==================== alu_pipe
Fig. 1: alu_pipe, placement view
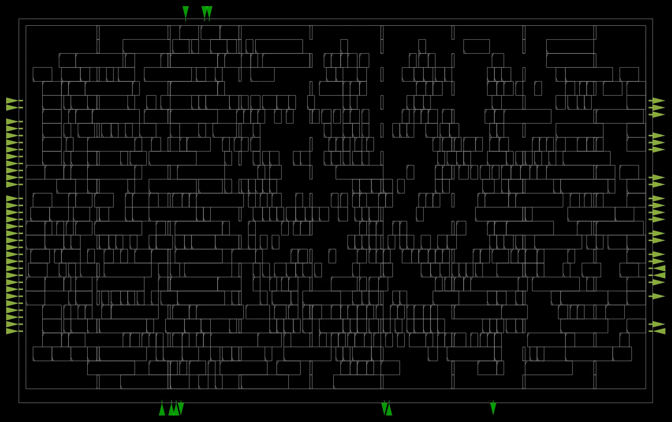
Fig. 2: alu_pipe, signal wires by layer
Two of the layers only.
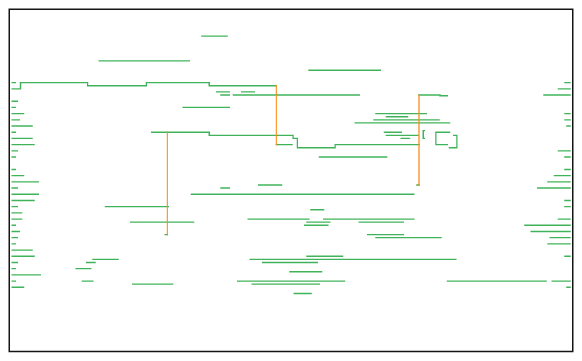
Fig. 3: alu_pipe, routed metal per tile
The die is cut into 25 by 15 equal tiles; white is low, dark blue is high, scaled to the fullest tile. Values are wire area over tile area, all layers added.
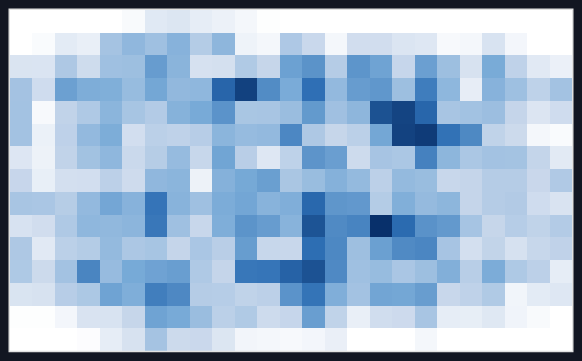
$ cat config.mk
export PLATFORM = sky130hd
export DESIGN_NAME = alu_pipe
export DESIGN_NICKNAME = d
export VERILOG_FILES = /design/src/rtl/alu_pkg.sv /design/src/rtl/alu_core.sv /design/src/rtl/alu_pipe.sv
export SDC_FILE = /design/constraint.sdc
export NUM_CORES = 1
export LEC_CHECK = 0
export ABC_AREA = 1
export CORE_ASPECT_RATIO = 0.6
export CORE_UTILIZATION = 45
export CTS_CLUSTER_DIAMETER = 100
export DETAILED_ROUTE_END_ITERATION = 10
export GPL_TIMING_DRIVEN = 0
export MAX_ROUTING_LAYER = met4
export PLACE_DENSITY = 0.8
export SKIP_CTS_REPAIR_TIMING = 1
export SYNTH_ARGS = -nofsm -noshare
export SYNTH_HDL_FRONTEND = slang
export SYNTH_SLANG_ARGS = --single-unit
$ cat constraint.sdc
create_clock -name clk -period 3.4 [get_ports clk]
set_input_delay 0.34 -clock clk [delete_from_list [all_inputs] [get_ports clk]]
set_output_delay 0.34 -clock clk [all_outputs]
set_load 0.05 [all_outputs]
$ cat src/rtl/alu_pkg.sv
// ============================================================================
// Module  : alu_pkg
// Purpose : Shared types and constants for the Hack-style ALU pipeline.
//           - alu_ctrl_t  : packed control word {zx, nx, zy, ny, f, no}
//           - alu_flags_t : packed result flags {zr, ng, cy, ov}
//           - ALU_*       : control words for the 18 Hack functions
//           - alu_pass_ops: builds a control word that leaves the operands
//                           untouched and only selects function / negation
// Revision: 1.0 - initial release
// ============================================================================
`default_nettype none

package alu_pkg;

    typedef struct packed {
        logic zx;   // zero X
        logic nx;   // invert X (after zeroing)
        logic zy;   // zero Y
        logic ny;   // invert Y (after zeroing)
        logic f;    // 1: add, 0: bitwise AND
        logic no;   // invert the result
    } alu_ctrl_t;

    typedef struct packed {
        logic zr;   // result is zero
        logic ng;   // result MSB
        logic cy;   // adder carry-out (add only)
        logic ov;   // signed overflow (add only)
    } alu_flags_t;

    localparam alu_ctrl_t ALU_ZERO   = 6'b101010;
    localparam alu_ctrl_t ALU_ONE    = 6'b111111;
    localparam alu_ctrl_t ALU_NEG1   = 6'b111010;
    localparam alu_ctrl_t ALU_X      = 6'b001100;
    localparam alu_ctrl_t ALU_Y      = 6'b110000;
    localparam alu_ctrl_t ALU_NOT_X  = 6'b001101;
    localparam alu_ctrl_t ALU_NOT_Y  = 6'b110001;
    localparam alu_ctrl_t ALU_NEG_X  = 6'b001111;
    localparam alu_ctrl_t ALU_NEG_Y  = 6'b110011;
    localparam alu_ctrl_t ALU_INC_X  = 6'b011111;
    localparam alu_ctrl_t ALU_INC_Y  = 6'b110111;
    localparam alu_ctrl_t ALU_DEC_X  = 6'b001110;
    localparam alu_ctrl_t ALU_DEC_Y  = 6'b110010;
    localparam alu_ctrl_t ALU_ADD    = 6'b000010;
    localparam alu_ctrl_t ALU_SUB_XY = 6'b010011;
    localparam alu_ctrl_t ALU_SUB_YX = 6'b000111;
    localparam alu_ctrl_t ALU_AND    = 6'b000000;
    localparam alu_ctrl_t ALU_OR     = 6'b010101;

    // Operands that have already been conditioned (zeroed/inverted) must not
    // be conditioned again, so only f and no are carried through.
    function automatic alu_ctrl_t alu_pass_ops(input logic f, input logic no);
        alu_ctrl_t c;
        c    = '0;
        c.f  = f;
        c.no = no;
        return c;
    endfunction

endpackage

`default_nettype wire

$ cat src/rtl/alu_core.sv
// ============================================================================
// Module  : alu_core
// Purpose : Purely combinational Hack ALU with carry/overflow flags.
//           Usable standalone; also exposes the conditioned operands so a
//           pipeline can register them between conditioning and function.
// Ports   : x, y   [WIDTH]  operands
//           ctrl   alu_ctrl_t control word
//           x2, y2 [WIDTH]  conditioned operands (after zero/invert)
//           out    [WIDTH]  result
//           flags  alu_flags_t {zr, ng, cy, ov}
// Revision: 1.0 - initial release
// ============================================================================
`default_nettype none

module alu_core
    import alu_pkg::*;
#(
    parameter int WIDTH = 16
) (
    input  logic [WIDTH-1:0] x,
    input  logic [WIDTH-1:0] y,
    input  alu_ctrl_t        ctrl,
    output logic [WIDTH-1:0] x2,
    output logic [WIDTH-1:0] y2,
    output logic [WIDTH-1:0] out,
    output alu_flags_t       flags
);

    logic [WIDTH-1:0] x1;
    logic [WIDTH-1:0] y1;
    logic [WIDTH-1:0] sum;
    logic [WIDTH-1:0] r;
    logic             carry;

    always_comb begin
        x1           = ctrl.zx ? '0 : x;
        x2           = ctrl.nx ? ~x1 : x1;
        y1           = ctrl.zy ? '0 : y;
        y2           = ctrl.ny ? ~y1 : y1;
        {carry, sum} = {1'b0, x2} + {1'b0, y2};
        r            = ctrl.f ? sum : (x2 & y2);
        out          = ctrl.no ? ~r : r;

        flags.zr     = (out == '0);
        flags.ng     = out[WIDTH-1];
        // Carry and overflow describe the adder itself, before the final
        // inversion, and are meaningless for the AND function.
        flags.cy     = ctrl.f & carry;
        flags.ov     = ctrl.f & (x2[WIDTH-1] == y2[WIDTH-1])
                              & (sum[WIDTH-1] != x2[WIDTH-1]);
    end

endmodule

`default_nettype wire

$ cat src/rtl/alu_pipe.sv
// ============================================================================
// Module  : alu_pipe
// Purpose : Valid/ready pipelined Hack ALU. Stage 1 registers the conditioned
//           operands plus f/no; optional stage 2 registers result and flags.
// Ports   : clk, rst_n            clock, async active-low reset
//           in_valid / in_ready   input handshake
//           x, y [WIDTH]          operands
//           zx nx zy ny f no      Hack control bits
//           out_valid / out_ready output handshake
//           out [WIDTH], zr, ng, cy, ov  result and flags
// Revision: 1.0 - initial release
// ============================================================================
`default_nettype none

module alu_pipe
    import alu_pkg::*;
#(
    parameter int WIDTH   = 16,
    parameter bit OUT_REG = 1'b1
) (
    input  logic             clk,
    input  logic             rst_n,
    input  logic             in_valid,
    output logic             in_ready,
    input  logic [WIDTH-1:0] x,
    input  logic [WIDTH-1:0] y,
    input  logic             zx,
    input  logic             nx,
    input  logic             zy,
    input  logic             ny,
    input  logic             f,
    input  logic             no,
    output logic             out_valid,
    input  logic             out_ready,
    output logic [WIDTH-1:0] out,
    output logic             zr,
    output logic             ng,
    output logic             cy,
    output logic             ov
);

    alu_ctrl_t        ctrl_in;
    logic [WIDTH-1:0] x2_d;
    logic [WIDTH-1:0] y2_d;
    logic [WIDTH-1:0] unused_pre_out;
    alu_flags_t       unused_pre_flags;

    logic             s1_valid;
    logic [WIDTH-1:0] s1_x2;
    logic [WIDTH-1:0] s1_y2;
    logic             s1_f;
    logic             s1_no;
    logic             s1_adv;
    logic             s2_adv;

    logic [WIDTH-1:0] res;
    alu_flags_t       res_flags;
    logic [WIDTH-1:0] unused_fn_x2;
    logic [WIDTH-1:0] unused_fn_y2;

    assign ctrl_in = {zx, nx, zy, ny, f, no};

    // Front instance is used only for operand conditioning.
    alu_core #(.WIDTH(WIDTH)) u_pre (
        .x     (x),
        .y     (y),
        .ctrl  (ctrl_in),
        .x2    (x2_d),
        .y2    (y2_d),
        .out   (unused_pre_out),
        .flags (unused_pre_flags)
    );

    // A stage moves when it is empty or its consumer takes its contents.
    // in_ready therefore depends only on pipeline state and out_ready.
    assign s1_adv   = !s1_valid || s2_adv;
    assign in_ready = s1_adv;

    always_ff @(posedge clk or negedge rst_n) begin
        if (!rst_n) begin
            s1_valid <= 1'b0;
            s1_x2    <= '0;
            s1_y2    <= '0;
            s1_f     <= 1'b0;
            s1_no    <= 1'b0;
        end else if (s1_adv) begin
            s1_valid <= in_valid;
            if (in_valid) begin
                s1_x2 <= x2_d;
                s1_y2 <= y2_d;
                s1_f  <= f;
                s1_no <= no;
            end
        end
    end

    // Back instance sees already-conditioned operands.
    alu_core #(.WIDTH(WIDTH)) u_fn (
        .x     (s1_x2),
        .y     (s1_y2),
        .ctrl  (alu_pass_ops(s1_f, s1_no)),
        .x2    (unused_fn_x2),
        .y2    (unused_fn_y2),
        .out   (res),
        .flags (res_flags)
    );

    generate
        if (OUT_REG) begin : g_out_reg
            logic             s2_valid;
            logic [WIDTH-1:0] s2_out;
            alu_flags_t       s2_flags;

            assign s2_adv = !s2_valid || out_ready;

            always_ff @(posedge clk or negedge rst_n) begin
                if (!rst_n) begin
                    s2_valid <= 1'b0;
                    s2_out   <= '0;
                    s2_flags <= '0;
                end else if (s2_adv) begin
                    s2_valid <= s1_valid;
                    if (s1_valid) begin
                        s2_out   <= res;
                        s2_flags <= res_flags;
                    end
                end
            end

            assign out_valid = s2_valid;
            assign out       = s2_out;
            assign zr        = s2_flags.zr;
            assign ng        = s2_flags.ng;
            assign cy        = s2_flags.cy;
            assign ov        = s2_flags.ov;
        end else begin : g_no_out_reg
            assign s2_adv    = out_ready;
            assign out_valid = s1_valid;
            // Reset-cleared stage-1 registers would otherwise show zr = 1;
            // masking keeps result and flags at zero while nothing is valid.
            assign out       = s1_valid ? res : '0;
            assign zr        = s1_valid & res_flags.zr;
            assign ng        = s1_valid & res_flags.ng;
            assign cy        = s1_valid & res_flags.cy;
            assign ov        = s1_valid & res_flags.ov;
        end
    endgenerate

endmodule

`default_nettype wire

==> impl_metrics.ini <==
; physical design summary
[clock_network]
cts.htree.levels = 2
cts.sinks = 55
clock_path_buffers = 2
clk_latency_ns = 0.30

[timing]
rsz0062_at_grt = false
tns_ns = 0
worst_slack_ns = 1.02
max_freq_ghz = 0.419
slew_violations = 0

[global_routing]
grt_max_degree = 39
antenna_found_initial = 0

[routing]
route.layer.met1.wl_mm = 5.40
drt_iter0_drc = 257
drt_pass1_iterations = 7
vias = 3945
drt-total-wl_mm = 10.4
viasPerCell = 5.14
top_layer = met4

[critical_path]
critPathLaunch = s1_y2[0]
cp.arrival_ns = 2.62
r2r_start = s1_y2[0]
critPathRequiredTime_ns = 3.64
cpMostUsedCell = nand2_1
worstSetupEndpoint = zr
worstPathMaxFanout = 4

[power]
power_uw = 3100
comb-power_uw = 1670
pwr-share-seq = 0.296
maxPowerGroup = combinational cells
pg_clk_uw = 512

[synth]
top_area_frac = 0.347
ys_top_cells_by_count = 226 x nand2_1, 73 x nand3_1, 55 x dfrtp_1, 49 x inv_1, 48 x o21ai_0
ff_type = dfrtp_1
fp_nets = 644
synth_cell_types = 27
ys_top_logic_family = simple AND/OR/NAND/NOR gates
yosysWarnings = 0

[layout]
antenna_cells = 0

[status]
outcome = completed

[run]
drv_cap = 0

[floorplan]
coreArea_um2 = 8520

[placement]
dpl.hpwl_mm = 8.49
Notes on Fig. 1 above:
Flops: 55
Tapcell Cnt: 112
Seq/total area: 0.282
Final Util: 0.573
row cnt: 26

Notes on Fig. 2 above:
layer	colour	wire length
met3	green	776 um
met4	orange	55.1 um

Notes on Fig. 3 above:
mean over tiles	0.18
densest ninth of the die	middle
tiles over half the peak	20%

[layout make-up]
type                            instances  area [um2]  share of cell area
Buffer                                 25         154              0.0315
Clock buffer                            5         125              0.0256
Timing Repair Buffer                   63         636               0.130
Sequential cell                        55        1380               0.282
Inverter                               51         191              0.0392
Tap cell                              112         140              0.0287
Clock inverter                          2        16.3             0.00333
Multi-Input combinational cell        454        2250               0.460
[state kept, by name (all words and copies together) (netlist names)]
name	cells
s1_x2	16
ov	1
out_valid	1
s1_valid	1
cy	1
zr	1
s1_f	1
out	16
s1_no	1
s1_y2	16

==================== alu4
## config.mk

```make
export PLATFORM = sky130hd
export DESIGN_NAME = alu4
export DESIGN_NICKNAME = d
export VERILOG_FILES = /design/src/rtl/alu4.sv
export SDC_FILE = /design/constraint.sdc
export NUM_CORES = 1
export LEC_CHECK = 0
export ABC_CLOCK_PERIOD_IN_PS = 6670
export CAP_MARGIN = 20
export CORE_UTILIZATION = 24
export CTS_BUF_LIST = sky130_fd_sc_hd__clkbuf_4 sky130_fd_sc_hd__clkbuf_8
export DETAILED_ROUTE_END_ITERATION = 7
export SYNTH_ARGS = -nofsm -noshare
export SYNTH_HDL_FRONTEND = slang
export SYNTH_SLANG_ARGS = --single-unit
```

## constraint.sdc

```tcl
create_clock -name clk -period 6.67 [get_ports clk]
set_clock_uncertainty 0.15 [all_clocks]
set_input_delay 2.001 -clock clk [delete_from_list [all_inputs] [get_ports clk]]
set_output_delay 2.001 -clock clk [all_outputs]
set_load 0.01 [all_outputs]
```

## src/rtl/alu4.sv

```systemverilog
// alu4: registered WIDTH-bit integer ALU with carry/borrow, zero and
// signed-overflow flags. One cycle from input sample to output.
module alu4 #(
    parameter int WIDTH = 4
) (
    input  logic             clk,
    input  logic             rst,
    input  logic [WIDTH-1:0] A,
    input  logic [WIDTH-1:0] B,
    input  logic [2:0]       ALUctr,
    output logic [WIDTH-1:0] F,
    output logic             cf,
    output logic             zero,
    output logic             of
);

    typedef enum logic [2:0] {
        OP_ADD  = 3'b000,
        OP_AND  = 3'b001,
        OP_OR   = 3'b010,
        OP_SUB  = 3'b011,
        OP_XOR  = 3'b100,
        OP_NOR  = 3'b101,
        OP_SLT  = 3'b110,
        OP_SLTU = 3'b111
    } op_e;

    // Shared adder/subtractor signals.
    logic             is_sub;
    logic [WIDTH-1:0] b_eff;
    logic [WIDTH:0]   sum;
    logic             carry_out;
    logic             ovf;
    logic             lt_signed;
    logic             lt_unsigned;

    // Next-state values for the output registers.
    logic [WIDTH-1:0] f_d,    f_q;
    logic             cf_d,   cf_q;
    logic             zero_d, zero_q;
    logic             of_d,   of_q;

    // One adder serves ADD, SUB, SLT and SLTU; everything but ADD subtracts.
    always_comb begin
        is_sub      = (ALUctr != OP_ADD);
        b_eff       = is_sub ? ~B : B;
        sum         = {1'b0, A} + {1'b0, b_eff} + {{WIDTH{1'b0}}, is_sub};
        carry_out   = sum[WIDTH];
        // Operands of the adder share a sign but the result does not.
        ovf         = (A[WIDTH-1] == b_eff[WIDTH-1]) && (sum[WIDTH-1] != A[WIDTH-1]);
        lt_signed   = sum[WIDTH-1] ^ ovf;
        lt_unsigned = ~carry_out;
    end

    // Select the result and flags for the requested operation.
    always_comb begin
        // NOTE: every output gets a default before the case so no path leaves
        // a value unassigned, which would infer a latch.
        f_d  = '0;
        cf_d = 1'b0;
        of_d = 1'b0;
        case (ALUctr)
            OP_ADD: begin
                f_d  = sum[WIDTH-1:0];
                cf_d = carry_out;
                of_d = ovf;
            end
            OP_SUB: begin
                f_d  = sum[WIDTH-1:0];
                cf_d = ~carry_out;
                of_d = ovf;
            end
            OP_AND:  f_d = A & B;
            OP_OR:   f_d = A | B;
            OP_XOR:  f_d = A ^ B;
            OP_NOR:  f_d = ~(A | B);
            OP_SLT:  f_d = {{(WIDTH-1){1'b0}}, lt_signed};
            OP_SLTU: f_d = {{(WIDTH-1){1'b0}}, lt_unsigned};
            default: f_d = '0;
        endcase
        zero_d = (f_d == '0);
    end

    // Output registers with synchronous reset taking priority.
    always_ff @(posedge clk) begin
        // NOTE: non-blocking assignments so every register samples the values
        // from before this edge, independent of statement order.
        if (rst) begin
            f_q    <= '0;
            cf_q   <= 1'b0;
            zero_q <= 1'b1;
            of_q   <= 1'b0;
        end else begin
            f_q    <= f_d;
            cf_q   <= cf_d;
            zero_q <= zero_d;
            of_q   <= of_d;
        end
    end

    assign F    = f_q;
    assign cf   = cf_q;
    assign zero = zero_q;
    assign of   = of_q;

endmodule

```

==> impl_metrics.ini <==
; physical design summary
[timing]
slew_violations = 0

[layout]
seq_share = 0.136
largest_class = logic gates
final_cells = 160
final_cell_mix = 19 x clkdlybuf4s50_1, 11 x ha_1, 10 x inv_1

[synth]
yosys.area_share.xor_xnor = 0.0671
synth-seq-cells = 7
async_flop_share = 0
muxShareOfSynthArea = 0.0128

[status]
outcome = completed

[clock_network]
cts.sinks = 7
cts_tree = done

[global_routing]
met3_usage = 0.0109
grt.busiest_layer = met2
antenna_found_initial = 0
overflow = 0

[critical_path]
cp.arrival_ns = 4.96

[floorplan]
rows = 20

[placement]
place_congestion = 0.839

[routing]
route.layer.met1.wl_um = 819
top_layer = met4
## flip-flops by register name, summed over array words and instances (netlist names)
name  cells
cf        1
zero      1
of        1
F         4
## how the worst min path moves through the flow
stage               start  endpoint  depth (start not counted)
floorplan             rst      F[0]                          1
global placement      rst      F[0]                          2
detailed placement    rst      F[0]                          2
CTS                   rst      F[0]                          2
global route          rst      F[0]                          2
finish                rst      F[0]                          2
## power by group
| group | internal, uW | switching [uW] |
|---|---|---|
| clock | 26.8 | 13.9 |
| sequential | 45.9 | 0.820 |
| combinational | 31.0 | 32.1 |
Fig. 4: alu4, signal wires by layer
Two of the layers only.
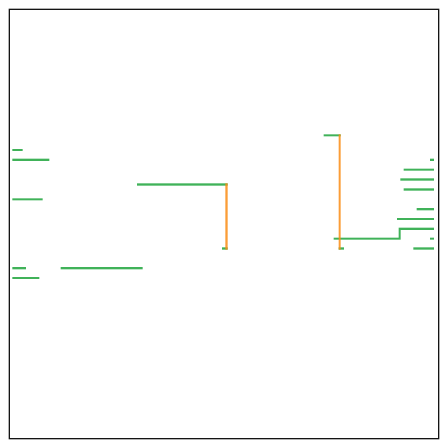
layer	colour	wire length
met3	green	77.7 um
met4	orange	24.5 um
routed len/inst: 10.5 um
final wirelength: 1.68 mm
via count: 730
total global-route track usage: 0.105

Fig. 5: alu4, routed metal per tile
The die is cut into 12 by 12 equal tiles; white is low, dark blue is high, scaled to the fullest tile. Values are wire area over tile area, all layers added.
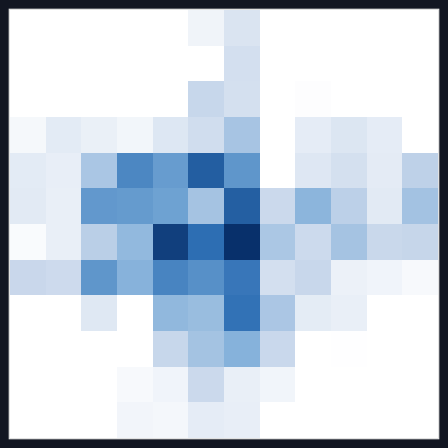
tiles over half the peak	11%
nearly empty tiles	43%
fullest tile	0.45
densest ninth of the die	middle
emptiest ninth of the die	bottom right

Fig. 6: alu4, the metal 2 layer
Bar = 20 um.
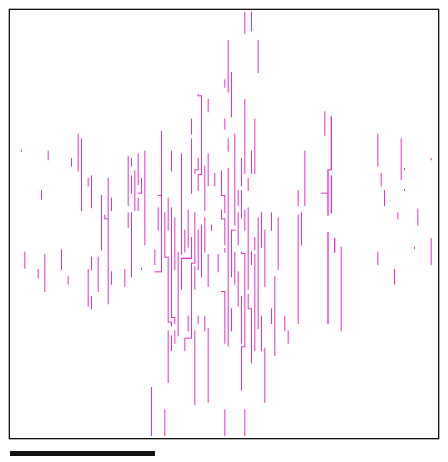
wire length on this layer	762 um
share of all routed wire	45%


==================== alu_muldiv
Fig. 7: alu_muldiv, signal wires by layer
Two of the layers only.
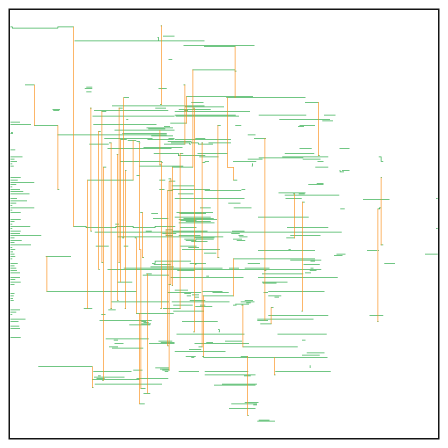
==> config.mk <==
export PLATFORM = sky130hd
export DESIGN_NAME = alu_muldiv
export DESIGN_NICKNAME = d
export VERILOG_FILES = /design/src/rtl/alu_muldiv.sv
export SDC_FILE = /design/constraint.sdc
export NUM_CORES = 1
export LEC_CHECK = 0
export CAP_MARGIN = 20
export CORE_MARGIN = 2
export CORE_UTILIZATION = 32
export DETAILED_ROUTE_END_ITERATION = 10
export PLACE_DENSITY = 0.51
export SYNTH_ARGS = -nofsm -noshare
export SYNTH_HDL_FRONTEND = slang
export SYNTH_SLANG_ARGS = --single-unit
==> constraint.sdc <==
create_clock -name clk -period 7.5 [get_ports clk]
set_input_delay 1.125 -clock clk [delete_from_list [all_inputs] [get_ports clk]]
set_output_delay 1.125 -clock clk [all_outputs]
set_load 0.05 [all_outputs]
==> src/rtl/alu_muldiv.sv <==
// Iterative multiply/divide unit: one shift-add or restoring-subtract step per cycle,
// producing a {hi,lo} pair for MULT/MULTU/DIV/DIVU with a valid/ready handshake on each side.
module alu_muldiv #(
    parameter int unsigned DATA_W = 32
) (
    input  logic              clk,
    input  logic              resetn,
    input  logic              in_valid,
    output logic              in_ready,
    input  logic [1:0]        op,
    input  logic [DATA_W-1:0] a,
    input  logic [DATA_W-1:0] b,
    input  logic              cancel,
    output logic              out_valid,
    input  logic              out_ready,
    output logic [DATA_W-1:0] hi,
    output logic [DATA_W-1:0] lo,
    output logic              busy
);

    localparam int unsigned CNT_W  = $clog2(DATA_W) + 1;
    localparam int unsigned PROD_W = 2 * DATA_W;

    typedef enum logic [1:0] {IDLE, BUSY, DONE} state_t;

    state_t              state_q, state_d;
    logic [CNT_W-1:0]    cnt_q;
    logic                is_div_q, is_signed_q, neg_q, neg_rem_q, div0_q;
    logic [DATA_W-1:0]   a_q, b_q, opd_q;
    logic [PROD_W-1:0]   acc_q;

    logic                accept, setup, last;
    logic [DATA_W-1:0]   mag_a, mag_b;
    logic [DATA_W:0]     mul_sum, div_shift, div_diff;
    logic [PROD_W-1:0]   step_nxt, prod_fix;
    logic [DATA_W-1:0]   hi_d, lo_d;

    // Operand magnitudes, one datapath step and final sign fix-up
    always_comb begin
        accept = (state_q == IDLE) && in_valid && !cancel;
        setup  = (cnt_q == CNT_W'(DATA_W));
        last   = (cnt_q == CNT_W'(0));
        mag_a  = (is_signed_q && a_q[DATA_W-1]) ? DATA_W'(0) - a_q : a_q;
        mag_b  = (is_signed_q && b_q[DATA_W-1]) ? DATA_W'(0) - b_q : b_q;

        mul_sum   = {1'b0, acc_q[PROD_W-1:DATA_W]} + ({1'b0, opd_q} & {(DATA_W+1){acc_q[0]}});
        div_shift = acc_q[PROD_W-1:DATA_W-1];
        div_diff  = div_shift - {1'b0, opd_q};

        if (is_div_q) begin
            // Remainder in the upper half, quotient bits shift into the lower half
            if (div_diff[DATA_W])
                step_nxt = {div_shift[DATA_W-1:0], acc_q[DATA_W-2:0], 1'b0};
            else
                step_nxt = {div_diff[DATA_W-1:0], acc_q[DATA_W-2:0], 1'b1};
        end else begin
            step_nxt = {mul_sum, acc_q[DATA_W-1:1]};
        end

        prod_fix = neg_q ? PROD_W'(0) - step_nxt : step_nxt;
        hi_d     = prod_fix[PROD_W-1:DATA_W];
        lo_d     = prod_fix[DATA_W-1:0];
        if (is_div_q) begin
            lo_d = neg_q     ? DATA_W'(0) - step_nxt[DATA_W-1:0]      : step_nxt[DATA_W-1:0];
            hi_d = neg_rem_q ? DATA_W'(0) - step_nxt[PROD_W-1:DATA_W] : step_nxt[PROD_W-1:DATA_W];
            if (div0_q) begin
                lo_d = '1;
                hi_d = a_q;
            end
        end
    end

    always_comb begin
        state_d = state_q;
        case (state_q)
            IDLE:    if (accept) state_d = BUSY;
            BUSY:    if (cancel) state_d = IDLE;
                     else if (!setup && last) state_d = DONE;
            DONE:    if (cancel || out_ready) state_d = IDLE;
            default: state_d = IDLE;
        endcase
    end

    always_ff @(posedge clk or negedge resetn) begin
        if (!resetn) begin
            state_q   <= IDLE;
            in_ready  <= 1'b1;
            busy      <= 1'b0;
            out_valid <= 1'b0;
        end else begin
            state_q   <= state_d;
            in_ready  <= (state_d == IDLE);
            busy      <= (state_d != IDLE);
            out_valid <= (state_d == DONE);
        end
    end

    // Datapath: latch on accept, prepare magnitudes on the first BUSY cycle, then iterate
    always_ff @(posedge clk or negedge resetn) begin
        if (!resetn) begin
            cnt_q       <= '0;
            is_div_q    <= 1'b0;
            is_signed_q <= 1'b0;
            neg_q       <= 1'b0;
            neg_rem_q   <= 1'b0;
            div0_q      <= 1'b0;
            a_q         <= '0;
            b_q         <= '0;
            opd_q       <= '0;
            acc_q       <= '0;
            hi          <= '0;
            lo          <= '0;
        end else if (accept) begin
            a_q         <= a;
            b_q         <= b;
            is_div_q    <= op[1];
            is_signed_q <= !op[0];
            cnt_q       <= CNT_W'(DATA_W);
        end else if (state_q == BUSY && !cancel) begin
            if (setup) begin
                opd_q     <= is_div_q ? mag_b : mag_a;
                acc_q     <= {DATA_W'(0), is_div_q ? mag_a : mag_b};
                neg_q     <= is_signed_q && (a_q[DATA_W-1] ^ b_q[DATA_W-1]);
                neg_rem_q <= is_signed_q && a_q[DATA_W-1];
                div0_q    <= (b_q == DATA_W'(0));
                cnt_q     <= cnt_q - CNT_W'(1);
            end else begin
                acc_q <= step_nxt;
                if (last) begin
                    hi <= hi_d;
                    lo <= lo_d;
                end else begin
                    cnt_q <= cnt_q - CNT_W'(1);
                end
            end
        end
    end

endmodule

==> impl_metrics.ini <==
; physical design summary
[critical_path]
cp.depth = 21
crit_type = reg -> reg
ff2ff_path_depth = 21

[timing]
worst_slack_ns = 1.09
worstMarginPinSlew_ns = 1.19
rsz0062_at_grt = false

[layout]
drive_above_1_share = 0.0626
stdcell_area_um2 = 22700
seq_share = 0.265

[status]
outcome = completed

[power]
power_uw = 12300
swShare = 0.550

[synth]
syn-cell-area_um2 = 19500
edf_count = 0
syn_area_per_cell_um2 = 7.65
ys_sh_aoi = 0.243

[clock_network]
cts.sinks = 240
cts_repair_resize_count = 0
clk_pin_slew_ns = 0.06

[floorplan]
io_pins = 138

[global_routing]
grt_pass1_vias = 18559
Notes on Fig. 7 above:
layer	colour	wire length
met3	green	4630 um
met4	orange	3100 um
via count: 19637
total global-route track usage: 0.252
final wirelength: 81.1 mm
routed len/inst: 23.7 um

[how the worst max path moves through the flow]
stage	to	startpoint	slack, ns
after CTS	hi[28]	opd_q[0]	1.23
after detailed placement	hi[28]	opd_q[0]	1.27
after global routing	hi[28]	opd_q[0]	0.61
after floorplan	hi[30]	is_div_q	2.10
after global placement	hi[28]	opd_q[0]	1.36
final	hi[28]	opd_q[0]	1.09
[cell families after synthesis]
group	count (synthesis)
AOI/OAI and AO/OA	738
xor gates and xnor gates	163
adders and majority gates	71
buffers and inverters	228
DFF	240
muxes	68
and+or+nand+nor	1043

==================== fifo_wr_arbiter
Fig. 8: fifo_wr_arbiter, signal wires by layer
Two of the layers only.
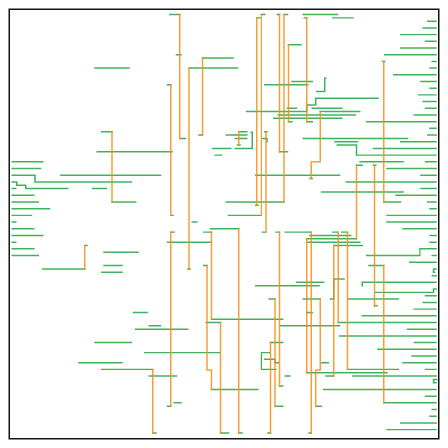
Fig. 9: fifo_wr_arbiter, placement view
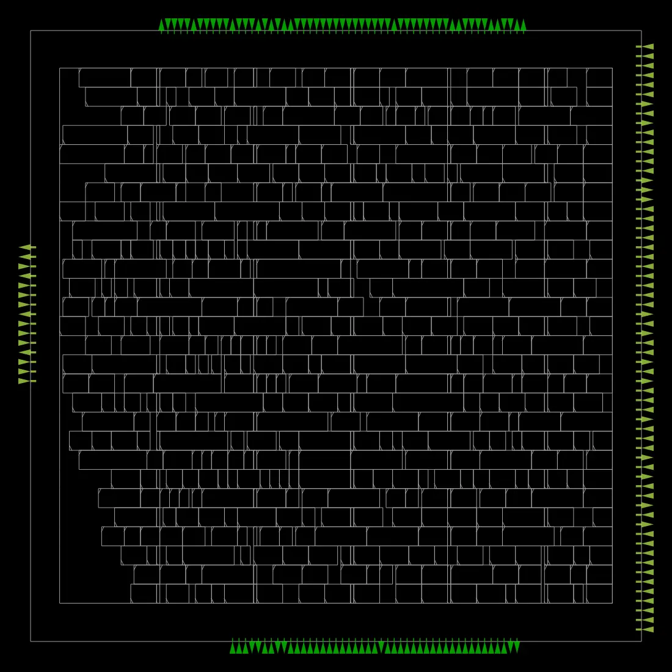
Fig. 10: fifo_wr_arbiter, the metal 2 layer
Bar = 20 um.
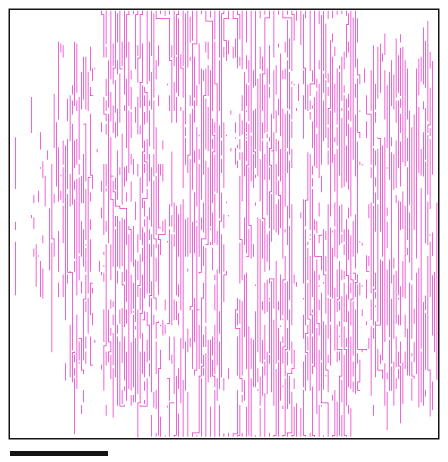
==> config.mk <==
export PLATFORM = sky130hd
export DESIGN_NAME = fifo_wr_arbiter
export DESIGN_NICKNAME = d
export VERILOG_FILES = /design/src/rtl/fifo_wr_arbiter.sv
export SDC_FILE = /design/constraint.sdc
export NUM_CORES = 1
export LEC_CHECK = 0
export ABC_AREA = 1
export CORE_MARGIN = 4
export CORE_UTILIZATION = 26
export DETAILED_ROUTE_END_ITERATION = 10
export GPL_ROUTABILITY_DRIVEN = 1
export HOLD_SLACK_MARGIN = 0.12
export PLACE_DENSITY = 0.88
export RECOVER_POWER = 100
export SETUP_SLACK_MARGIN = 0.2
export SLEW_MARGIN = 20
export SYNTH_ARGS = -nofsm -noshare
export SYNTH_HDL_FRONTEND = slang
export SYNTH_SLANG_ARGS = --single-unit
==> constraint.sdc <==
create_clock -name clk -period 1.4 [get_ports clk]
set_input_delay 0.21 -clock clk [delete_from_list [all_inputs] [get_ports clk]]
set_output_delay 0.21 -clock clk [all_outputs]
set_load 0.03 [all_outputs]
==> src/rtl/fifo_wr_arbiter.sv <==
// fifo_wr_arbiter: round-robin burst arbiter that shares one FIFO write port among NUM_REQ producers.
module fifo_wr_arbiter #(
    parameter int DATA_WIDTH = 32,
    parameter int NUM_REQ    = 4,
    parameter int MAX_BURST  = 4
) (
    input  logic                          clk,
    input  logic                          reset_n,
    input  logic [NUM_REQ-1:0]            req_valid,
    input  logic [NUM_REQ*DATA_WIDTH-1:0] req_data,
    input  logic [NUM_REQ-1:0]            req_last,
    output logic [NUM_REQ-1:0]            req_ready,
    output logic                          fifo_wr_en,
    output logic [DATA_WIDTH-1:0]         fifo_wr_data,
    input  logic                          fifo_full,
    output logic [$clog2(NUM_REQ)-1:0]    grant_id,
    output logic                          busy
);
    localparam int IW = $clog2(NUM_REQ);
    localparam int BW = $clog2(MAX_BURST + 1);

    typedef enum logic {IDLE, BURST} state_t;

    state_t        state;
    logic [IW-1:0] rr_ptr;
    logic [IW-1:0] winner;
    logic [IW-1:0] next_ptr;
    logic [BW-1:0] beat_cnt;
    logic          release_beat;

    // Scan downward so the lowest offset from rr_ptr is the last (winning) assignment.
    always_comb begin
        winner = rr_ptr;
        for (int k = NUM_REQ - 1; k >= 0; k--)
            if (req_valid[(int'(rr_ptr) + k) % NUM_REQ]) winner = IW'((int'(rr_ptr) + k) % NUM_REQ);
    end

    assign fifo_wr_en   = (state == BURST) && req_valid[grant_id] && !fifo_full;
    assign req_ready    = (state == BURST && !fifo_full) ? NUM_REQ'(1) << grant_id : '0;
    assign fifo_wr_data = req_data[grant_id*DATA_WIDTH +: DATA_WIDTH];
    assign release_beat = req_last[grant_id] || beat_cnt == BW'(MAX_BURST - 1);
    assign next_ptr     = (grant_id == IW'(NUM_REQ - 1)) ? '0 : grant_id + 1'b1;

    always_ff @(posedge clk or negedge reset_n) begin
        if (!reset_n) begin
            state    <= IDLE;
            busy     <= 1'b0;
            rr_ptr   <= '0;
            grant_id <= '0;
            beat_cnt <= '0;
        end else if (state == IDLE) begin
            if (|req_valid) begin
                state    <= BURST;
                busy     <= 1'b1;
                grant_id <= winner;
                beat_cnt <= '0;
            end
        end else if (fifo_wr_en) begin
            beat_cnt <= beat_cnt + 1'b1;
            if (release_beat) begin
                state  <= IDLE;
                busy   <= 1'b0;
                rr_ptr <= next_ptr;
            end
        end
    end
endmodule

==> impl_metrics.ini <==
; physical design summary
[status]
outcome = finished, violations left
violations = negative setup slack

[critical_path]
critPathBufInv = 3
ff2ff_path_depth = 9

[layout]
antenna_cells = 0
top_register = beat_cnt
fill_cells = 223
n_all_buffers = 237

[routing]
wl_met3_mm = 1.10
route.layer.met1.wl_mm = 5.59
drt_iter0_drc = 210
detail-route-antenna-nets = 0
top_layer = met4

[timing]
worst_slack_ns = -0.464
slew_violations = 0
setup_viol = 47
fin_skew_ns = 0.00198

[synth]
ff_type = dfrtp_1
syn_area_per_cell_um2 = 5.44
async_flop_share = 1.00

[floorplan]
tap_cells = 75
die_h_um = 86.9
io_pins = 179

[global_routing]
antenna_found_initial = 0
grt.busiest_layer = met2
met3_usage = 0.0700

[power]
seq_power_uw = 606

[clock_network]
postCtsHoldBufs = 0
clk_latency_ns = 0.24
Notes on Fig. 8 above:
layer	colour	wire length
met4	orange	838 um
met3	green	1100 um

Notes on Fig. 9 above:
Finished Layout Cells: 594
Seq/total area: 0.0432
Final Util: 0.890

Notes on Fig. 10 above:
nets with wire on the layer	625
wire length on this layer	7540 um
share of all routed wire	50%

## cells by family (layout without fill, tap and decap cells)
logic type	count (synthesis)	count (layout)	synth area share
simple gates	128	128	0.328
compound gates	112	112	0.375
buf+inv	43	264	0.112
flops	9	9	0.139
fa+ha+maj	6	6	0.0463
## per-stage QoR
stage	hold WS, ns	setup TNS [ns]	instances
global placement	0.466	-10.05	555
finish	0.366	-15.17	594
floorplan	-0.0856	-1.14	298
detailed placement	0.478	-11.11	555
global route	0.390	-17.47	594
CTS	0.297	-13.71	577

==================== req_gnt_arbiter
Fig. 11: req_gnt_arbiter, wires at chosen ports, followed through buffers
Bar = 10 um.
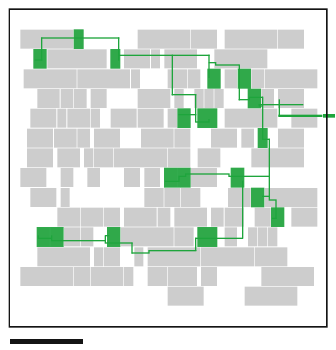
===== src/rtl/req_gnt_arbiter.sv =====
// req_gnt_arbiter: round-robin request/grant arbiter with fixed grant
// latency, forced release after MAX_HOLD cycles and one idle cycle between
// grants.
// Ports:
//   clk       - clock; every state update happens on posedge
//   rst       - synchronous active-high reset
//   cStart    - arbitration enable, only looked at while idle
//   req       - per-requester request levels
//   gnt       - registered one-hot grant (or all zero)
//   gnt_valid - registered OR of gnt
//   gnt_id    - registered index of the current or last winner
//   timeout   - one-clock pulse when a grant is forcibly released
module req_gnt_arbiter #(
    parameter int N_REQ       = 4,
    parameter int GNT_LATENCY = 2,
    parameter int MAX_HOLD    = 8,
    localparam int IW = $clog2(N_REQ)
) (
    input  logic             clk,
    input  logic             rst,
    input  logic             cStart,
    input  logic [N_REQ-1:0] req,
    output logic [N_REQ-1:0] gnt,
    output logic             gnt_valid,
    output logic [IW-1:0]    gnt_id,
    output logic             timeout
);

    localparam int LW = $clog2(GNT_LATENCY + 1);
    localparam int HW = $clog2(MAX_HOLD + 1);

    typedef enum logic [1:0] {
        IDLE,
        WAIT,
        GRANT,
        RELEASE
    } state_t;

    state_t state, state_nxt;

    logic [IW-1:0]    ptr, ptr_nxt;
    logic [IW-1:0]    id_nxt;
    logic [LW-1:0]    lat, lat_nxt;
    logic [HW-1:0]    hold, hold_nxt;
    logic [N_REQ-1:0] gnt_nxt;
    logic             valid_nxt;
    logic             to_nxt;

    logic [IW-1:0]    idx;
    logic [IW-1:0]    pick;
    logic             found;
    logic             at_limit;

    // First requester at or above the pointer, wrapping round to 0.
    always_comb begin
        found = 1'b0;
        pick  = '0;
        idx   = '0;
        for (int k = 0; k < N_REQ; k++) begin
            idx = IW'((int'(ptr) + k) % N_REQ);
            if (!found && req[idx]) begin
                found = 1'b1;
                pick  = idx;
            end
        end
    end

    assign at_limit = (hold == HW'(MAX_HOLD));

    always_ff @(posedge clk) begin
        if (rst) begin
            state     <= IDLE;
            ptr       <= '0;
            lat       <= '0;
            hold      <= '0;
            gnt       <= '0;
            gnt_valid <= 1'b0;
            gnt_id    <= '0;
            timeout   <= 1'b0;
        end else begin
            state     <= state_nxt;
            ptr       <= ptr_nxt;
            lat       <= lat_nxt;
            hold      <= hold_nxt;
            gnt       <= gnt_nxt;
            gnt_valid <= valid_nxt;
            gnt_id    <= id_nxt;
            timeout   <= to_nxt;
        end
    end

    always_comb begin
        state_nxt = state;
        ptr_nxt   = ptr;
        id_nxt    = gnt_id;
        lat_nxt   = lat;
        hold_nxt  = hold;
        gnt_nxt   = gnt;
        valid_nxt = gnt_valid;
        to_nxt    = 1'b0;
        unique case (state)
            IDLE: begin
                if (cStart && found) begin
                    id_nxt    = pick;
                    lat_nxt   = LW'(GNT_LATENCY - 1);
                    state_nxt = WAIT;
                end
            end
            WAIT: begin
                if (!req[gnt_id]) begin
                    // Winner gave up before its grant: pointer untouched.
                    state_nxt = IDLE;
                end else if (lat == '0) begin
                    gnt_nxt   = {{(N_REQ-1){1'b0}}, 1'b1} << gnt_id;
                    valid_nxt = 1'b1;
                    hold_nxt  = HW'(1);
                    state_nxt = GRANT;
                end else begin
                    lat_nxt = lat - 1'b1;
                end
            end
            GRANT: begin
                if (!req[gnt_id] || at_limit) begin
                    gnt_nxt   = '0;
                    valid_nxt = 1'b0;
                    // A voluntary drop wins over a coincident hold limit.
                    to_nxt    = req[gnt_id];
                    ptr_nxt   = (gnt_id == IW'(N_REQ - 1)) ?
                                '0 : gnt_id + 1'b1;
                    state_nxt = RELEASE;
                end else begin
                    hold_nxt = hold + 1'b1;
                end
            end
            RELEASE: begin
                state_nxt = IDLE;
            end
            default: begin
                state_nxt = IDLE;
            end
        endcase
    end

endmodule


===== config.mk =====
export PLATFORM = sky130hd
export DESIGN_NAME = req_gnt_arbiter
export DESIGN_NICKNAME = d
export VERILOG_FILES = /design/src/rtl/req_gnt_arbiter.sv
export SDC_FILE = /design/constraint.sdc
export NUM_CORES = 1
export LEC_CHECK = 0
export CAP_MARGIN = 20
export CORE_UTILIZATION = 55
export DETAILED_ROUTE_END_ITERATION = 7
export PLACE_DENSITY = 0.91
export SLEW_MARGIN = 40
export SYNTH_ARGS = -nofsm -noshare
export SYNTH_HDL_FRONTEND = slang
export SYNTH_SLANG_ARGS = --single-unit

===== constraint.sdc =====
create_clock -name clk -period 6 [get_ports clk]
set_clock_uncertainty 0.15 [all_clocks]
set_input_delay 1.2 -clock clk [delete_from_list [all_inputs] [get_ports clk]]
set_output_delay 1.2 -clock clk [all_outputs]
set_load 0.01 [all_outputs]

==> impl_metrics.ini <==
; physical design summary
[status]
outcome = completed

[routing]
drt-total-wl_mm = 1.92
drt_iter0_drc = 6
wl_per_cell_um = 14.0

[layout]
final_util = 0.713
n_all_buffers = 14
logic_gates = 76
comb_share = 0.468

[synth]
top_cell = dfxtp_1
synth_adder_area_share = 0.0927
ys_top_logic_family = simple AND/OR/NAND/NOR gates

[critical_path]
critPathRequiredTime_ns = 6.07
worstSetupEndpoint = ptr[0]

[clock_network]
clk_pin_slew_ns = 0.10
cts.htree.levels = 1
clk_latency_ns = 0.30

[placement]
dpl_cell_area_um2 = 1070
pre_cts_ws_ns = 2.72

[floorplan]
tap_cells = 16

[timing]
period_used_share = 0.496

[power]
cellInternalPower_uw = 181
Notes on Fig. 11 above:
port	colour	bits	direction	edge	end cells	buffers	wire
rst	green	1	input	right	18	1	155 um
I/O pin total: 15
IO Port Bufs: 14

==> placed cells by master (no fill, tap or decap), types with 3 or more instances in the layout <==
cell,synthesis,final
clkbuf_4,0,3
clkdlybuf4s50_1,0,14
nor3_1,5,5
or3_1,4,4
inv_1,9,9
nand2_1,9,9
a21oi_1,15,15
nand3_1,6,6
ha_1,7,7
dfxtp_1,18,18
nor2b_1,3,3
==> state kept, by name (all words and copies together) (netlist names), named ones only <==
name	cells
gnt	4
gnt_valid	1
gnt_id	2
ptr	2
hold	4
state	1
lat	2
timeout	1

==================== uart_tx_arbiter
===== config.mk =====
export PLATFORM = sky130hd
export DESIGN_NAME = uart_tx_arbiter
export DESIGN_NICKNAME = d
export VERILOG_FILES = /design/src/rtl/uart_tx_arbiter_pkg.sv /design/src/rtl/uart_tx_arbiter_rr_pick.sv /design/src/rtl/uart_tx_arbiter.sv
export SDC_FILE = /design/constraint.sdc
export NUM_CORES = 1
export LEC_CHECK = 0
export CORE_ASPECT_RATIO = 0.9
export CORE_MARGIN = 4
export CORE_UTILIZATION = 46
export CTS_BUF_LIST = sky130_fd_sc_hd__clkbuf_4 sky130_fd_sc_hd__clkbuf_8
export DETAILED_ROUTE_END_ITERATION = 8
export PLACE_DENSITY = 0.87
export SETUP_SLACK_MARGIN = 0.3
export SKIP_LAST_GASP = 1
export SYNTH_ARGS = -nofsm -noshare
export SYNTH_HDL_FRONTEND = slang
export SYNTH_HIERARCHICAL = 1
export SYNTH_SLANG_ARGS = --single-unit

===== constraint.sdc =====
create_clock -name ipClk -period 2.3 [get_ports ipClk]
set_clock_uncertainty 0.15 [all_clocks]
set_input_delay 0.23 -clock ipClk [delete_from_list [all_inputs] [get_ports ipClk]]
set_output_delay 0.23 -clock ipClk [all_outputs]
set_load 0.05 [all_outputs]

===== src/rtl/uart_tx_arbiter_pkg.sv =====
// Shared types for the UART transmit packet arbiter: packet beat layout,
// arbiter state encoding and drop-counter width.
package uart_tx_arbiter_pkg;

    localparam int DROP_CNT_W = 8;
    localparam int LEN_W      = 8;
    localparam int DATA_W     = 8;
    localparam int ADDR_W     = 8;

    typedef struct packed {
        logic [ADDR_W-1:0] Source;
        logic [ADDR_W-1:0] Destination;
        logic [LEN_W-1:0]  Length;
        logic              SoP;
        logic              EoP;
        logic [DATA_W-1:0] Data;
        logic              Valid;
    } UART_PACKET;

    typedef enum logic {
        IDLE = 1'b0,
        BUSY = 1'b1
    } arb_state_t;

endpackage


===== src/rtl/uart_tx_arbiter_rr_pick.sv =====
// Round-robin search: first requester at or after last_grant+1 (mod N)
// whose request bit is set.
module rr_pick #(
    parameter int N = 2,
    localparam int W = (N > 1) ? $clog2(N) : 1
) (
    input  logic [N-1:0] req,
    input  logic [W-1:0] last_grant,
    output logic         hit,
    output logic [W-1:0] idx
);

    int cand;

    always_comb begin
        hit  = 1'b0;
        idx  = '0;
        cand = 0;
        for (int i = 1; i <= N; i++) begin
            cand = (int'(last_grant) + i) % N;
            if (!hit && req[W'(cand)]) begin
                hit = 1'b1;
                idx = W'(cand);
            end
        end
    end

endmodule


===== src/rtl/uart_tx_arbiter.sv =====
// Packet-atomic round-robin arbiter in front of the UART transmitter:
// forwards whole packets, drops misframed beats, flags length mismatches.
module uart_tx_arbiter
    import uart_tx_arbiter_pkg::*;
#(
    parameter int N_SRC = 2,
    localparam int GW = $clog2(N_SRC)
) (
    input  logic                  ipClk,
    input  logic                  ipReset,
    input  UART_PACKET            ipTxPacket [N_SRC],
    output logic [N_SRC-1:0]      opTxReady,
    output UART_PACKET            opTxPacket,
    input  logic                  ipTxReady,
    output logic [GW-1:0]         opGrant,
    output logic                  opLengthError,
    output logic [DROP_CNT_W-1:0] opDropCount
);

    arb_state_t            state_q, state_d;
    logic [GW-1:0]         grant_q, grant_d;
    logic [LEN_W-1:0]      cnt_q, cnt_d;
    logic [LEN_W-1:0]      len_q, len_d;
    UART_PACKET            out_q, out_d;
    logic [DROP_CNT_W-1:0] drop_q, drop_d;
    logic                  lerr_q, lerr_d;

    logic [N_SRC-1:0]      sop_req;
    logic [N_SRC-1:0]      misframed;
    logic                  pick_hit;
    logic [GW-1:0]         pick_idx;
    logic [3:0]            n_drop;
    logic [DROP_CNT_W:0]   drop_sum;
    logic [LEN_W-1:0]      cnt_inc;
    UART_PACKET            gnt_pkt;
    logic                  accept;

    always_comb begin
        sop_req   = '0;
        misframed = '0;
        for (int i = 0; i < N_SRC; i++) begin
            sop_req[i]   = ipTxPacket[i].Valid && ipTxPacket[i].SoP;
            misframed[i] = ipTxPacket[i].Valid && !ipTxPacket[i].SoP;
        end
    end

    rr_pick #(
        .N (N_SRC)
    ) u_pick (
        .req        (sop_req),
        .last_grant (grant_q),
        .hit        (pick_hit),
        .idx        (pick_idx)
    );

    assign gnt_pkt = ipTxPacket[grant_q];
    assign cnt_inc = cnt_q + 8'd1;

    always_comb begin
        state_d   = state_q;
        grant_d   = grant_q;
        cnt_d     = cnt_q;
        len_d     = len_q;
        drop_d    = drop_q;
        lerr_d    = 1'b0;
        opTxReady = '0;
        accept    = 1'b0;
        n_drop    = '0;
        drop_sum  = '0;
        out_d     = out_q;
        // A completed transfer empties the output slot unless refilled below.
        if (ipTxReady) begin
            out_d.Valid = 1'b0;
        end

        if (!ipReset) begin
            unique case (state_q)
                IDLE: begin
                    opTxReady = misframed;
                    n_drop    = 4'($countones(misframed));
                    drop_sum  = {1'b0, drop_q} + (DROP_CNT_W + 1)'(n_drop);
                    drop_d    = drop_sum[DROP_CNT_W] ? '1
                                                     : drop_sum[DROP_CNT_W-1:0];
                    if (pick_hit) begin
                        grant_d = pick_idx;
                        cnt_d   = '0;
                        len_d   = ipTxPacket[pick_idx].Length;
                        state_d = BUSY;
                    end
                end
                BUSY: begin
                    opTxReady[grant_q] = !out_q.Valid || ipTxReady;
                    accept = gnt_pkt.Valid && (!out_q.Valid || ipTxReady);
                    if (accept) begin
                        out_d       = gnt_pkt;
                        out_d.Valid = 1'b1;
                        cnt_d       = cnt_inc;
                        if (gnt_pkt.EoP) begin
                            state_d = IDLE;
                            lerr_d  = (len_q == '0) || (cnt_inc != len_q);
                        end
                    end
                end
                default: state_d = IDLE;
            endcase
        end
    end

    always_ff @(posedge ipClk) begin
        if (ipReset) begin
            state_q <= IDLE;
            grant_q <= GW'(N_SRC - 1);
            cnt_q   <= '0;
            len_q   <= '0;
            out_q   <= '0;
            drop_q  <= '0;
            lerr_q  <= 1'b0;
        end else begin
            state_q <= state_d;
            grant_q <= grant_d;
            cnt_q   <= cnt_d;
            len_q   <= len_d;
            out_q   <= out_d;
            drop_q  <= drop_d;
            lerr_q  <= lerr_d;
        end
    end

    assign opTxPacket    = out_q;
    assign opGrant       = grant_q;
    assign opLengthError = lerr_q;
    assign opDropCount   = drop_q;

endmodule


Fig. 12: uart_tx_arbiter, register map, names as in the netlist
Other sequential cells in the stronger grey, the rest of the logic in the fainter grey.
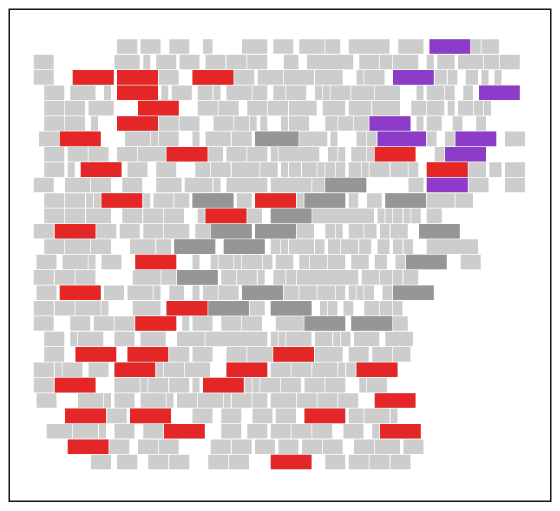
signal	colour	placed flops
opTxPacket	red	35
opDropCount	purple	8
not coloured	19
Seq/total area: 0.259
P_seq: 1170 uW
Final Util: 0.727
register area: 1250 um2

==> impl_metrics.ini <==
; physical design summary
[status]
outcome = completed

[timing]
holdWs_ns = 0.201
rsz0062_at_grt = true
setup_viol = 0
slew_violations = 0
worstMarginPinSlew_ns = 0.535
max_freq_ghz = 0.487
tns_ns = 0

[layout]
final_cell_mix = 106 x clkdlybuf4s50_1, 60 x dfxtp_1, 59 x nor2_1, 43 x mux2i_1, 30 x a211oi_2
lay_top_count = clkdlybuf4s50_1
comb_share = 0.380
layout.nets = 530
flops = 62
logic_area_um2 = 1830
antenna_cells = 0
fill_cells = 436
n_all_buffers = 134
largest_class = logic gates
syn2layout_area_growth_pct = 52.1
buffer_area_frac = 0.282
largest_reg_flops = 35
nNonClkInverters = 4

[critical_path]
cp.arrival_ns = 2.11
worst_setup_path_end_kind = register
worstSetupEndpoint = opDropCount[6]
crit_path_start_kind = register
crit_type = reg -> reg

[power]
cellInternalPower_uw = 2230
maxPowerGroup = clock
pg_clk_uw = 1190
power.density_nw_per_um2 = 645
power_uw = 3110
swShare = 0.281

[floorplan]
rows = 28
io_pins = 120
chip_area_um2 = 8270
initCoreUtil = 0.478
die_h_um = 86.7
tap_cells = 90

[clock_network]
cts_tree = done
cts_repair_resize_count = 4
clock_path_buffers = 2
cts.sinks = 62

[synth]
yosysWarnings = 6
syn_area_per_cell_um2 = 9.48

[routing]
drt_pass1_iterations = 5
viasPerCell = 5.28
drc = 0
detail-route-antenna-nets = 0

[global_routing]
grt_pass1_vias = 2976
grt_pass1_wl_mm = 14.1

[placement]
dpl.hpwl_mm = 6.35
dpl_cell_area_um2 = 4480

[min_path]
hold_class = in -> reg
hold_depth = 2
min-delay-start = ipReset
Fig. 13: uart_tx_arbiter, signal wires by layer
Two of the layers only.
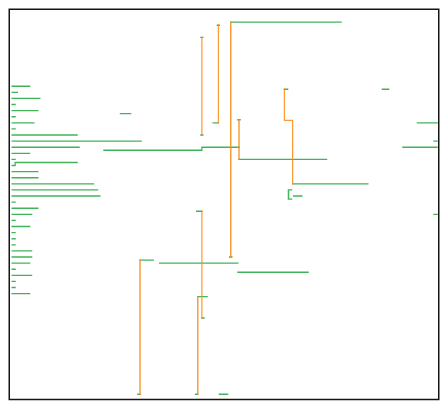
layer	colour	wire length
met4	orange	203 um
met3	green	370 um
total global-route track usage: 0.217
routed len/inst: 16.3 um
via count: 2901
final wirelength: 8.93 mm

worst max-delay path: stages (launching register included):
cell and delay (ns):
dfxtp_4 0.36, inv_4 0.04, fa_2 0.40, inv_2 0.10
ha_4 0.13, nor2b_4 0.13, and2_4 0.14, nand4_1 0.15
nor3_2 0.26, a211oi_1 0.07
routing by layer:
layer  global-route usage  wire, um  vias to the layer above
met5                    0         0                        -
met4               0.0788       203                        0
met3               0.0599       369                       17
met2                0.381      4690                       72
met1                0.253      3660                     1376
li1                     -         -                     1436

==================== clkdiv_multi
Fig. 14: clkdiv_multi, placement view
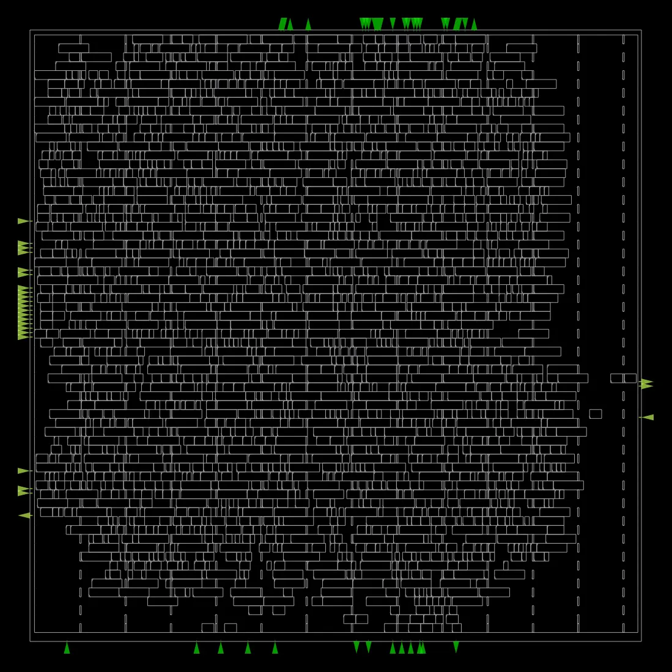
Fig. 15: clkdiv_multi, wires at chosen ports, followed through buffers
Bar = 50 um.
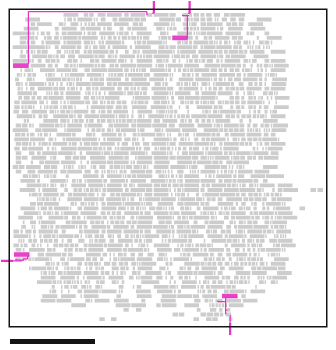
## src/rtl/clkdiv_multi.sv

```systemverilog
// clkdiv_multi: NCH independent programmable clock dividers.
// Each channel counts CLK cycles up to its active divisor and emits a
// one-cycle TICK, a toggling SQ and, in one-shot mode, a BUSY flag.
// Divisor writes go to a shadow register and reach the active divisor
// only at terminal count or while the channel is idle/armed, so a period
// change never produces a short or long period.
// Optional build macro CLKDIV_TICKCOUNT_EN adds TICK_TOTAL, a 16-bit
// wrapping per-channel count of TICK pulses.
module clkdiv_multi #(
  parameter int NCH         = 4,
  parameter int W           = 30,
  parameter int DEFAULT_DIV = 1249999
) (
  input  logic           CLK,
  input  logic           RST,
  input  logic [NCH-1:0] EN,
  input  logic [NCH-1:0] MODE,
  input  logic [NCH-1:0] START,
  input  logic [NCH-1:0] LOAD,
  input  logic [W-1:0]   DIV_IN,
  output logic [NCH-1:0] TICK,
  output logic [NCH-1:0] SQ,
  output logic [NCH-1:0] BUSY
`ifdef CLKDIV_TICKCOUNT_EN
  ,
  output logic [NCH*16-1:0] TICK_TOTAL
`endif
);

  typedef enum logic [1:0] {
    ST_IDLE  = 2'd0,
    ST_RUN   = 2'd1,
    ST_ARMED = 2'd2,
    ST_SHOT  = 2'd3
  } state_t;

  localparam logic [W-1:0] DIV_RST = W'(DEFAULT_DIV);

  for (genvar i = 0; i < NCH; i++) begin : g_ch
    state_t       state;
    logic [W-1:0] cnt;
    logic [W-1:0] div_act;
    logic [W-1:0] div_sh;
    logic         tick_q;
    logic         sq_q;
    logic         busy_q;
    logic         fire;
    logic [W-1:0] div_at_tc;

    // Terminal count of an active count; EN low aborts it before it can fire.
    assign fire = EN[i] && ((state == ST_RUN) || (state == ST_SHOT)) && (cnt == div_act);
    // A LOAD landing on terminal count bypasses the shadow so it applies at once.
    assign div_at_tc = LOAD[i] ? DIV_IN : div_sh;

    // Channel state machine, counter, divisor pipeline and registered outputs.
    always_ff @(posedge CLK or posedge RST) begin
      if (RST) begin
        state   <= ST_IDLE;
        cnt     <= '0;
        div_act <= DIV_RST;
        div_sh  <= DIV_RST;
        tick_q  <= 1'b0;
        sq_q    <= 1'b0;
        busy_q  <= 1'b0;
      end else begin
        // NOTE: non-blocking assignments throughout, so every read below sees
        // the pre-edge value regardless of statement order.
        tick_q <= fire;
        if (fire) sq_q <= ~sq_q;
        if (LOAD[i]) div_sh <= DIV_IN;

        if (!EN[i]) begin
          state  <= ST_IDLE;
          cnt    <= '0;
          busy_q <= 1'b0;
          if (state == ST_IDLE) div_act <= div_sh;
        end else begin
          case (state)
            ST_IDLE: begin
              cnt     <= '0;
              div_act <= div_sh;
              state   <= MODE[i] ? ST_ARMED : ST_RUN;
            end
            ST_RUN: begin
              if (fire) begin
                cnt     <= '0;
                div_act <= div_at_tc;
                if (MODE[i]) state <= ST_ARMED;
              end else begin
                cnt <= cnt + 1'b1;
              end
            end
            ST_ARMED: begin
              cnt     <= '0;
              busy_q  <= 1'b0;
              div_act <= div_sh;
              if (!MODE[i]) begin
                state <= ST_RUN;
              end else if (START[i]) begin
                state  <= ST_SHOT;
                busy_q <= 1'b1;
              end
            end
            ST_SHOT: begin
              if (fire) begin
                cnt     <= '0;
                div_act <= div_at_tc;
                busy_q  <= 1'b0;
                state   <= ST_ARMED;
              end else begin
                cnt <= cnt + 1'b1;
              end
            end
            default: state <= ST_IDLE;
          endcase
        end
      end
    end

    assign TICK[i] = tick_q;
    assign SQ[i]   = sq_q;
    assign BUSY[i] = busy_q;

`ifdef CLKDIV_TICKCOUNT_EN
    logic [15:0] tick_total_q;

    // Wrapping tick counter, advanced on the same edge that raises TICK.
    always_ff @(posedge CLK or posedge RST) begin
      if (RST) begin
        tick_total_q <= '0;
      end else if (!EN[i]) begin
        tick_total_q <= '0;
      end else if (fire) begin
        tick_total_q <= tick_total_q + 16'd1;
      end
    end

    assign TICK_TOTAL[16*i +: 16] = tick_total_q;
`else
    // Default build: no per-channel tick counter.
`endif
  end

endmodule

```

## config.mk

```make
export PLATFORM = sky130hd
export DESIGN_NAME = clkdiv_multi
export DESIGN_NICKNAME = d
export VERILOG_FILES = /design/src/rtl/clkdiv_multi.sv
export SDC_FILE = /design/constraint.sdc
export NUM_CORES = 1
export LEC_CHECK = 0
export CORE_UTILIZATION = 59
export CTS_CLUSTER_SIZE = 25
export DETAILED_ROUTE_END_ITERATION = 8
export HOLD_SLACK_MARGIN = 0.1
export PLACE_DENSITY = 0.86
export SLEW_MARGIN = 20
export SYNTH_ARGS = -nofsm -noshare
export SYNTH_HDL_FRONTEND = slang
export SYNTH_SLANG_ARGS = --single-unit
```

## constraint.sdc

```tcl
create_clock -name CLK -period 17.7 [get_ports CLK]
set_input_delay 4.425 -clock CLK [delete_from_list [all_inputs] [get_ports CLK]]
set_output_delay 4.425 -clock CLK [all_outputs]
set_load 0.1 [all_outputs]
```

==> impl_metrics.ini <==
; physical design summary
[status]
outcome = completed

[layout]
seq_share = 0.432
final_cell_mix = 324 x nor2_1, 292 x dfrtp_1, 210 x o211ai_1, 169 x nand2_1, 162 x xor2_1

[min_path]
hold_depth = 1

[global_routing]
grt_max_degree = 174

[timing]
hold_viol = 0

[critical_path]
rrSetupSlack_ns = 14.97
crit_slowest_cell = nand2_1

[synth]
synth_cell_types = 51
edf_count = 0
ys_top_logic_family = simple AND/OR/NAND/NOR gates

[clock_network]
cts_tree = done

[placement]
io_buffers = 59
dpl.hpwl_mm = 30.6

[routing]
drt_pass1_iterations = 6
wl_per_cell_um = 19.6
vias = 15751
## Picture notes: Fig. 14
fillers: 2510
Flops: 380
row cnt: 67
Tapcell Cnt: 448
core area: 33500 um2

## Picture notes: Fig. 15
port	colour	bits	direction	edge	end cells	buffers	wire
BUSY	magenta	4	output	2 top, 1 bottom, 1 left	4	4	172 um

-- report_power, final --
group | switching [uW] | internal, uW | leakage [uW] | total (uW)
sequential | 94.3 | 991 | 0.00466 | 1090
clock | 351 | 526 | 0.000683 | 877
combinational | 192 | 147 | 0.00349 | 339
-- stage by stage --
| step | utilization | setup slack, ns |
|---|---|---|
| after floorplan | - | 2.86 |
| after global placement | 0.620 | 10.43 |
| after detailed placement | 0.620 | 10.33 |
| after CTS | 0.662 | 10.89 |
| after global routing | 0.664 | 10.97 |
| final | 0.664 | 11.04 |

==================== seq_divider16
$ cat src/rtl/seq_divider16_pkg.sv
// Shared definitions for the sequential restoring divider: default width,
// FSM state encodings and the quotient reported on a divide-by-zero.
package seq_divider16_pkg;

  localparam int DEFAULT_WIDTH = 16;

  typedef enum logic [1:0] {
    ST_IDLE = 2'b00,
    ST_RUN  = 2'b01,
    ST_DONE = 2'b10
  } state_t;

  // All-ones quotient flags a zero divisor alongside ov
  localparam logic [DEFAULT_WIDTH-1:0] DIV_ZERO_Q = 16'hFFFF;

endpackage

$ cat src/rtl/seq_divider16_div_step.sv
// One restoring-division step built from ripple full-adder cells: trial
// subtraction of the divisor from {rem, shift_in}, keep the difference if it fits.
module full_adder (
  input  logic x,
  input  logic y,
  input  logic cin,
  output logic s,
  output logic cout
);

  assign s    = x ^ y ^ cin;
  assign cout = (x & y) | (cin & (x ^ y));

endmodule

module div_step
  import seq_divider16_pkg::*;
#(
  parameter int WIDTH = DEFAULT_WIDTH
) (
  input  logic [WIDTH-1:0] rem,
  input  logic             shift_in,
  input  logic [WIDTH-1:0] divisor,
  output logic [WIDTH-1:0] next_rem,
  output logic             q_bit
);

  logic [WIDTH:0]   partial;
  logic [WIDTH-1:0] sub_b;
  logic [WIDTH-1:0] diff;
  logic [WIDTH:0]   carry;

  assign partial  = {rem, shift_in};
  assign sub_b    = ~divisor;
  assign carry[0] = 1'b1;

  for (genvar i = 0; i < WIDTH; i++) begin : g_sub
    full_adder u_fa (
      .x   (partial[i]),
      .y   (sub_b[i]),
      .cin (carry[i]),
      .s   (diff[i]),
      .cout(carry[i+1])
    );
  end

  // The divisor's extended top bit is zero, so the final cell reduces to an OR
  assign q_bit    = partial[WIDTH] | carry[WIDTH];
  assign next_rem = q_bit ? diff : partial[WIDTH-1:0];

endmodule

$ cat src/rtl/seq_divider16.sv
// Sequential unsigned divider: one restoring step per cycle, MSB first,
// with registered busy/done/q/r/ov and back-to-back launch from DONE.
module seq_divider16
  import seq_divider16_pkg::*;
#(
  parameter int WIDTH = DEFAULT_WIDTH
) (
  input  logic             clk,
  input  logic             rst,
  input  logic             start,
  input  logic [WIDTH-1:0] a,
  input  logic [WIDTH-1:0] b,
  output logic             busy,
  output logic             done,
  output logic [WIDTH-1:0] q,
  output logic [WIDTH-1:0] r,
  output logic             ov
);

  localparam int CW = $clog2(WIDTH);
  localparam logic [CW-1:0] LAST_STEP = CW'(WIDTH - 1);

  state_t           state;
  logic [WIDTH-1:0] dq;
  logic [WIDTH-1:0] rem;
  logic [WIDTH-1:0] div;
  logic [CW-1:0]    cnt;
  logic             ov_int;
  logic [WIDTH-1:0] step_rem;
  logic             step_q;

  div_step #(.WIDTH(WIDTH)) u_step (
    .rem     (rem),
    .shift_in(dq[WIDTH-1]),
    .divisor (div),
    .next_rem(step_rem),
    .q_bit   (step_q)
  );

  // Status and result outputs trail the state by one register stage, which
  // keeps busy and done mutually exclusive even on back-to-back launches.
  always_ff @(posedge clk) begin
    if (rst) begin
      state  <= ST_IDLE;
      dq     <= '0;
      rem    <= '0;
      div    <= '0;
      cnt    <= '0;
      ov_int <= 1'b0;
      busy   <= 1'b0;
      done   <= 1'b0;
      q      <= '0;
      r      <= '0;
      ov     <= 1'b0;
    end else begin
      busy <= (state == ST_RUN);
      done <= (state == ST_DONE);
      if (state == ST_DONE) begin
        q  <= dq;
        r  <= rem;
        ov <= ov_int;
      end

      case (state)
        ST_IDLE, ST_DONE: begin
          if (start) begin
            div <= b;
            cnt <= '0;
            if (b != '0) begin
              dq     <= a;
              rem    <= '0;
              ov_int <= 1'b0;
              state  <= ST_RUN;
            end else begin
              dq     <= WIDTH'(DIV_ZERO_Q);
              rem    <= a;
              ov_int <= 1'b1;
              state  <= ST_DONE;
            end
          end else begin
            state <= ST_IDLE;
          end
        end
        ST_RUN: begin
          dq  <= {dq[WIDTH-2:0], step_q};
          rem <= step_rem;
          cnt <= cnt + 1'b1;
          if (cnt == LAST_STEP) state <= ST_DONE;
        end
        default: state <= ST_IDLE;
      endcase
    end
  end

endmodule

$ cat config.mk
export PLATFORM = sky130hd
export DESIGN_NAME = seq_divider16
export DESIGN_NICKNAME = d
export VERILOG_FILES = /design/src/rtl/seq_divider16_pkg.sv /design/src/rtl/seq_divider16_div_step.sv /design/src/rtl/seq_divider16.sv
export SDC_FILE = /design/constraint.sdc
export NUM_CORES = 1
export LEC_CHECK = 0
export ABC_AREA = 1
export CORE_UTILIZATION = 50
export DETAILED_ROUTE_END_ITERATION = 10
export HOLD_SLACK_MARGIN = 0.02
export PLACE_DENSITY = 0.87
export SLEW_MARGIN = 20
export SYNTH_ARGS = -nofsm -noshare
export SYNTH_HDL_FRONTEND = slang
export SYNTH_HIERARCHICAL = 1
export SYNTH_SLANG_ARGS = --single-unit
$ cat constraint.sdc
create_clock -name clk -period 8.2 [get_ports clk]
set_input_delay 0.82 -clock clk [delete_from_list [all_inputs] [get_ports clk]]
set_output_delay 0.82 -clock clk [all_outputs]
set_load 0.005 [all_outputs]
==> impl_metrics.ini <==
; physical design summary
[layout]
layout.nets = 694
stdcell_area_um2 = 5210
n_all_buffers = 74
syn2layout_area_growth_pct = 21.1
antenna_cells = 0
lay_top_count = nor2_1
logic_area_um2 = 2100
seq_share = 0.346
flop_area_um2 = 1800

[floorplan]
coreArea_um2 = 8260
die_w_um = 94.7
chip_area_um2 = 8980

[power]
pwr-share-seq = 0.472
cellInternalPower_uw = 719
combPwrFrac = 0.196

[timing]
fin_crit_ns = 7.84
tns_ns = 0
max_freq_ghz = 0.127
rsz0062_at_grt = false
slew_violations = 0
worstMarginPinSlew_ns = 0.696

[synth]
syn_area_per_cell_um2 = 7.28
fp_nets = 643
async_flop_share = 0
ff_type = dfxtp_1

[routing]
dr_wl_met2_mm = 5.46
drt_iter0_drc = 223
drt_pass1_iterations = 5

[placement]
place_congestion = 0.888
pre_cts_ws_ns = 0.461

[min_path]
hold_class = reg -> reg
holdPathEnd = ov_int
min-delay-start = ov_int

[critical_path]
critPathRequiredTime_ns = 8.51
critPathBufInv = 2
crit_chain = inv_1 -> fa_1 -> fa_1 -> fa_1 -> fa_1 -> fa_1 -> fa_1 -> fa_1 -> fa_1 -> fa_1 -> fa_1 -> fa_1 -> fa_1 -> fa_1 -> fa_1 -> fa_1 -> fa_1 -> nor2_4 -> nand2_1 -> nand2_1 -> nand2_1 -> o21ai_0 -> inv_1 -> a21oi_1
worstSetupEndpoint = rem[15]
rrSetupSlack_ns = 0.36
worst_setup_path_end_kind = register

[status]
outcome = completed

[global_routing]
met2_usage = 0.442
overflow = 0
antenna_found_initial = 0
grt_pass1_wl_mm = 17.7

[clock_network]
post_cts_buffers = 0
cts.htree.levels = 3
cts_tree = done
cts_repair_resize_count = 0
## power by group through the flow
| stage | Sequential, uW | Combinational [uW] | Clock [uW] |
|---|---|---|---|
| after CTS | 480 | 198 | 342 |
| after detailed placement | 490 | 195 | 0 |
| after global routing | 484 | 224 | 358 |
| final | 480 | 199 | 338 |
| after global placement | 489 | 190 | 0 |
| after floorplan | 487 | 127 | 0 |
## cell families after synthesis
| group | share of synthesized area |
|---|---|
| other | 0.000872 |
| and+or+nand+nor | 0.237 |
| buffers and inverters | 0.0934 |
| DFF | 0.419 |
| adders and majority gates | 0.0774 |
| AOI/OAI and AO/OA | 0.173 |
Fig. 16: seq_divider16, placement view
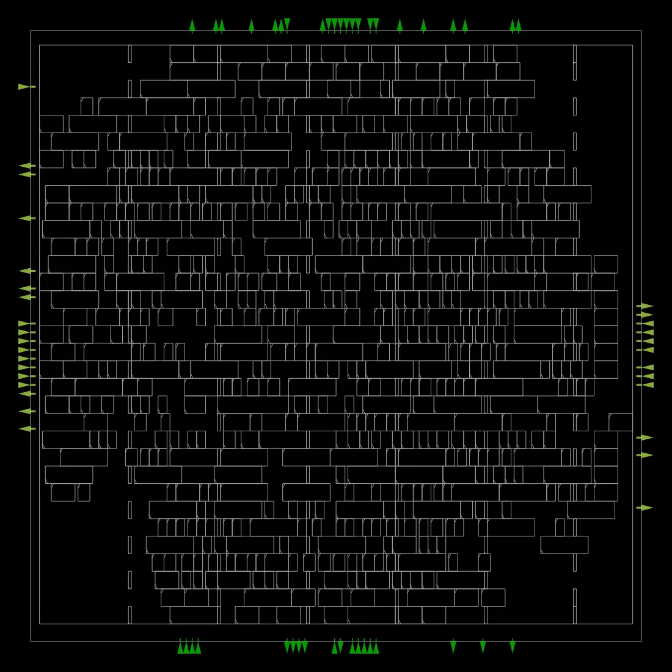
fillers: 769
Flops: 90
Final Util: 0.631
Finished Layout Cells: 751

Fig. 17: seq_divider16, wires at chosen ports, followed through buffers
Bar = 20 um.
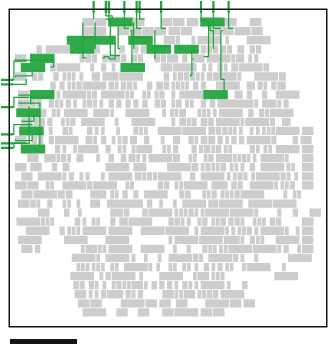
port	colour	bits	direction	edge	end cells	buffers	wire
q	green	16	output	10 top, 6 left	16	16	343 um
I/O pin total: 70
IO Port Bufs: 69


==================== rfin_pulse_deframer
[src/rtl/rx_phy_pkg.sv]
// Shared RX PHY definitions: FSM encoding, frame geometry and pulse-window helpers.
// Reused by the deframer, the TX serializer and the APB RX register map.
package rx_phy_pkg;

  localparam int BIT_PERIOD_DEF   = 10000;
  localparam int PREAMBLE_LEN_DEF = 8;
  localparam int PAYLOAD_LEN_DEF  = 64;

  localparam logic [1:0] ST_HUNT    = 2'd0;
  localparam logic [1:0] ST_PRE     = 2'd1;
  localparam logic [1:0] ST_PAYLOAD = 2'd2;

  function automatic int win_lo(input int period);
    return period / 2;
  endfunction

  function automatic int win_hi(input int period);
    return (3 * period) / 2;
  endfunction

endpackage

[src/rtl/rfin_sync_edge.sv]
// 2-FF synchronizer plus registered rising-edge detect for the raw RF input.
// o_EVT is a one-cycle pulse 3 PCLK cycles after i_RFIN rises; no backpressure.
module rfin_sync_edge (
  input  logic i_PCLK,
  input  logic i_PRESETn,
  input  logic i_RFIN,
  output logic o_EVT
);

  logic r_meta;
  logic r_sync;
  logic r_prev;

  always_ff @(posedge i_PCLK or negedge i_PRESETn) begin
    if (!i_PRESETn) begin
      r_meta <= 1'b0;
      r_sync <= 1'b0;
      r_prev <= 1'b0;
      o_EVT  <= 1'b0;
    end else begin
      r_meta <= i_RFIN;
      r_sync <= r_meta;
      r_prev <= r_sync;
      o_EVT  <= r_sync & ~r_prev;
    end
  end

endmodule

[src/rtl/rfin_pulse_deframer.sv]
// Decodes the pulse-position RF line code into PAYLOAD_LEN-bit packets after an all-ones preamble.
// o_DATA/o_PKT_REC follow the last o_SH_EN by one cycle; no backpressure, unread data is overwritten (o_OVERRUN).
module rfin_pulse_deframer
  import rx_phy_pkg::*;
#(
  parameter int BIT_PERIOD_CYC = BIT_PERIOD_DEF,
  parameter int PREAMBLE_LEN   = PREAMBLE_LEN_DEF,
  parameter int PAYLOAD_LEN    = PAYLOAD_LEN_DEF,
  parameter int CNT_W          = 15
) (
  input  logic                   i_PCLK,
  input  logic                   i_PRESETn,
  input  logic                   i_RX_EN,
  input  logic                   i_RFIN,
  input  logic                   i_ACK,
  output logic                   o_SH_EN,
  output logic                   o_BIT,
  output logic [PAYLOAD_LEN-1:0] o_DATA,
  output logic                   o_PKT_REC,
  output logic                   o_VALID,
  output logic                   o_OVERRUN,
  output logic                   o_FRAME_ERR
);

  localparam int PC_W = $clog2(PREAMBLE_LEN + 1);
  localparam int BC_W = $clog2(PAYLOAD_LEN + 1);

  localparam logic [CNT_W-1:0] LO       = CNT_W'(win_lo(BIT_PERIOD_CYC));
  localparam logic [CNT_W-1:0] HI       = CNT_W'(win_hi(BIT_PERIOD_CYC));
  // Acting one count early keeps a run of zeros at exactly one slot per decode.
  localparam logic [CNT_W-1:0] HI_M1    = CNT_W'(win_hi(BIT_PERIOD_CYC) - 1);
  localparam logic [PC_W-1:0]  PRE_LAST = PC_W'(PREAMBLE_LEN - 1);
  localparam logic [BC_W-1:0]  BIT_LAST = BC_W'(PAYLOAD_LEN - 1);

  logic                   w_evt;
  logic [CNT_W-1:0]       w_cnt_nxt;
  logic                   w_in_win;
  logic                   w_at_hi;

  logic [1:0]             r_state;
  logic [CNT_W-1:0]       r_cnt;
  logic [PC_W-1:0]        r_pre_cnt;
  logic [BC_W-1:0]        r_bit_cnt;
  logic [PAYLOAD_LEN-1:0] r_shift;
  logic                   r_done;

  rfin_sync_edge u_sync (
    .i_PCLK    (i_PCLK),
    .i_PRESETn (i_PRESETn),
    .i_RFIN    (i_RFIN),
    .o_EVT     (w_evt)
  );

  assign w_cnt_nxt = (r_cnt >= HI) ? HI : r_cnt + 1'b1;
  assign w_in_win  = (r_cnt >= LO);
  assign w_at_hi   = (r_cnt >= HI_M1);

  always_ff @(posedge i_PCLK or negedge i_PRESETn) begin
    if (!i_PRESETn) begin
      r_state     <= ST_HUNT;
      r_cnt       <= '0;
      r_pre_cnt   <= '0;
      r_bit_cnt   <= '0;
      r_shift     <= '0;
      r_done      <= 1'b0;
      o_SH_EN     <= 1'b0;
      o_BIT       <= 1'b0;
      o_FRAME_ERR <= 1'b0;
    end else begin
      o_SH_EN     <= 1'b0;
      o_FRAME_ERR <= 1'b0;
      r_done      <= 1'b0;
      if (!i_RX_EN) begin
        r_state   <= ST_HUNT;
        r_cnt     <= '0;
        r_pre_cnt <= '0;
        r_bit_cnt <= '0;
      end else begin
        case (r_state)
          ST_HUNT: begin
            r_cnt     <= '0;
            r_bit_cnt <= '0;
            r_pre_cnt <= w_evt ? PC_W'(1) : '0;
            r_state   <= w_evt ? ST_PRE : ST_HUNT;
          end
          ST_PRE: begin
            if (w_evt && w_in_win) begin
              r_cnt     <= '0;
              r_pre_cnt <= r_pre_cnt + 1'b1;
              if (r_pre_cnt == PRE_LAST) begin
                r_state   <= ST_PAYLOAD;
                r_bit_cnt <= '0;
              end
            end else if (w_at_hi) begin
              r_state   <= ST_HUNT;
              r_cnt     <= '0;
              r_pre_cnt <= '0;
            end else begin
              r_cnt <= w_cnt_nxt;
            end
          end
          ST_PAYLOAD: begin
            if (w_evt && !w_in_win) begin
              o_FRAME_ERR <= 1'b1;
              r_state     <= ST_HUNT;
              r_cnt       <= '0;
            end else if (w_evt || w_at_hi) begin
              // A pulse resyncs to itself; a missing pulse references the virtual mid-slot.
              o_SH_EN   <= 1'b1;
              o_BIT     <= w_evt;
              r_shift   <= {r_shift[PAYLOAD_LEN-2:0], w_evt};
              r_cnt     <= w_evt ? '0 : LO;
              r_bit_cnt <= r_bit_cnt + 1'b1;
              if (r_bit_cnt == BIT_LAST) begin
                r_done  <= 1'b1;
                r_state <= ST_HUNT;
              end
            end else begin
              r_cnt <= w_cnt_nxt;
            end
          end
          default: begin
            r_state <= ST_HUNT;
            r_cnt   <= '0;
          end
        endcase
      end
    end
  end

  always_ff @(posedge i_PCLK or negedge i_PRESETn) begin
    if (!i_PRESETn) begin
      o_DATA    <= '0;
      o_PKT_REC <= 1'b0;
      o_VALID   <= 1'b0;
      o_OVERRUN <= 1'b0;
    end else begin
      o_PKT_REC <= r_done;
      if (r_done) begin
        o_DATA <= r_shift;
      end
      o_VALID   <= r_done | (o_VALID & ~i_ACK);
      o_OVERRUN <= (r_done & o_VALID & ~i_ACK) | (o_OVERRUN & ~i_ACK);
    end
  end

endmodule

[config.mk]
export PLATFORM = sky130hd
export DESIGN_NAME = rfin_pulse_deframer
export DESIGN_NICKNAME = d
export VERILOG_FILES = /design/src/rtl/rx_phy_pkg.sv /design/src/rtl/rfin_sync_edge.sv /design/src/rtl/rfin_pulse_deframer.sv
export SDC_FILE = /design/constraint.sdc
export NUM_CORES = 1
export LEC_CHECK = 0
export CAP_MARGIN = 20
export CORE_MARGIN = 1.5
export CORE_UTILIZATION = 27
export CTS_BUF_LIST = sky130_fd_sc_hd__clkbuf_8
export DETAILED_ROUTE_END_ITERATION = 8
export PLACE_DENSITY = 0.48
export REMOVE_ABC_BUFFERS = 1
export SLEW_MARGIN = 20
export SYNTH_ARGS = -nofsm -noshare
export SYNTH_HDL_FRONTEND = slang
export SYNTH_HIERARCHICAL = 1
export SYNTH_SLANG_ARGS = --single-unit
export TNS_END_PERCENT = 100
[constraint.sdc]
create_clock -name i_PCLK -period 6 [get_ports i_PCLK]
set_input_delay 1.2 -clock i_PCLK [delete_from_list [all_inputs] [get_ports i_PCLK]]
set_output_delay 1.2 -clock i_PCLK [all_outputs]
set_load 0.005 [all_outputs]
Fig. 18: rfin_pulse_deframer, signal wires by layer
Two of the layers only.
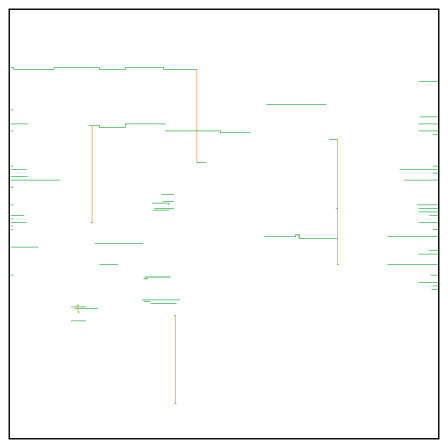
layer	colour	wire length
met4	orange	158 um
met3	green	532 um
total global-route track usage: 0.103
via count: 4063
routed len/inst: 14.7 um

Fig. 19: rfin_pulse_deframer, wires at chosen ports, followed through buffers
Bar = 50 um.
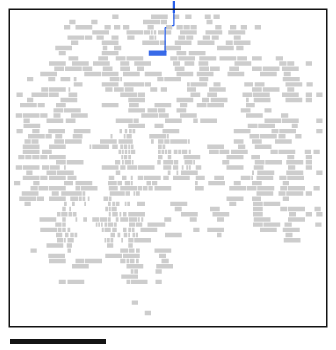
port	colour	bits	direction	edge	end cells	buffers	wire
o_SH_EN	blue	1	output	top	1	1	22.3 um

==> impl_metrics.ini <==
; physical design summary
[timing]
max_freq_ghz = 0.308
period_used_share = 0.541
hold_viol = 0

[synth]
yosysWarnings = 6
ff_type = dfrtp_1
yosys.area_share.xor_xnor = 0.0148
syn-cell-area_um2 = 7120

[layout]
antenna_cells = 0
final_cell_mix = 165 x dfrtp_1, 73 x clkdlybuf4s50_1, 68 x mux2_2, 59 x mux2_4
final_cells = 907
fill_cells = 2567

[critical_path]
rrSetupSlack_ns = 3.10
crit_type = in -> reg
worstSetupEndpoint = r_shift[3]

[floorplan]
initCoreUtil = 0.274
rows = 59

[power]
p_switching_uw = 436
pwr-share-clk = 0.390
maxPowerGroup = sequential cells

[routing]
viasPerCell = 4.48
drt_pass1_iterations = 5
drc = 0

[clock_network]
post_cts_buffers = 0
cts_inserted_buffers = 17

[global_routing]
grt_max_degree = 74

[status]
outcome = completed
## layer usage
layer / vias to the layer above / routed length [um] / part of all wire / global-route usage
met5: - / 0 / 0 / 0
met4: 0 / 158 / 0.012 / 0.0381
met3: 12 / 532 / 0.040 / 0.0250
met2: 88 / 6350 / 0.48 / 0.165
met1: 2083 / 6290 / 0.47 / 0.136
li1: 1880 / - / - / -
## area by class of cell
cell class,instances,share of cell area
repair buffers,77,0.0901
inverters,11,0.00575
multi-input cells,287,0.323
flip-flops and latches,166,0.490
clock buffers,17,0.0276
well taps,335,0.0494
clock inverters,14,0.0143

==================== operand_fold_seq
Fig. 20: operand_fold_seq, wires at chosen ports, followed through buffers
Bar = 20 um.
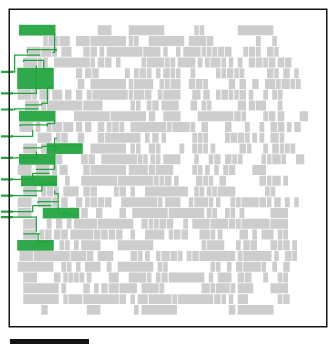
Fig. 21: operand_fold_seq, placement view
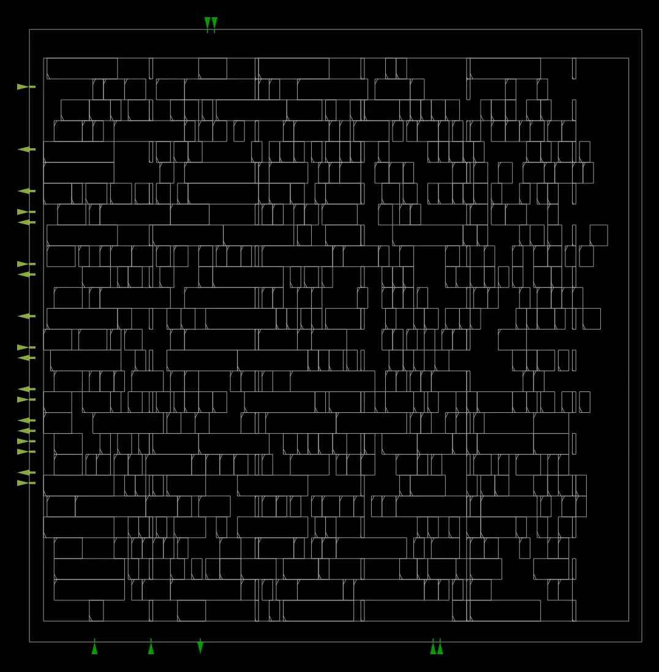
Fig. 22: operand_fold_seq, register map, names as in the netlist
Other sequential cells in the stronger grey, the rest of the logic in the fainter grey.
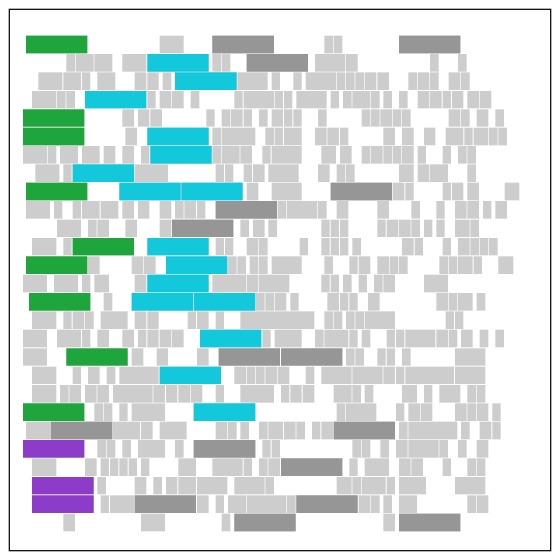
**src/rtl/operand_fold_pkg.sv**
```systemverilog
// Shared types, mode encodings and the fold operation for operand_fold_seq.
package operand_fold_pkg;

    typedef enum logic [1:0] {
        StIdle,
        StCapture,
        StCompute,
        StDone
    } state_e;

    localparam logic [1:0] MODE_ADD = 2'b00;
    localparam logic [1:0] MODE_SUB = 2'b01;
    localparam logic [1:0] MODE_XOR = 2'b10;
    localparam logic [1:0] MODE_MAX = 2'b11;

    // Folds run at this fixed width; callers zero-extend in and truncate out.
    localparam int unsigned FOLD_W = 32;

    function automatic logic [FOLD_W-1:0] fold(input logic [1:0]        mode,
                                               input logic [FOLD_W-1:0] acc,
                                               input logic [FOLD_W-1:0] op);
        logic [FOLD_W-1:0] res;
        case (mode)
            MODE_ADD: res = acc + op;
            MODE_SUB: res = acc - op;
            MODE_XOR: res = acc ^ op;
            default:  res = (acc > op) ? acc : op;
        endcase
        return res;
    endfunction

endpackage

```
**src/rtl/operand_fold_seq_btn_sync.sv**
```systemverilog
// Two-flop synchroniser with rising-edge detect; one pulse per clean press.
module btn_sync_edge (
    input  logic CLK,
    input  logic reset_n,
    input  logic btn,
    output logic pulse
);

    logic [2:0] sync_q;

    always_ff @(posedge CLK or negedge reset_n) begin
        if (!reset_n) begin
            sync_q <= '0;
        end else begin
            sync_q <= {sync_q[1:0], btn};
        end
    end

    assign pulse = sync_q[1] & ~sync_q[2];

endmodule

```
**src/rtl/operand_fold_seq.sv**
```systemverilog
// Keyboard operand entry: captures NUM_OPS operands and folds them sequentially.
module operand_fold_seq
    import operand_fold_pkg::*;
#(
    parameter int unsigned WIDTH     = 8,
    parameter int unsigned NUM_OPS   = 2,
    parameter int unsigned OUT_WIDTH = WIDTH + $clog2(NUM_OPS)
) (
    input  logic                       CLK,
    input  logic                       reset_n,
    input  logic [WIDTH-1:0]           key_data,
    input  logic                       next,
    input  logic                       clear,
    input  logic [1:0]                 mode,
    output logic [OUT_WIDTH-1:0]       disp,
    output logic [$clog2(NUM_OPS)-1:0] op_idx,
    output logic                       done
);

    localparam int unsigned IDX_W = $clog2(NUM_OPS);
    localparam logic [IDX_W-1:0] LAST = IDX_W'(NUM_OPS - 1);

    state_e               state_q, state_d;
    logic [WIDTH-1:0]     op_q [NUM_OPS];
    logic [WIDTH-1:0]     op_d [NUM_OPS];
    logic [OUT_WIDTH-1:0] acc_q, acc_d;
    logic [OUT_WIDTH-1:0] disp_q, disp_d;
    logic [IDX_W-1:0]     idx_q, idx_d;
    logic [IDX_W-1:0]     cnt_q, cnt_d;
    logic [1:0]           mode_q, mode_d;
    logic                 done_q, done_d;
    logic                 next_pulse;

    btn_sync_edge u_next_sync (
        .CLK     (CLK),
        .reset_n (reset_n),
        .btn     (next),
        .pulse   (next_pulse)
    );

    always_ff @(posedge CLK or negedge reset_n) begin
        if (!reset_n) begin
            state_q <= StIdle;
            acc_q   <= '0;
            disp_q  <= '0;
            idx_q   <= '0;
            cnt_q   <= '0;
            mode_q  <= MODE_ADD;
            done_q  <= 1'b0;
            for (int i = 0; i < NUM_OPS; i++) begin
                op_q[i] <= '0;
            end
        end else begin
            state_q <= state_d;
            acc_q   <= acc_d;
            disp_q  <= disp_d;
            idx_q   <= idx_d;
            cnt_q   <= cnt_d;
            mode_q  <= mode_d;
            done_q  <= done_d;
            for (int i = 0; i < NUM_OPS; i++) begin
                op_q[i] <= op_d[i];
            end
        end
    end

    always_comb begin
        state_d = state_q;
        acc_d   = acc_q;
        disp_d  = disp_q;
        idx_d   = idx_q;
        cnt_d   = cnt_q;
        mode_d  = mode_q;
        done_d  = done_q;
        op_d    = op_q;

        if (clear) begin
            state_d = StIdle;
            acc_d   = '0;
            disp_d  = '0;
            idx_d   = '0;
            cnt_d   = '0;
            mode_d  = MODE_ADD;
            done_d  = 1'b0;
            for (int i = 0; i < NUM_OPS; i++) begin
                op_d[i] = '0;
            end
        end else begin
            unique case (state_q)
                StIdle: begin
                    state_d = StCapture;
                    idx_d   = '0;
                end
                StCapture: begin
                    disp_d = OUT_WIDTH'(key_data);
                    if (next_pulse) begin
                        op_d[idx_q] = key_data;
                        if (idx_q == LAST) begin
                            state_d = StCompute;
                            cnt_d   = '0;
                        end else begin
                            idx_d = idx_q + 1'b1;
                        end
                    end
                end
                StCompute: begin
                    // cnt_q == 0 is the entry cycle: latch mode, seed with op[0].
                    if (cnt_q == '0) begin
                        mode_d = mode;
                        acc_d  = OUT_WIDTH'(op_q[0]);
                        cnt_d  = IDX_W'(1);
                    end else begin
                        acc_d = OUT_WIDTH'(fold(mode_q, FOLD_W'(acc_q), FOLD_W'(op_q[cnt_q])));
                        if (cnt_q == LAST) begin
                            state_d = StDone;
                        end else begin
                            cnt_d = cnt_q + 1'b1;
                        end
                    end
                end
                StDone: begin
                    disp_d = acc_q;
                    done_d = 1'b1;
                    if (next_pulse) begin
                        state_d = StCapture;
                        idx_d   = '0;
                        done_d  = 1'b0;
                    end
                end
                default: state_d = StIdle;
            endcase
        end
    end

    assign disp   = disp_q;
    assign op_idx = idx_q;
    assign done   = done_q;

endmodule

```
**config.mk**
```make
export PLATFORM = sky130hd
export DESIGN_NAME = operand_fold_seq
export DESIGN_NICKNAME = d
export VERILOG_FILES = /design/src/rtl/operand_fold_pkg.sv /design/src/rtl/operand_fold_seq_btn_sync.sv /design/src/rtl/operand_fold_seq.sv
export SDC_FILE = /design/constraint.sdc
export NUM_CORES = 1
export LEC_CHECK = 0
export ABC_AREA = 1
export CORE_MARGIN = 1.5
export CORE_UTILIZATION = 55
export DETAILED_ROUTE_END_ITERATION = 12
export PLACE_DENSITY = 0.76
export SETUP_SLACK_MARGIN = 0.02
export SYNTH_ARGS = -nofsm -noshare
export SYNTH_HDL_FRONTEND = slang
export SYNTH_SLANG_ARGS = --single-unit
```
**constraint.sdc**
```tcl
create_clock -name CLK -period 3.3 [get_ports CLK]
set_input_delay 0.495 -clock CLK [delete_from_list [all_inputs] [get_ports CLK]]
set_output_delay 0.495 -clock CLK [all_outputs]
set_load 0.01 [all_outputs]
```
==> impl_metrics.ini <==
; physical design summary
[routing]
drt_iter0_drc = 235
top_layer = met4
drt-total-wl_mm = 8.39
wl_met3_um = 388

[global_routing]
met3_usage = 0.0366
antenna_found_initial = 0
grt_pass1_wl_mm = 14.3
grt_max_degree = 45
grt_use_total = 0.293

[clock_network]
cts_tree = done
cts_repair_resize_count = 0
cts-root-buf = clkbuf_8
cts.htree.levels = 2
clock_path_buffers = 2

[synth]
yosys.area_share.xor_xnor = 0
synth_cells = 455
async_flop_share = 1.00
yosys.stat.seqShare = 0.338
yosysWarnings = 0
topCellsByArea = dfrtp_1 34%, nand2_1 12%, ha_1 8.8%
edf_count = 0
ys_top_cells_by_count = 107 x nand2_1, 71 x inv_1, 51 x nand3_1, 44 x dfrtp_1, 38 x o21ai_0

[timing]
worstMarginPinSlew_ns = 0.998
hold_viol = 0
max_freq_ghz = 0.361
slew_violations = 0
tns_ns = 0
setup_viol = 0

[layout]
final_cell_mix = 107 x nand2_1, 71 x inv_1, 51 x nand3_1, 44 x dfrtp_1, 38 x o21ai_0

[power]
p_switching_uw = 1140
ir_worst_vdd_v = 0.000437
combPwrFrac = 0.529
pwr-share-seq = 0.299
pg_clk_uw = 422
leakage_uw = 0.00188
power.density_nw_per_um2 = 674

[critical_path]
crit_chain = inv_2 -> o21ai_0 -> inv_1 -> ha_1 -> nand2_1 -> nand2_1 -> nand2_2 -> nand2_1 -> nand2_1 -> nand3_2 -> nand3_2 -> nand2_1 -> nor2_1 -> nand2_1 -> nand2_1
crit_family = simple AND/OR/NAND/NOR gates
critPathMaxStageDelay_ns = 0.60
cp.arrival_ns = 3.02
r2r-end = acc_q[8]
worst_setup_path_end_kind = register

[floorplan]
rows = 27

[placement]
dp_cells = 543
dpl.hpwl_mm = 6.46
place_congestion = 0.954

[status]
outcome = completed
## Picture notes: Fig. 20
port	colour	bits	direction	edge	end cells	buffers	wire
disp	green	9	output	left	9	9	196 um

## Picture notes: Fig. 21
Seq/total area: 0.304
fillers: 534
Final Util: 0.647
Flops: 44
core area: 5610 um2

## Picture notes: Fig. 22
signal	colour	placed flops
op_q	cyan	16
disp	green	9
u_next_sync.sync_q	purple	3

## layout make-up
type                       count  share of cell area
multi-input combinational    328               0.497
timing repair buffer          25              0.0669
tap                           72              0.0248
clock inverter                 3              0.0117
sequential                    44               0.304
inverter                      74              0.0766
clock buffer                   5              0.0190
## sequential cells by signal (all words and copies together) (netlist names)
signal,count
acc_q,9
cnt_q,1
disp,9
done,1
mode_q,2
op_idx,1
op_q,16
state_q,2
u_next_sync.sync_q,3

==================== wdt_reset_escalator
Fig. 23: wdt_reset_escalator, register map, names as in the netlist
Other sequential cells in the stronger grey, the rest of the logic in the fainter grey.
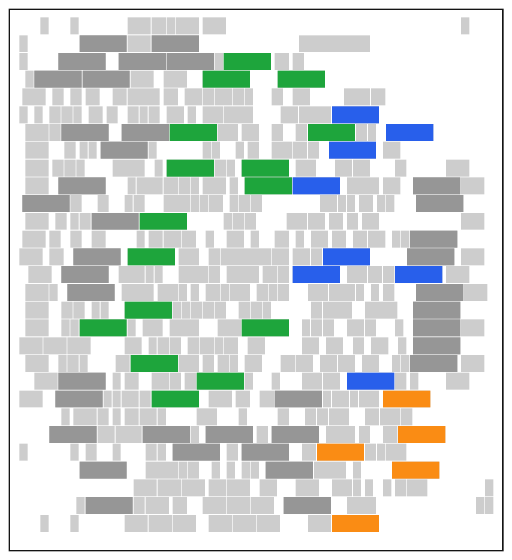
Fig. 24: wdt_reset_escalator, placement view
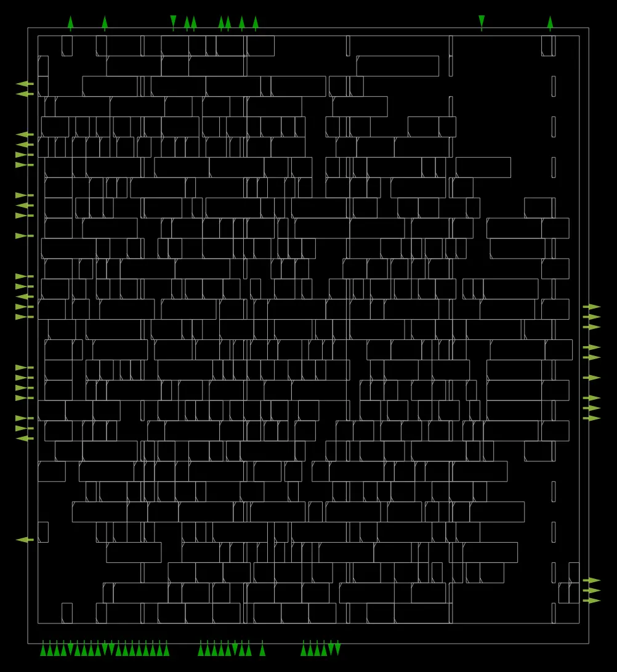
Fig. 25: wdt_reset_escalator, signal wires by layer
Two of the layers only.
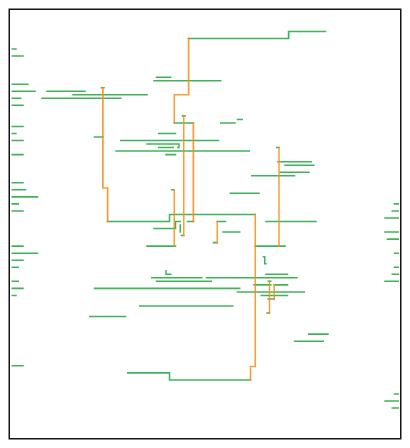
### src/rtl/wdt_reset_escalator.sv
// wdt_reset_escalator: watchdog timeout escalation.
// A timeout raises a warning interrupt and runs a programmable grace count.
// Without a valid acknowledge, a fixed-length reset pulse is issued, after
// which the block holds off until the timeout level clears.
// Optional build macro: WDT_ESC_LOCK_EN adds a sticky CTRL/GRACE write lock.
module wdt_reset_escalator #(
    parameter int unsigned PULSE_LEN = 16,
    parameter int unsigned GRACE_W   = 16
) (
    input  logic        clk,
    input  logic        rst,
    input  logic        timeout_in,
    input  logic [5:0]  address,
    input  logic [31:0] data_in,
    input  logic [1:0]  data_write_n,
    input  logic [1:0]  data_read_n,
    output logic [31:0] data_out,
    output logic        data_ready,
    output logic        warn_irq,
    output logic        reset_out
);

    localparam int unsigned PCNT_W = $clog2(PULSE_LEN + 1);

    localparam logic [5:0] ADDR_CTRL   = 6'h00;
    localparam logic [5:0] ADDR_GRACE  = 6'h04;
    localparam logic [5:0] ADDR_ACK    = 6'h08;
    localparam logic [5:0] ADDR_STATUS = 6'h0C;

    typedef enum logic [1:0] {
        ST_IDLE = 2'd0,
        ST_WARN = 2'd1,
        ST_FIRE = 2'd2,
        ST_HOLD = 2'd3
    } state_e;

    state_e               state_q, state_d;
    logic                 enable_q;
    logic [GRACE_W-1:0]   grace_q;
    logic [GRACE_W-1:0]   grace_cnt_q;
    logic [PCNT_W-1:0]    pulse_cnt_q;
    logic [7:0]           fire_cnt_q;
    logic                 warn_d, reset_d;
    logic                 locked;

    logic                 wr_en_c, rd_en_c, ack_c, ctrl_wr_c, grace_wr_c;
    logic [31:0]          wr_data_c, rd_data_c;

    // Write data zero-extended according to the access width.
    always_comb begin
        wr_data_c = data_in;
        case (data_write_n)
            2'b00:   wr_data_c = {24'd0, data_in[7:0]};
            2'b01:   wr_data_c = {16'd0, data_in[15:0]};
            default: wr_data_c = data_in;
        endcase
    end

    assign wr_en_c    = (data_write_n != 2'b11);
    assign rd_en_c    = (data_read_n != 2'b11);
    assign ack_c      = wr_en_c && (address == ADDR_ACK) && (data_in[7:0] == 8'hA5);
    assign ctrl_wr_c  = wr_en_c && (address == ADDR_CTRL) && !locked;
    assign grace_wr_c = wr_en_c && (address == ADDR_GRACE) && !locked;

`ifdef WDT_ESC_LOCK_EN
    logic lock_q;

    // Sticky lock: set by CTRL bit1, cleared only by rst.
    always_ff @(posedge clk) begin
        if (rst) begin
            lock_q <= 1'b0;
        end else if (ctrl_wr_c && wr_data_c[1]) begin
            lock_q <= 1'b1;
        end
    end

    assign locked = lock_q;
`else
    assign locked = 1'b0;
`endif

    // Software-visible configuration registers.
    always_ff @(posedge clk) begin
        if (rst) begin
            enable_q <= 1'b0;
            grace_q  <= '0;
        end else begin
            if (ctrl_wr_c) begin
                enable_q <= wr_data_c[0];
            end
            if (grace_wr_c) begin
                grace_q <= GRACE_W'(wr_data_c);
            end
        end
    end

    // FSM state register.
    always_ff @(posedge clk) begin
        if (rst) begin
            state_q <= ST_IDLE;
        end else begin
            state_q <= state_d;
        end
    end

    // FSM next-state logic; ACK/deassert/disable take priority over expiry.
    always_comb begin
        state_d = state_q;
        case (state_q)
            ST_IDLE: begin
                if (enable_q && timeout_in) begin
                    state_d = (grace_q == '0) ? ST_FIRE : ST_WARN;
                end
            end
            ST_WARN: begin
                if (ack_c || !timeout_in || !enable_q) begin
                    state_d = ST_IDLE;
                end else if (grace_cnt_q == GRACE_W'(1)) begin
                    state_d = ST_FIRE;
                end
            end
            ST_FIRE: begin
                if (pulse_cnt_q == PCNT_W'(1)) begin
                    state_d = ST_HOLD;
                end
            end
            ST_HOLD: begin
                if (!timeout_in) begin
                    state_d = ST_IDLE;
                end
            end
            default: state_d = ST_IDLE;
        endcase
    end

    // FSM output decode, evaluated on the next state so the registers line up.
    always_comb begin
        warn_d  = 1'b0;
        reset_d = 1'b0;
        case (state_d)
            ST_WARN: warn_d  = 1'b1;
            ST_FIRE: reset_d = 1'b1;
            default: ;
        endcase
    end

    // Registered interrupt and reset outputs.
    always_ff @(posedge clk) begin
        if (rst) begin
            warn_irq  <= 1'b0;
            reset_out <= 1'b0;
        end else begin
            warn_irq  <= warn_d;
            reset_out <= reset_d;
        end
    end

    // Grace and pulse counters, plus the saturating fire counter.
    always_ff @(posedge clk) begin
        if (rst) begin
            grace_cnt_q <= '0;
            pulse_cnt_q <= '0;
            fire_cnt_q  <= '0;
        end else begin
            if (state_q == ST_IDLE && state_d == ST_WARN) begin
                grace_cnt_q <= grace_q;
            end else if (state_q == ST_WARN) begin
                grace_cnt_q <= grace_cnt_q - GRACE_W'(1);
            end

            if (state_q != ST_FIRE && state_d == ST_FIRE) begin
                pulse_cnt_q <= PCNT_W'(PULSE_LEN);
                if (fire_cnt_q != 8'hFF) begin
                    fire_cnt_q <= fire_cnt_q + 8'd1;
                end
            end else if (state_q == ST_FIRE) begin
                pulse_cnt_q <= pulse_cnt_q - PCNT_W'(1);
            end
        end
    end

    // Read data mux; unmapped and write-only addresses read as zero.
    always_comb begin
        rd_data_c = 32'd0;
        case (address)
            ADDR_CTRL:   rd_data_c = {30'd0, locked, enable_q};
            ADDR_GRACE:  rd_data_c = 32'(grace_q);
            ADDR_STATUS: rd_data_c = {22'd0, fire_cnt_q, state_q};
            default:     rd_data_c = 32'd0;
        endcase
    end

    // Read response, one cycle after the request.
    always_ff @(posedge clk) begin
        if (rst) begin
            data_ready <= 1'b0;
            data_out   <= 32'd0;
        end else begin
            data_ready <= rd_en_c;
            data_out   <= rd_en_c ? rd_data_c : 32'd0;
        end
    end

endmodule

### config.mk
export PLATFORM = sky130hd
export DESIGN_NAME = wdt_reset_escalator
export DESIGN_NICKNAME = d
export VERILOG_FILES = /design/src/rtl/wdt_reset_escalator.sv
export SDC_FILE = /design/constraint.sdc
export NUM_CORES = 1
export LEC_CHECK = 0
export CAP_MARGIN = 20
export CORE_ASPECT_RATIO = 1.1
export CORE_UTILIZATION = 52
export DETAILED_ROUTE_END_ITERATION = 12
export PLACE_DENSITY = 0.83
export SYNTH_ARGS = -nofsm -noshare
export SYNTH_HDL_FRONTEND = slang
export SYNTH_SLANG_ARGS = --single-unit
### constraint.sdc
create_clock -name clk -period 6.8 [get_ports clk]
set_clock_uncertainty 0.2 [all_clocks]
set_input_delay 1.7 -clock clk [delete_from_list [all_inputs] [get_ports clk]]
set_output_delay 1.7 -clock clk [all_outputs]
set_load 0.03 [all_outputs]
==> impl_metrics.ini <==
; physical design summary
[status]
outcome = completed

[clock_network]
post_cts_buffers = 0
cts_tree = done

[synth]
async_flop_share = 0
top_area_cell = dfxtp_1
ys_sh_aoi = 0.186
yosysWarnings = 0
syn-cell-area_um2 = 3080

[critical_path]
cp.depth = 7
critPathRequiredTime_ns = 6.84
crit_chain = clkdlybuf4s50_1 -> nor4_1 -> nand2_1 -> o2111ai_1 -> o21a_1 -> nor2_1 -> o31a_1
critPathBufInv = 1

[timing]
tns_ns = 0
slew_violations = 0
max_freq_ghz = 0.234
worst_slack_ns = 2.53

[global_routing]
antenna_found_initial = 0

[power]
leakage_uw = 0.00132
## Picture notes: Fig. 23
signal	colour	placed flops
fire_cnt_q	blue	8
grace_cnt_q	green	16
pulse_cnt_q	orange	5
not coloured	38
Seq/total area: 0.359
Final Util: 0.653

## Picture notes: Fig. 24
Finished Layout Cells: 494
Flops: 67
Tapcell Cnt: 77
row cnt: 29
core area: 5730 um2

## Picture notes: Fig. 25
layer	colour	wire length
met3	green	472 um
met4	orange	164 um
total global-route track usage: 0.258
routed len/inst: 14.7 um
final wirelength: 7.24 mm

where the power goes:
part / leakage, uW / total [uW] / switching [uW] / internal, uW
clock: 0.0000950 / 322 / 154 / 168
sequential: 0.000540 / 394 / 1.07 / 393
combinational: 0.000685 / 46.7 / 27.4 / 19.2
total: 0.00132 / 763 / 183 / 580
final cells by class:
cell class              count  area share
well taps                  77      0.0258
repair buffers             52       0.136
flip-flops and latches     67       0.359
clock inverters             7      0.0184
multi-input cells         274       0.420
inverters                   8     0.00803
clock buffers               9      0.0331

==================== keypad_encoder
==> config.mk <==
export PLATFORM = sky130hd
export DESIGN_NAME = keypad_encoder
export DESIGN_NICKNAME = d
export VERILOG_FILES = /design/src/rtl/keypad_pkg.sv /design/src/rtl/keypad_col_scanner.sv /design/src/rtl/keypad_encoder.sv
export SDC_FILE = /design/constraint.sdc
export NUM_CORES = 1
export LEC_CHECK = 0
export ABC_AREA = 1
export CAP_MARGIN = 20
export CORE_ASPECT_RATIO = 0.7
export CORE_UTILIZATION = 40
export CTS_CLUSTER_DIAMETER = 100
export DETAILED_ROUTE_END_ITERATION = 12
export HOLD_SLACK_MARGIN = 0.05
export PLACE_DENSITY = 0.57
export SLEW_MARGIN = 20
export SYNTH_ARGS = -nofsm -noshare
export SYNTH_HDL_FRONTEND = slang
export SYNTH_SLANG_ARGS = --single-unit
==> constraint.sdc <==
create_clock -name CLK -period 2.2 [get_ports CLK]
set_input_delay 0.33 -clock CLK [delete_from_list [all_inputs] [get_ports CLK]]
set_output_delay 0.33 -clock CLK [all_outputs]
set_load 0.005 [all_outputs]
==> src/rtl/keypad_pkg.sv <==
// Shared types and keymap for the 4x4 keypad encoder.
package keypad_pkg;

    localparam int unsigned KEYS  = 16;
    localparam int unsigned NUM_W = 5;

    localparam logic [NUM_W-1:0] NO_KEY = 5'd31;
    localparam logic [NUM_W-1:0] KEY_A  = 5'd10;
    localparam logic [NUM_W-1:0] KEY_B  = 5'd11;
    localparam logic [NUM_W-1:0] KEY_C  = 5'd12;

    typedef enum logic [1:0] {SCAN, DEBOUNCE, HOLD} state_t;

    typedef struct packed {
        logic       is_digit;
        logic [3:0] digit;
        logic       is_start;
        logic       is_clear;
        logic       is_enter;
        logic       masked;
    } key_info_t;

    typedef struct packed {
        logic [NUM_W-1:0] num;
        logic             start_set;
        logic             start;
        logic             clear;
        logic             enter;
    } key_out_t;

    // Snapshot index is row*4+col; '*', '#' and D have no function.
    function automatic logic [NUM_W-1:0] key_code(input logic [3:0] idx);
        case (idx)
            4'd0:    key_code = 5'd1;
            4'd1:    key_code = 5'd2;
            4'd2:    key_code = 5'd3;
            4'd3:    key_code = KEY_A;
            4'd4:    key_code = 5'd4;
            4'd5:    key_code = 5'd5;
            4'd6:    key_code = 5'd6;
            4'd7:    key_code = KEY_B;
            4'd8:    key_code = 5'd7;
            4'd9:    key_code = 5'd8;
            4'd10:   key_code = 5'd9;
            4'd11:   key_code = KEY_C;
            4'd13:   key_code = 5'd0;
            default: key_code = NO_KEY;
        endcase
    endfunction

    function automatic key_info_t keymap(input logic [3:0] idx);
        key_info_t        k;
        logic [NUM_W-1:0] c;
        c          = key_code(idx);
        k.is_digit = (c < 5'd10);
        k.digit    = c[3:0];
        k.is_start = (c == KEY_A);
        k.is_clear = (c == KEY_B);
        k.is_enter = (c == KEY_C);
        k.masked   = (c == NO_KEY);
        return k;
    endfunction

    function automatic logic [KEYS-1:0] key_mask();
        logic [KEYS-1:0] m;
        m = '0;
        for (int i = 0; i < int'(KEYS); i++) begin
            m[i] = (key_code(4'(i)) == NO_KEY);
        end
        return m;
    endfunction

    localparam logic [KEYS-1:0] KEY_MASK = key_mask();

    // Output image presented to the controller for an accepted key.
    function automatic key_out_t encode_key(input key_info_t k, input logic [NUM_W-1:0] no_key);
        key_out_t o;
        o.num       = k.is_digit ? {1'b0, k.digit} : no_key;
        o.start_set = ~k.masked;
        o.start     = k.is_start;
        o.clear     = k.is_clear;
        o.enter     = k.is_enter;
        return o;
    endfunction

endpackage

==> src/rtl/keypad_col_scanner.sv <==
// Column drive rotation and row sampling; builds one 16-bit snapshot per sweep.
module keypad_col_scanner #(
    parameter int unsigned SCAN_DIV = 25
) (
    input  logic        i_clk,
    input  logic        i_reset,
    input  logic [3:0]  i_row,
    output logic [3:0]  o_col,
    output logic [15:0] o_snapshot_c,
    output logic        o_sweep_done_c
);

    localparam int unsigned SLOT_W = (SCAN_DIV > 1) ? $clog2(SCAN_DIV) : 1;

    logic [3:0]        r_row_s1;
    logic [3:0]        r_row_s2;
    logic [SLOT_W-1:0] r_slot;
    logic [1:0]        r_col_idx;
    logic [3:0]        r_col;
    logic [15:0]       r_snap;

    logic              w_slot_last;
    logic [15:0]       w_spread;

    assign w_slot_last = (r_slot == SLOT_W'(SCAN_DIV - 1));

    // Pressed rows (active-low) spread to bit r*4, then shifted to the active column.
    assign w_spread = {3'b000, ~r_row_s2[3], 3'b000, ~r_row_s2[2],
                       3'b000, ~r_row_s2[1], 3'b000, ~r_row_s2[0]};

    assign o_snapshot_c   = r_snap | (w_spread << r_col_idx);
    assign o_sweep_done_c = w_slot_last && (r_col_idx == 2'd3);
    assign o_col          = r_col;

    always_ff @(posedge i_clk) begin
        if (i_reset) begin
            r_row_s1  <= 4'hF;
            r_row_s2  <= 4'hF;
            r_slot    <= '0;
            r_col_idx <= '0;
            r_col     <= 4'b1110;
            r_snap    <= '0;
        end else begin
            r_row_s1 <= i_row;
            r_row_s2 <= r_row_s1;
            if (w_slot_last) begin
                r_slot    <= '0;
                r_col_idx <= r_col_idx + 2'd1;
                r_col     <= {r_col[2:0], r_col[3]};
                r_snap    <= o_sweep_done_c ? 16'd0 : o_snapshot_c;
            end else begin
                r_slot <= r_slot + SLOT_W'(1);
            end
        end
    end

endmodule

==> src/rtl/keypad_encoder.sv <==
// 4x4 keypad scanner/debouncer presenting one accepted key at a time to the controller.
module keypad_encoder #(
    parameter int unsigned SCAN_DIV       = 25,
    parameter int unsigned DEBOUNCE_SCANS = 5,
    parameter logic [4:0]  NO_KEY         = 5'd31
) (
    input  logic       CLK,
    input  logic       reset,
    input  logic [3:0] row,
    output logic [3:0] col,
    output logic [4:0] num,
    output logic       startSet,
    output logic       start,
    output logic       clear,
    output logic       enter
);

    import keypad_pkg::*;

    localparam int unsigned CNT_W = $clog2(DEBOUNCE_SCANS + 1);

    state_t           r_state;
    state_t           w_state_nxt;
    logic [3:0]       r_cand;
    logic [3:0]       w_cand_nxt;
    logic [CNT_W-1:0] r_cnt;
    logic [CNT_W-1:0] w_cnt_nxt;
    logic [CNT_W-1:0] w_cnt_inc;
    logic [CNT_W-1:0] r_rel_cnt;
    logic [CNT_W-1:0] w_rel_cnt_nxt;
    logic [CNT_W-1:0] w_rel_inc;
    key_out_t         r_out;
    key_out_t         w_out_nxt;
    key_out_t         w_out_load;
    key_out_t         w_out_idle;

    logic [15:0]      w_snapshot;
    logic [15:0]      w_snap_m;
    logic             w_sweep_done;
    logic             w_single;
    logic [3:0]       w_idx;

    keypad_col_scanner #(
        .SCAN_DIV (SCAN_DIV)
    ) u_scanner (
        .i_clk          (CLK),
        .i_reset        (reset),
        .i_row          (row),
        .o_col          (col),
        .o_snapshot_c   (w_snapshot),
        .o_sweep_done_c (w_sweep_done)
    );

    assign w_snap_m  = w_snapshot & ~KEY_MASK;
    assign w_single  = (w_snap_m != 16'd0) && ((w_snap_m & (w_snap_m - 16'd1)) == 16'd0);
    assign w_cnt_inc = r_cnt + CNT_W'(1);
    assign w_rel_inc = r_rel_cnt + CNT_W'(1);

    // Index of the lowest set key; only meaningful when w_single is true.
    always_comb begin
        w_idx = '0;
        for (int i = 15; i >= 0; i--) begin
            if (w_snap_m[i]) begin
                w_idx = 4'(i);
            end
        end
    end

    assign w_out_load = encode_key(keymap(w_idx), NO_KEY);
    assign w_out_idle = '{num: NO_KEY, default: 1'b0};

    always_ff @(posedge CLK) begin
        if (reset) begin
            r_state   <= SCAN;
            r_cand    <= '0;
            r_cnt     <= '0;
            r_rel_cnt <= '0;
            r_out     <= '{num: NO_KEY, default: 1'b0};
        end else begin
            r_state   <= w_state_nxt;
            r_cand    <= w_cand_nxt;
            r_cnt     <= w_cnt_nxt;
            r_rel_cnt <= w_rel_cnt_nxt;
            r_out     <= w_out_nxt;
        end
    end

    // Decisions happen only at sweep end; outputs move only on HOLD entry/exit.
    always_comb begin
        w_state_nxt   = r_state;
        w_cand_nxt    = r_cand;
        w_cnt_nxt     = r_cnt;
        w_rel_cnt_nxt = r_rel_cnt;
        w_out_nxt     = r_out;
        if (w_sweep_done) begin
            case (r_state)
                SCAN: begin
                    if (w_single) begin
                        w_cand_nxt  = w_idx;
                        w_cnt_nxt   = CNT_W'(1);
                        w_state_nxt = DEBOUNCE;
                        if (DEBOUNCE_SCANS <= 1) begin
                            w_out_nxt     = w_out_load;
                            w_rel_cnt_nxt = '0;
                            w_state_nxt   = HOLD;
                        end
                    end
                end
                DEBOUNCE: begin
                    if (w_snap_m == (16'd1 << r_cand)) begin
                        w_cnt_nxt = w_cnt_inc;
                        if (w_cnt_inc == CNT_W'(DEBOUNCE_SCANS)) begin
                            w_out_nxt     = w_out_load;
                            w_rel_cnt_nxt = '0;
                            w_state_nxt   = HOLD;
                        end
                    end else begin
                        w_cnt_nxt   = '0;
                        w_state_nxt = SCAN;
                    end
                end
                HOLD: begin
                    if (w_snap_m == 16'd0) begin
                        w_rel_cnt_nxt = w_rel_inc;
                        if (w_rel_inc == CNT_W'(DEBOUNCE_SCANS)) begin
                            w_out_nxt     = w_out_idle;
                            w_rel_cnt_nxt = '0;
                            w_cnt_nxt     = '0;
                            w_state_nxt   = SCAN;
                        end
                    end else begin
                        w_rel_cnt_nxt = '0;
                    end
                end
                default: begin
                    w_state_nxt = SCAN;
                end
            endcase
        end
    end

    assign num      = r_out.num;
    assign startSet = r_out.start_set;
    assign start    = r_out.start;
    assign clear    = r_out.clear;
    assign enter    = r_out.enter;

endmodule

Fig. 26: keypad_encoder, the metal 2 layer
Bar = 20 um.
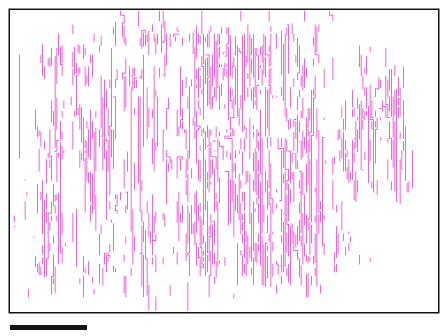
main direction	vertical
longest straight run	37.4 um
share of all routed wire	44%
wire length on this layer	4330 um

Fig. 27: keypad_encoder, signal wires by layer
Two of the layers only.
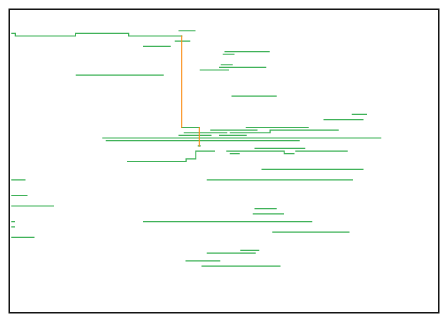
layer	colour	wire length
met3	green	639 um
met4	orange	28.6 um

Fig. 28: keypad_encoder, placement view
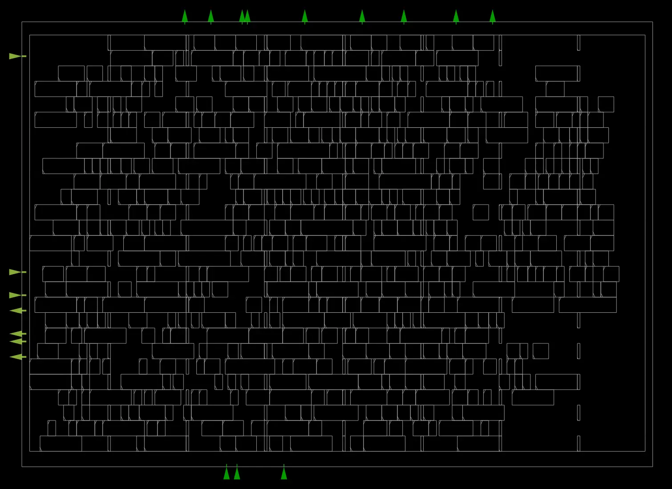
Flops: 53
Tapcell Cnt: 101

==> impl_metrics.ini <==
; physical design summary
[timing]
setup_viol = 21
worst_slack_ns = -0.369
holdWs_ns = 0.415

[critical_path]
worst_setup_path_end_kind = register
crit_path_start_kind = register
r2r_start = u_scanner.r_col_idx[0]

[power]
comb-power_uw = 190

[status]
outcome = finished, violations left
violations = negative setup slack

[clock_network]
cts_repair_resize_count = 36
cts_tree = done
cts-root-buf = clkbuf_16

[synth]
synth_adder_area_share = 0.0561
synth-seq-cells = 53
synth_cell_types = 42
fp_nets = 498

[layout]
flop_area_um2 = 1070
## layer usage
metal	GRT usage	up-vias	routed length [um]	part of all wire
li1	-	1775	-	-
met1	0.335	1615	4890	0.49
met2	0.335	85	4330	0.44
met3	0.0286	4	639	0.065
met4	0.0284	0	28	0.0028
met5	0	-	0	0
## state kept, by name (all words and copies together), names as in the netlist, 4 cells and up
register	flops
num	5
u_scanner.o_col	4
u_scanner.r_snap	13
u_scanner.r_slot	5
u_scanner.r_row_s2	4
u_scanner.r_row_s1	4
r_cand	4


==> notes/layouts.md <==
Pictures saved along the way, in no particular order.

Signal wires by layer.
Two of the layers only.
image #1
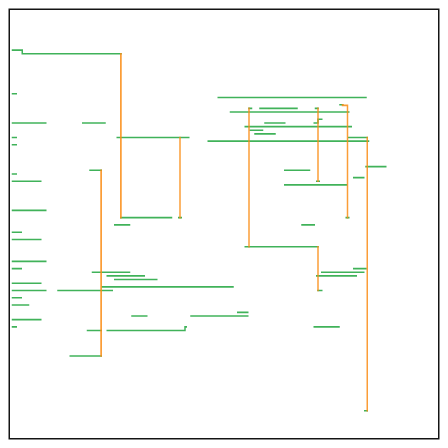
image #2
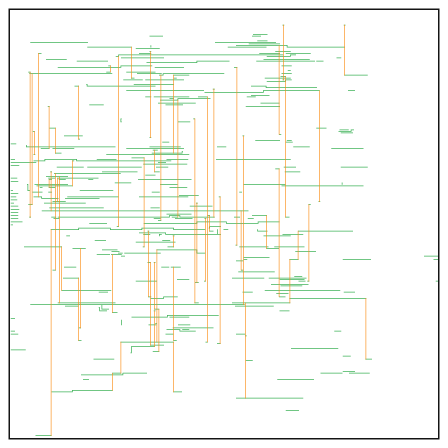
image #3
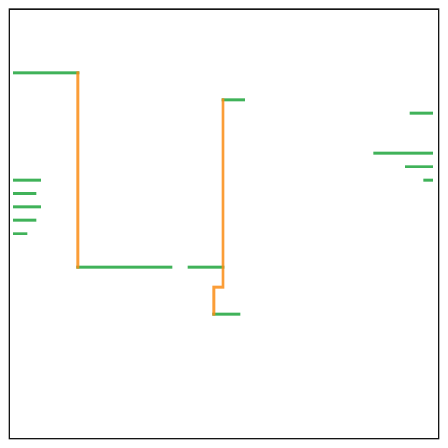
image #4
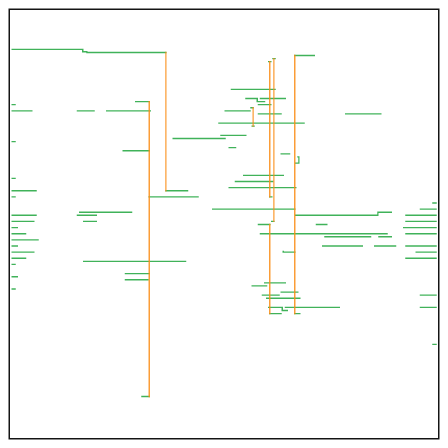
Image #2 is clkdiv_multi.
Image #4 is seq_divider16.
Image #3 is req_gnt_arbiter.
Image #1 is operand_fold_seq.
- most wire: image #2
- least wire: image #3


## Gallery

Wires at chosen ports, followed through buffers.
Plate I
Bar = 100 um.
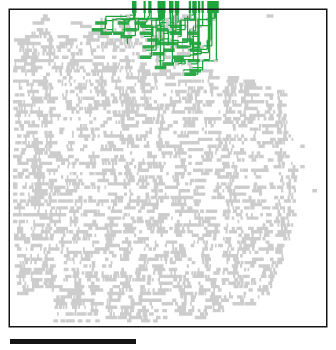
Plate II
Bar = 20 um.
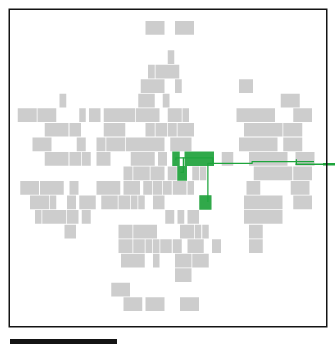
Plate III
Bar = 20 um.
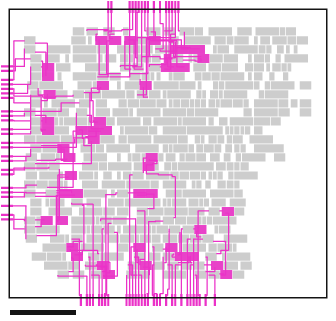
Plate IV
Bar = 20 um.
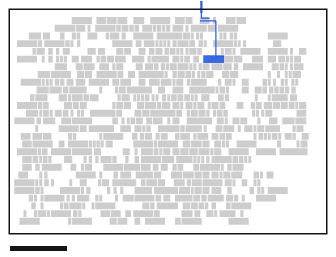
Plate V
Bar = 20 um.
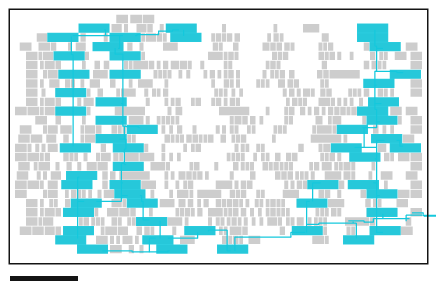
Plate VI
Bar = 20 um.
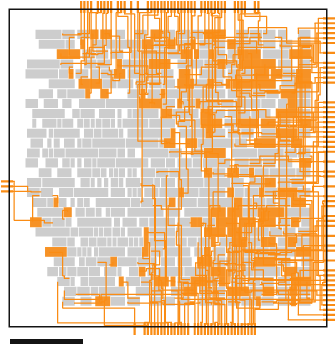
Of these, largest die: Plate I
alu_pipe: Plate V
alu_muldiv: Plate I
alu4: Plate II
fifo_wr_arbiter: Plate VI
uart_tx_arbiter: Plate III
keypad_encoder: Plate IV

Key to Plate III:
port	colour	bits	direction	edge	end cells	buffers	wire
ipTxPacket	magenta	70	input	30 bottom, 24 left, 16 top	46	71	1770 um

Power is estimated from default activity; no workload was simulated.
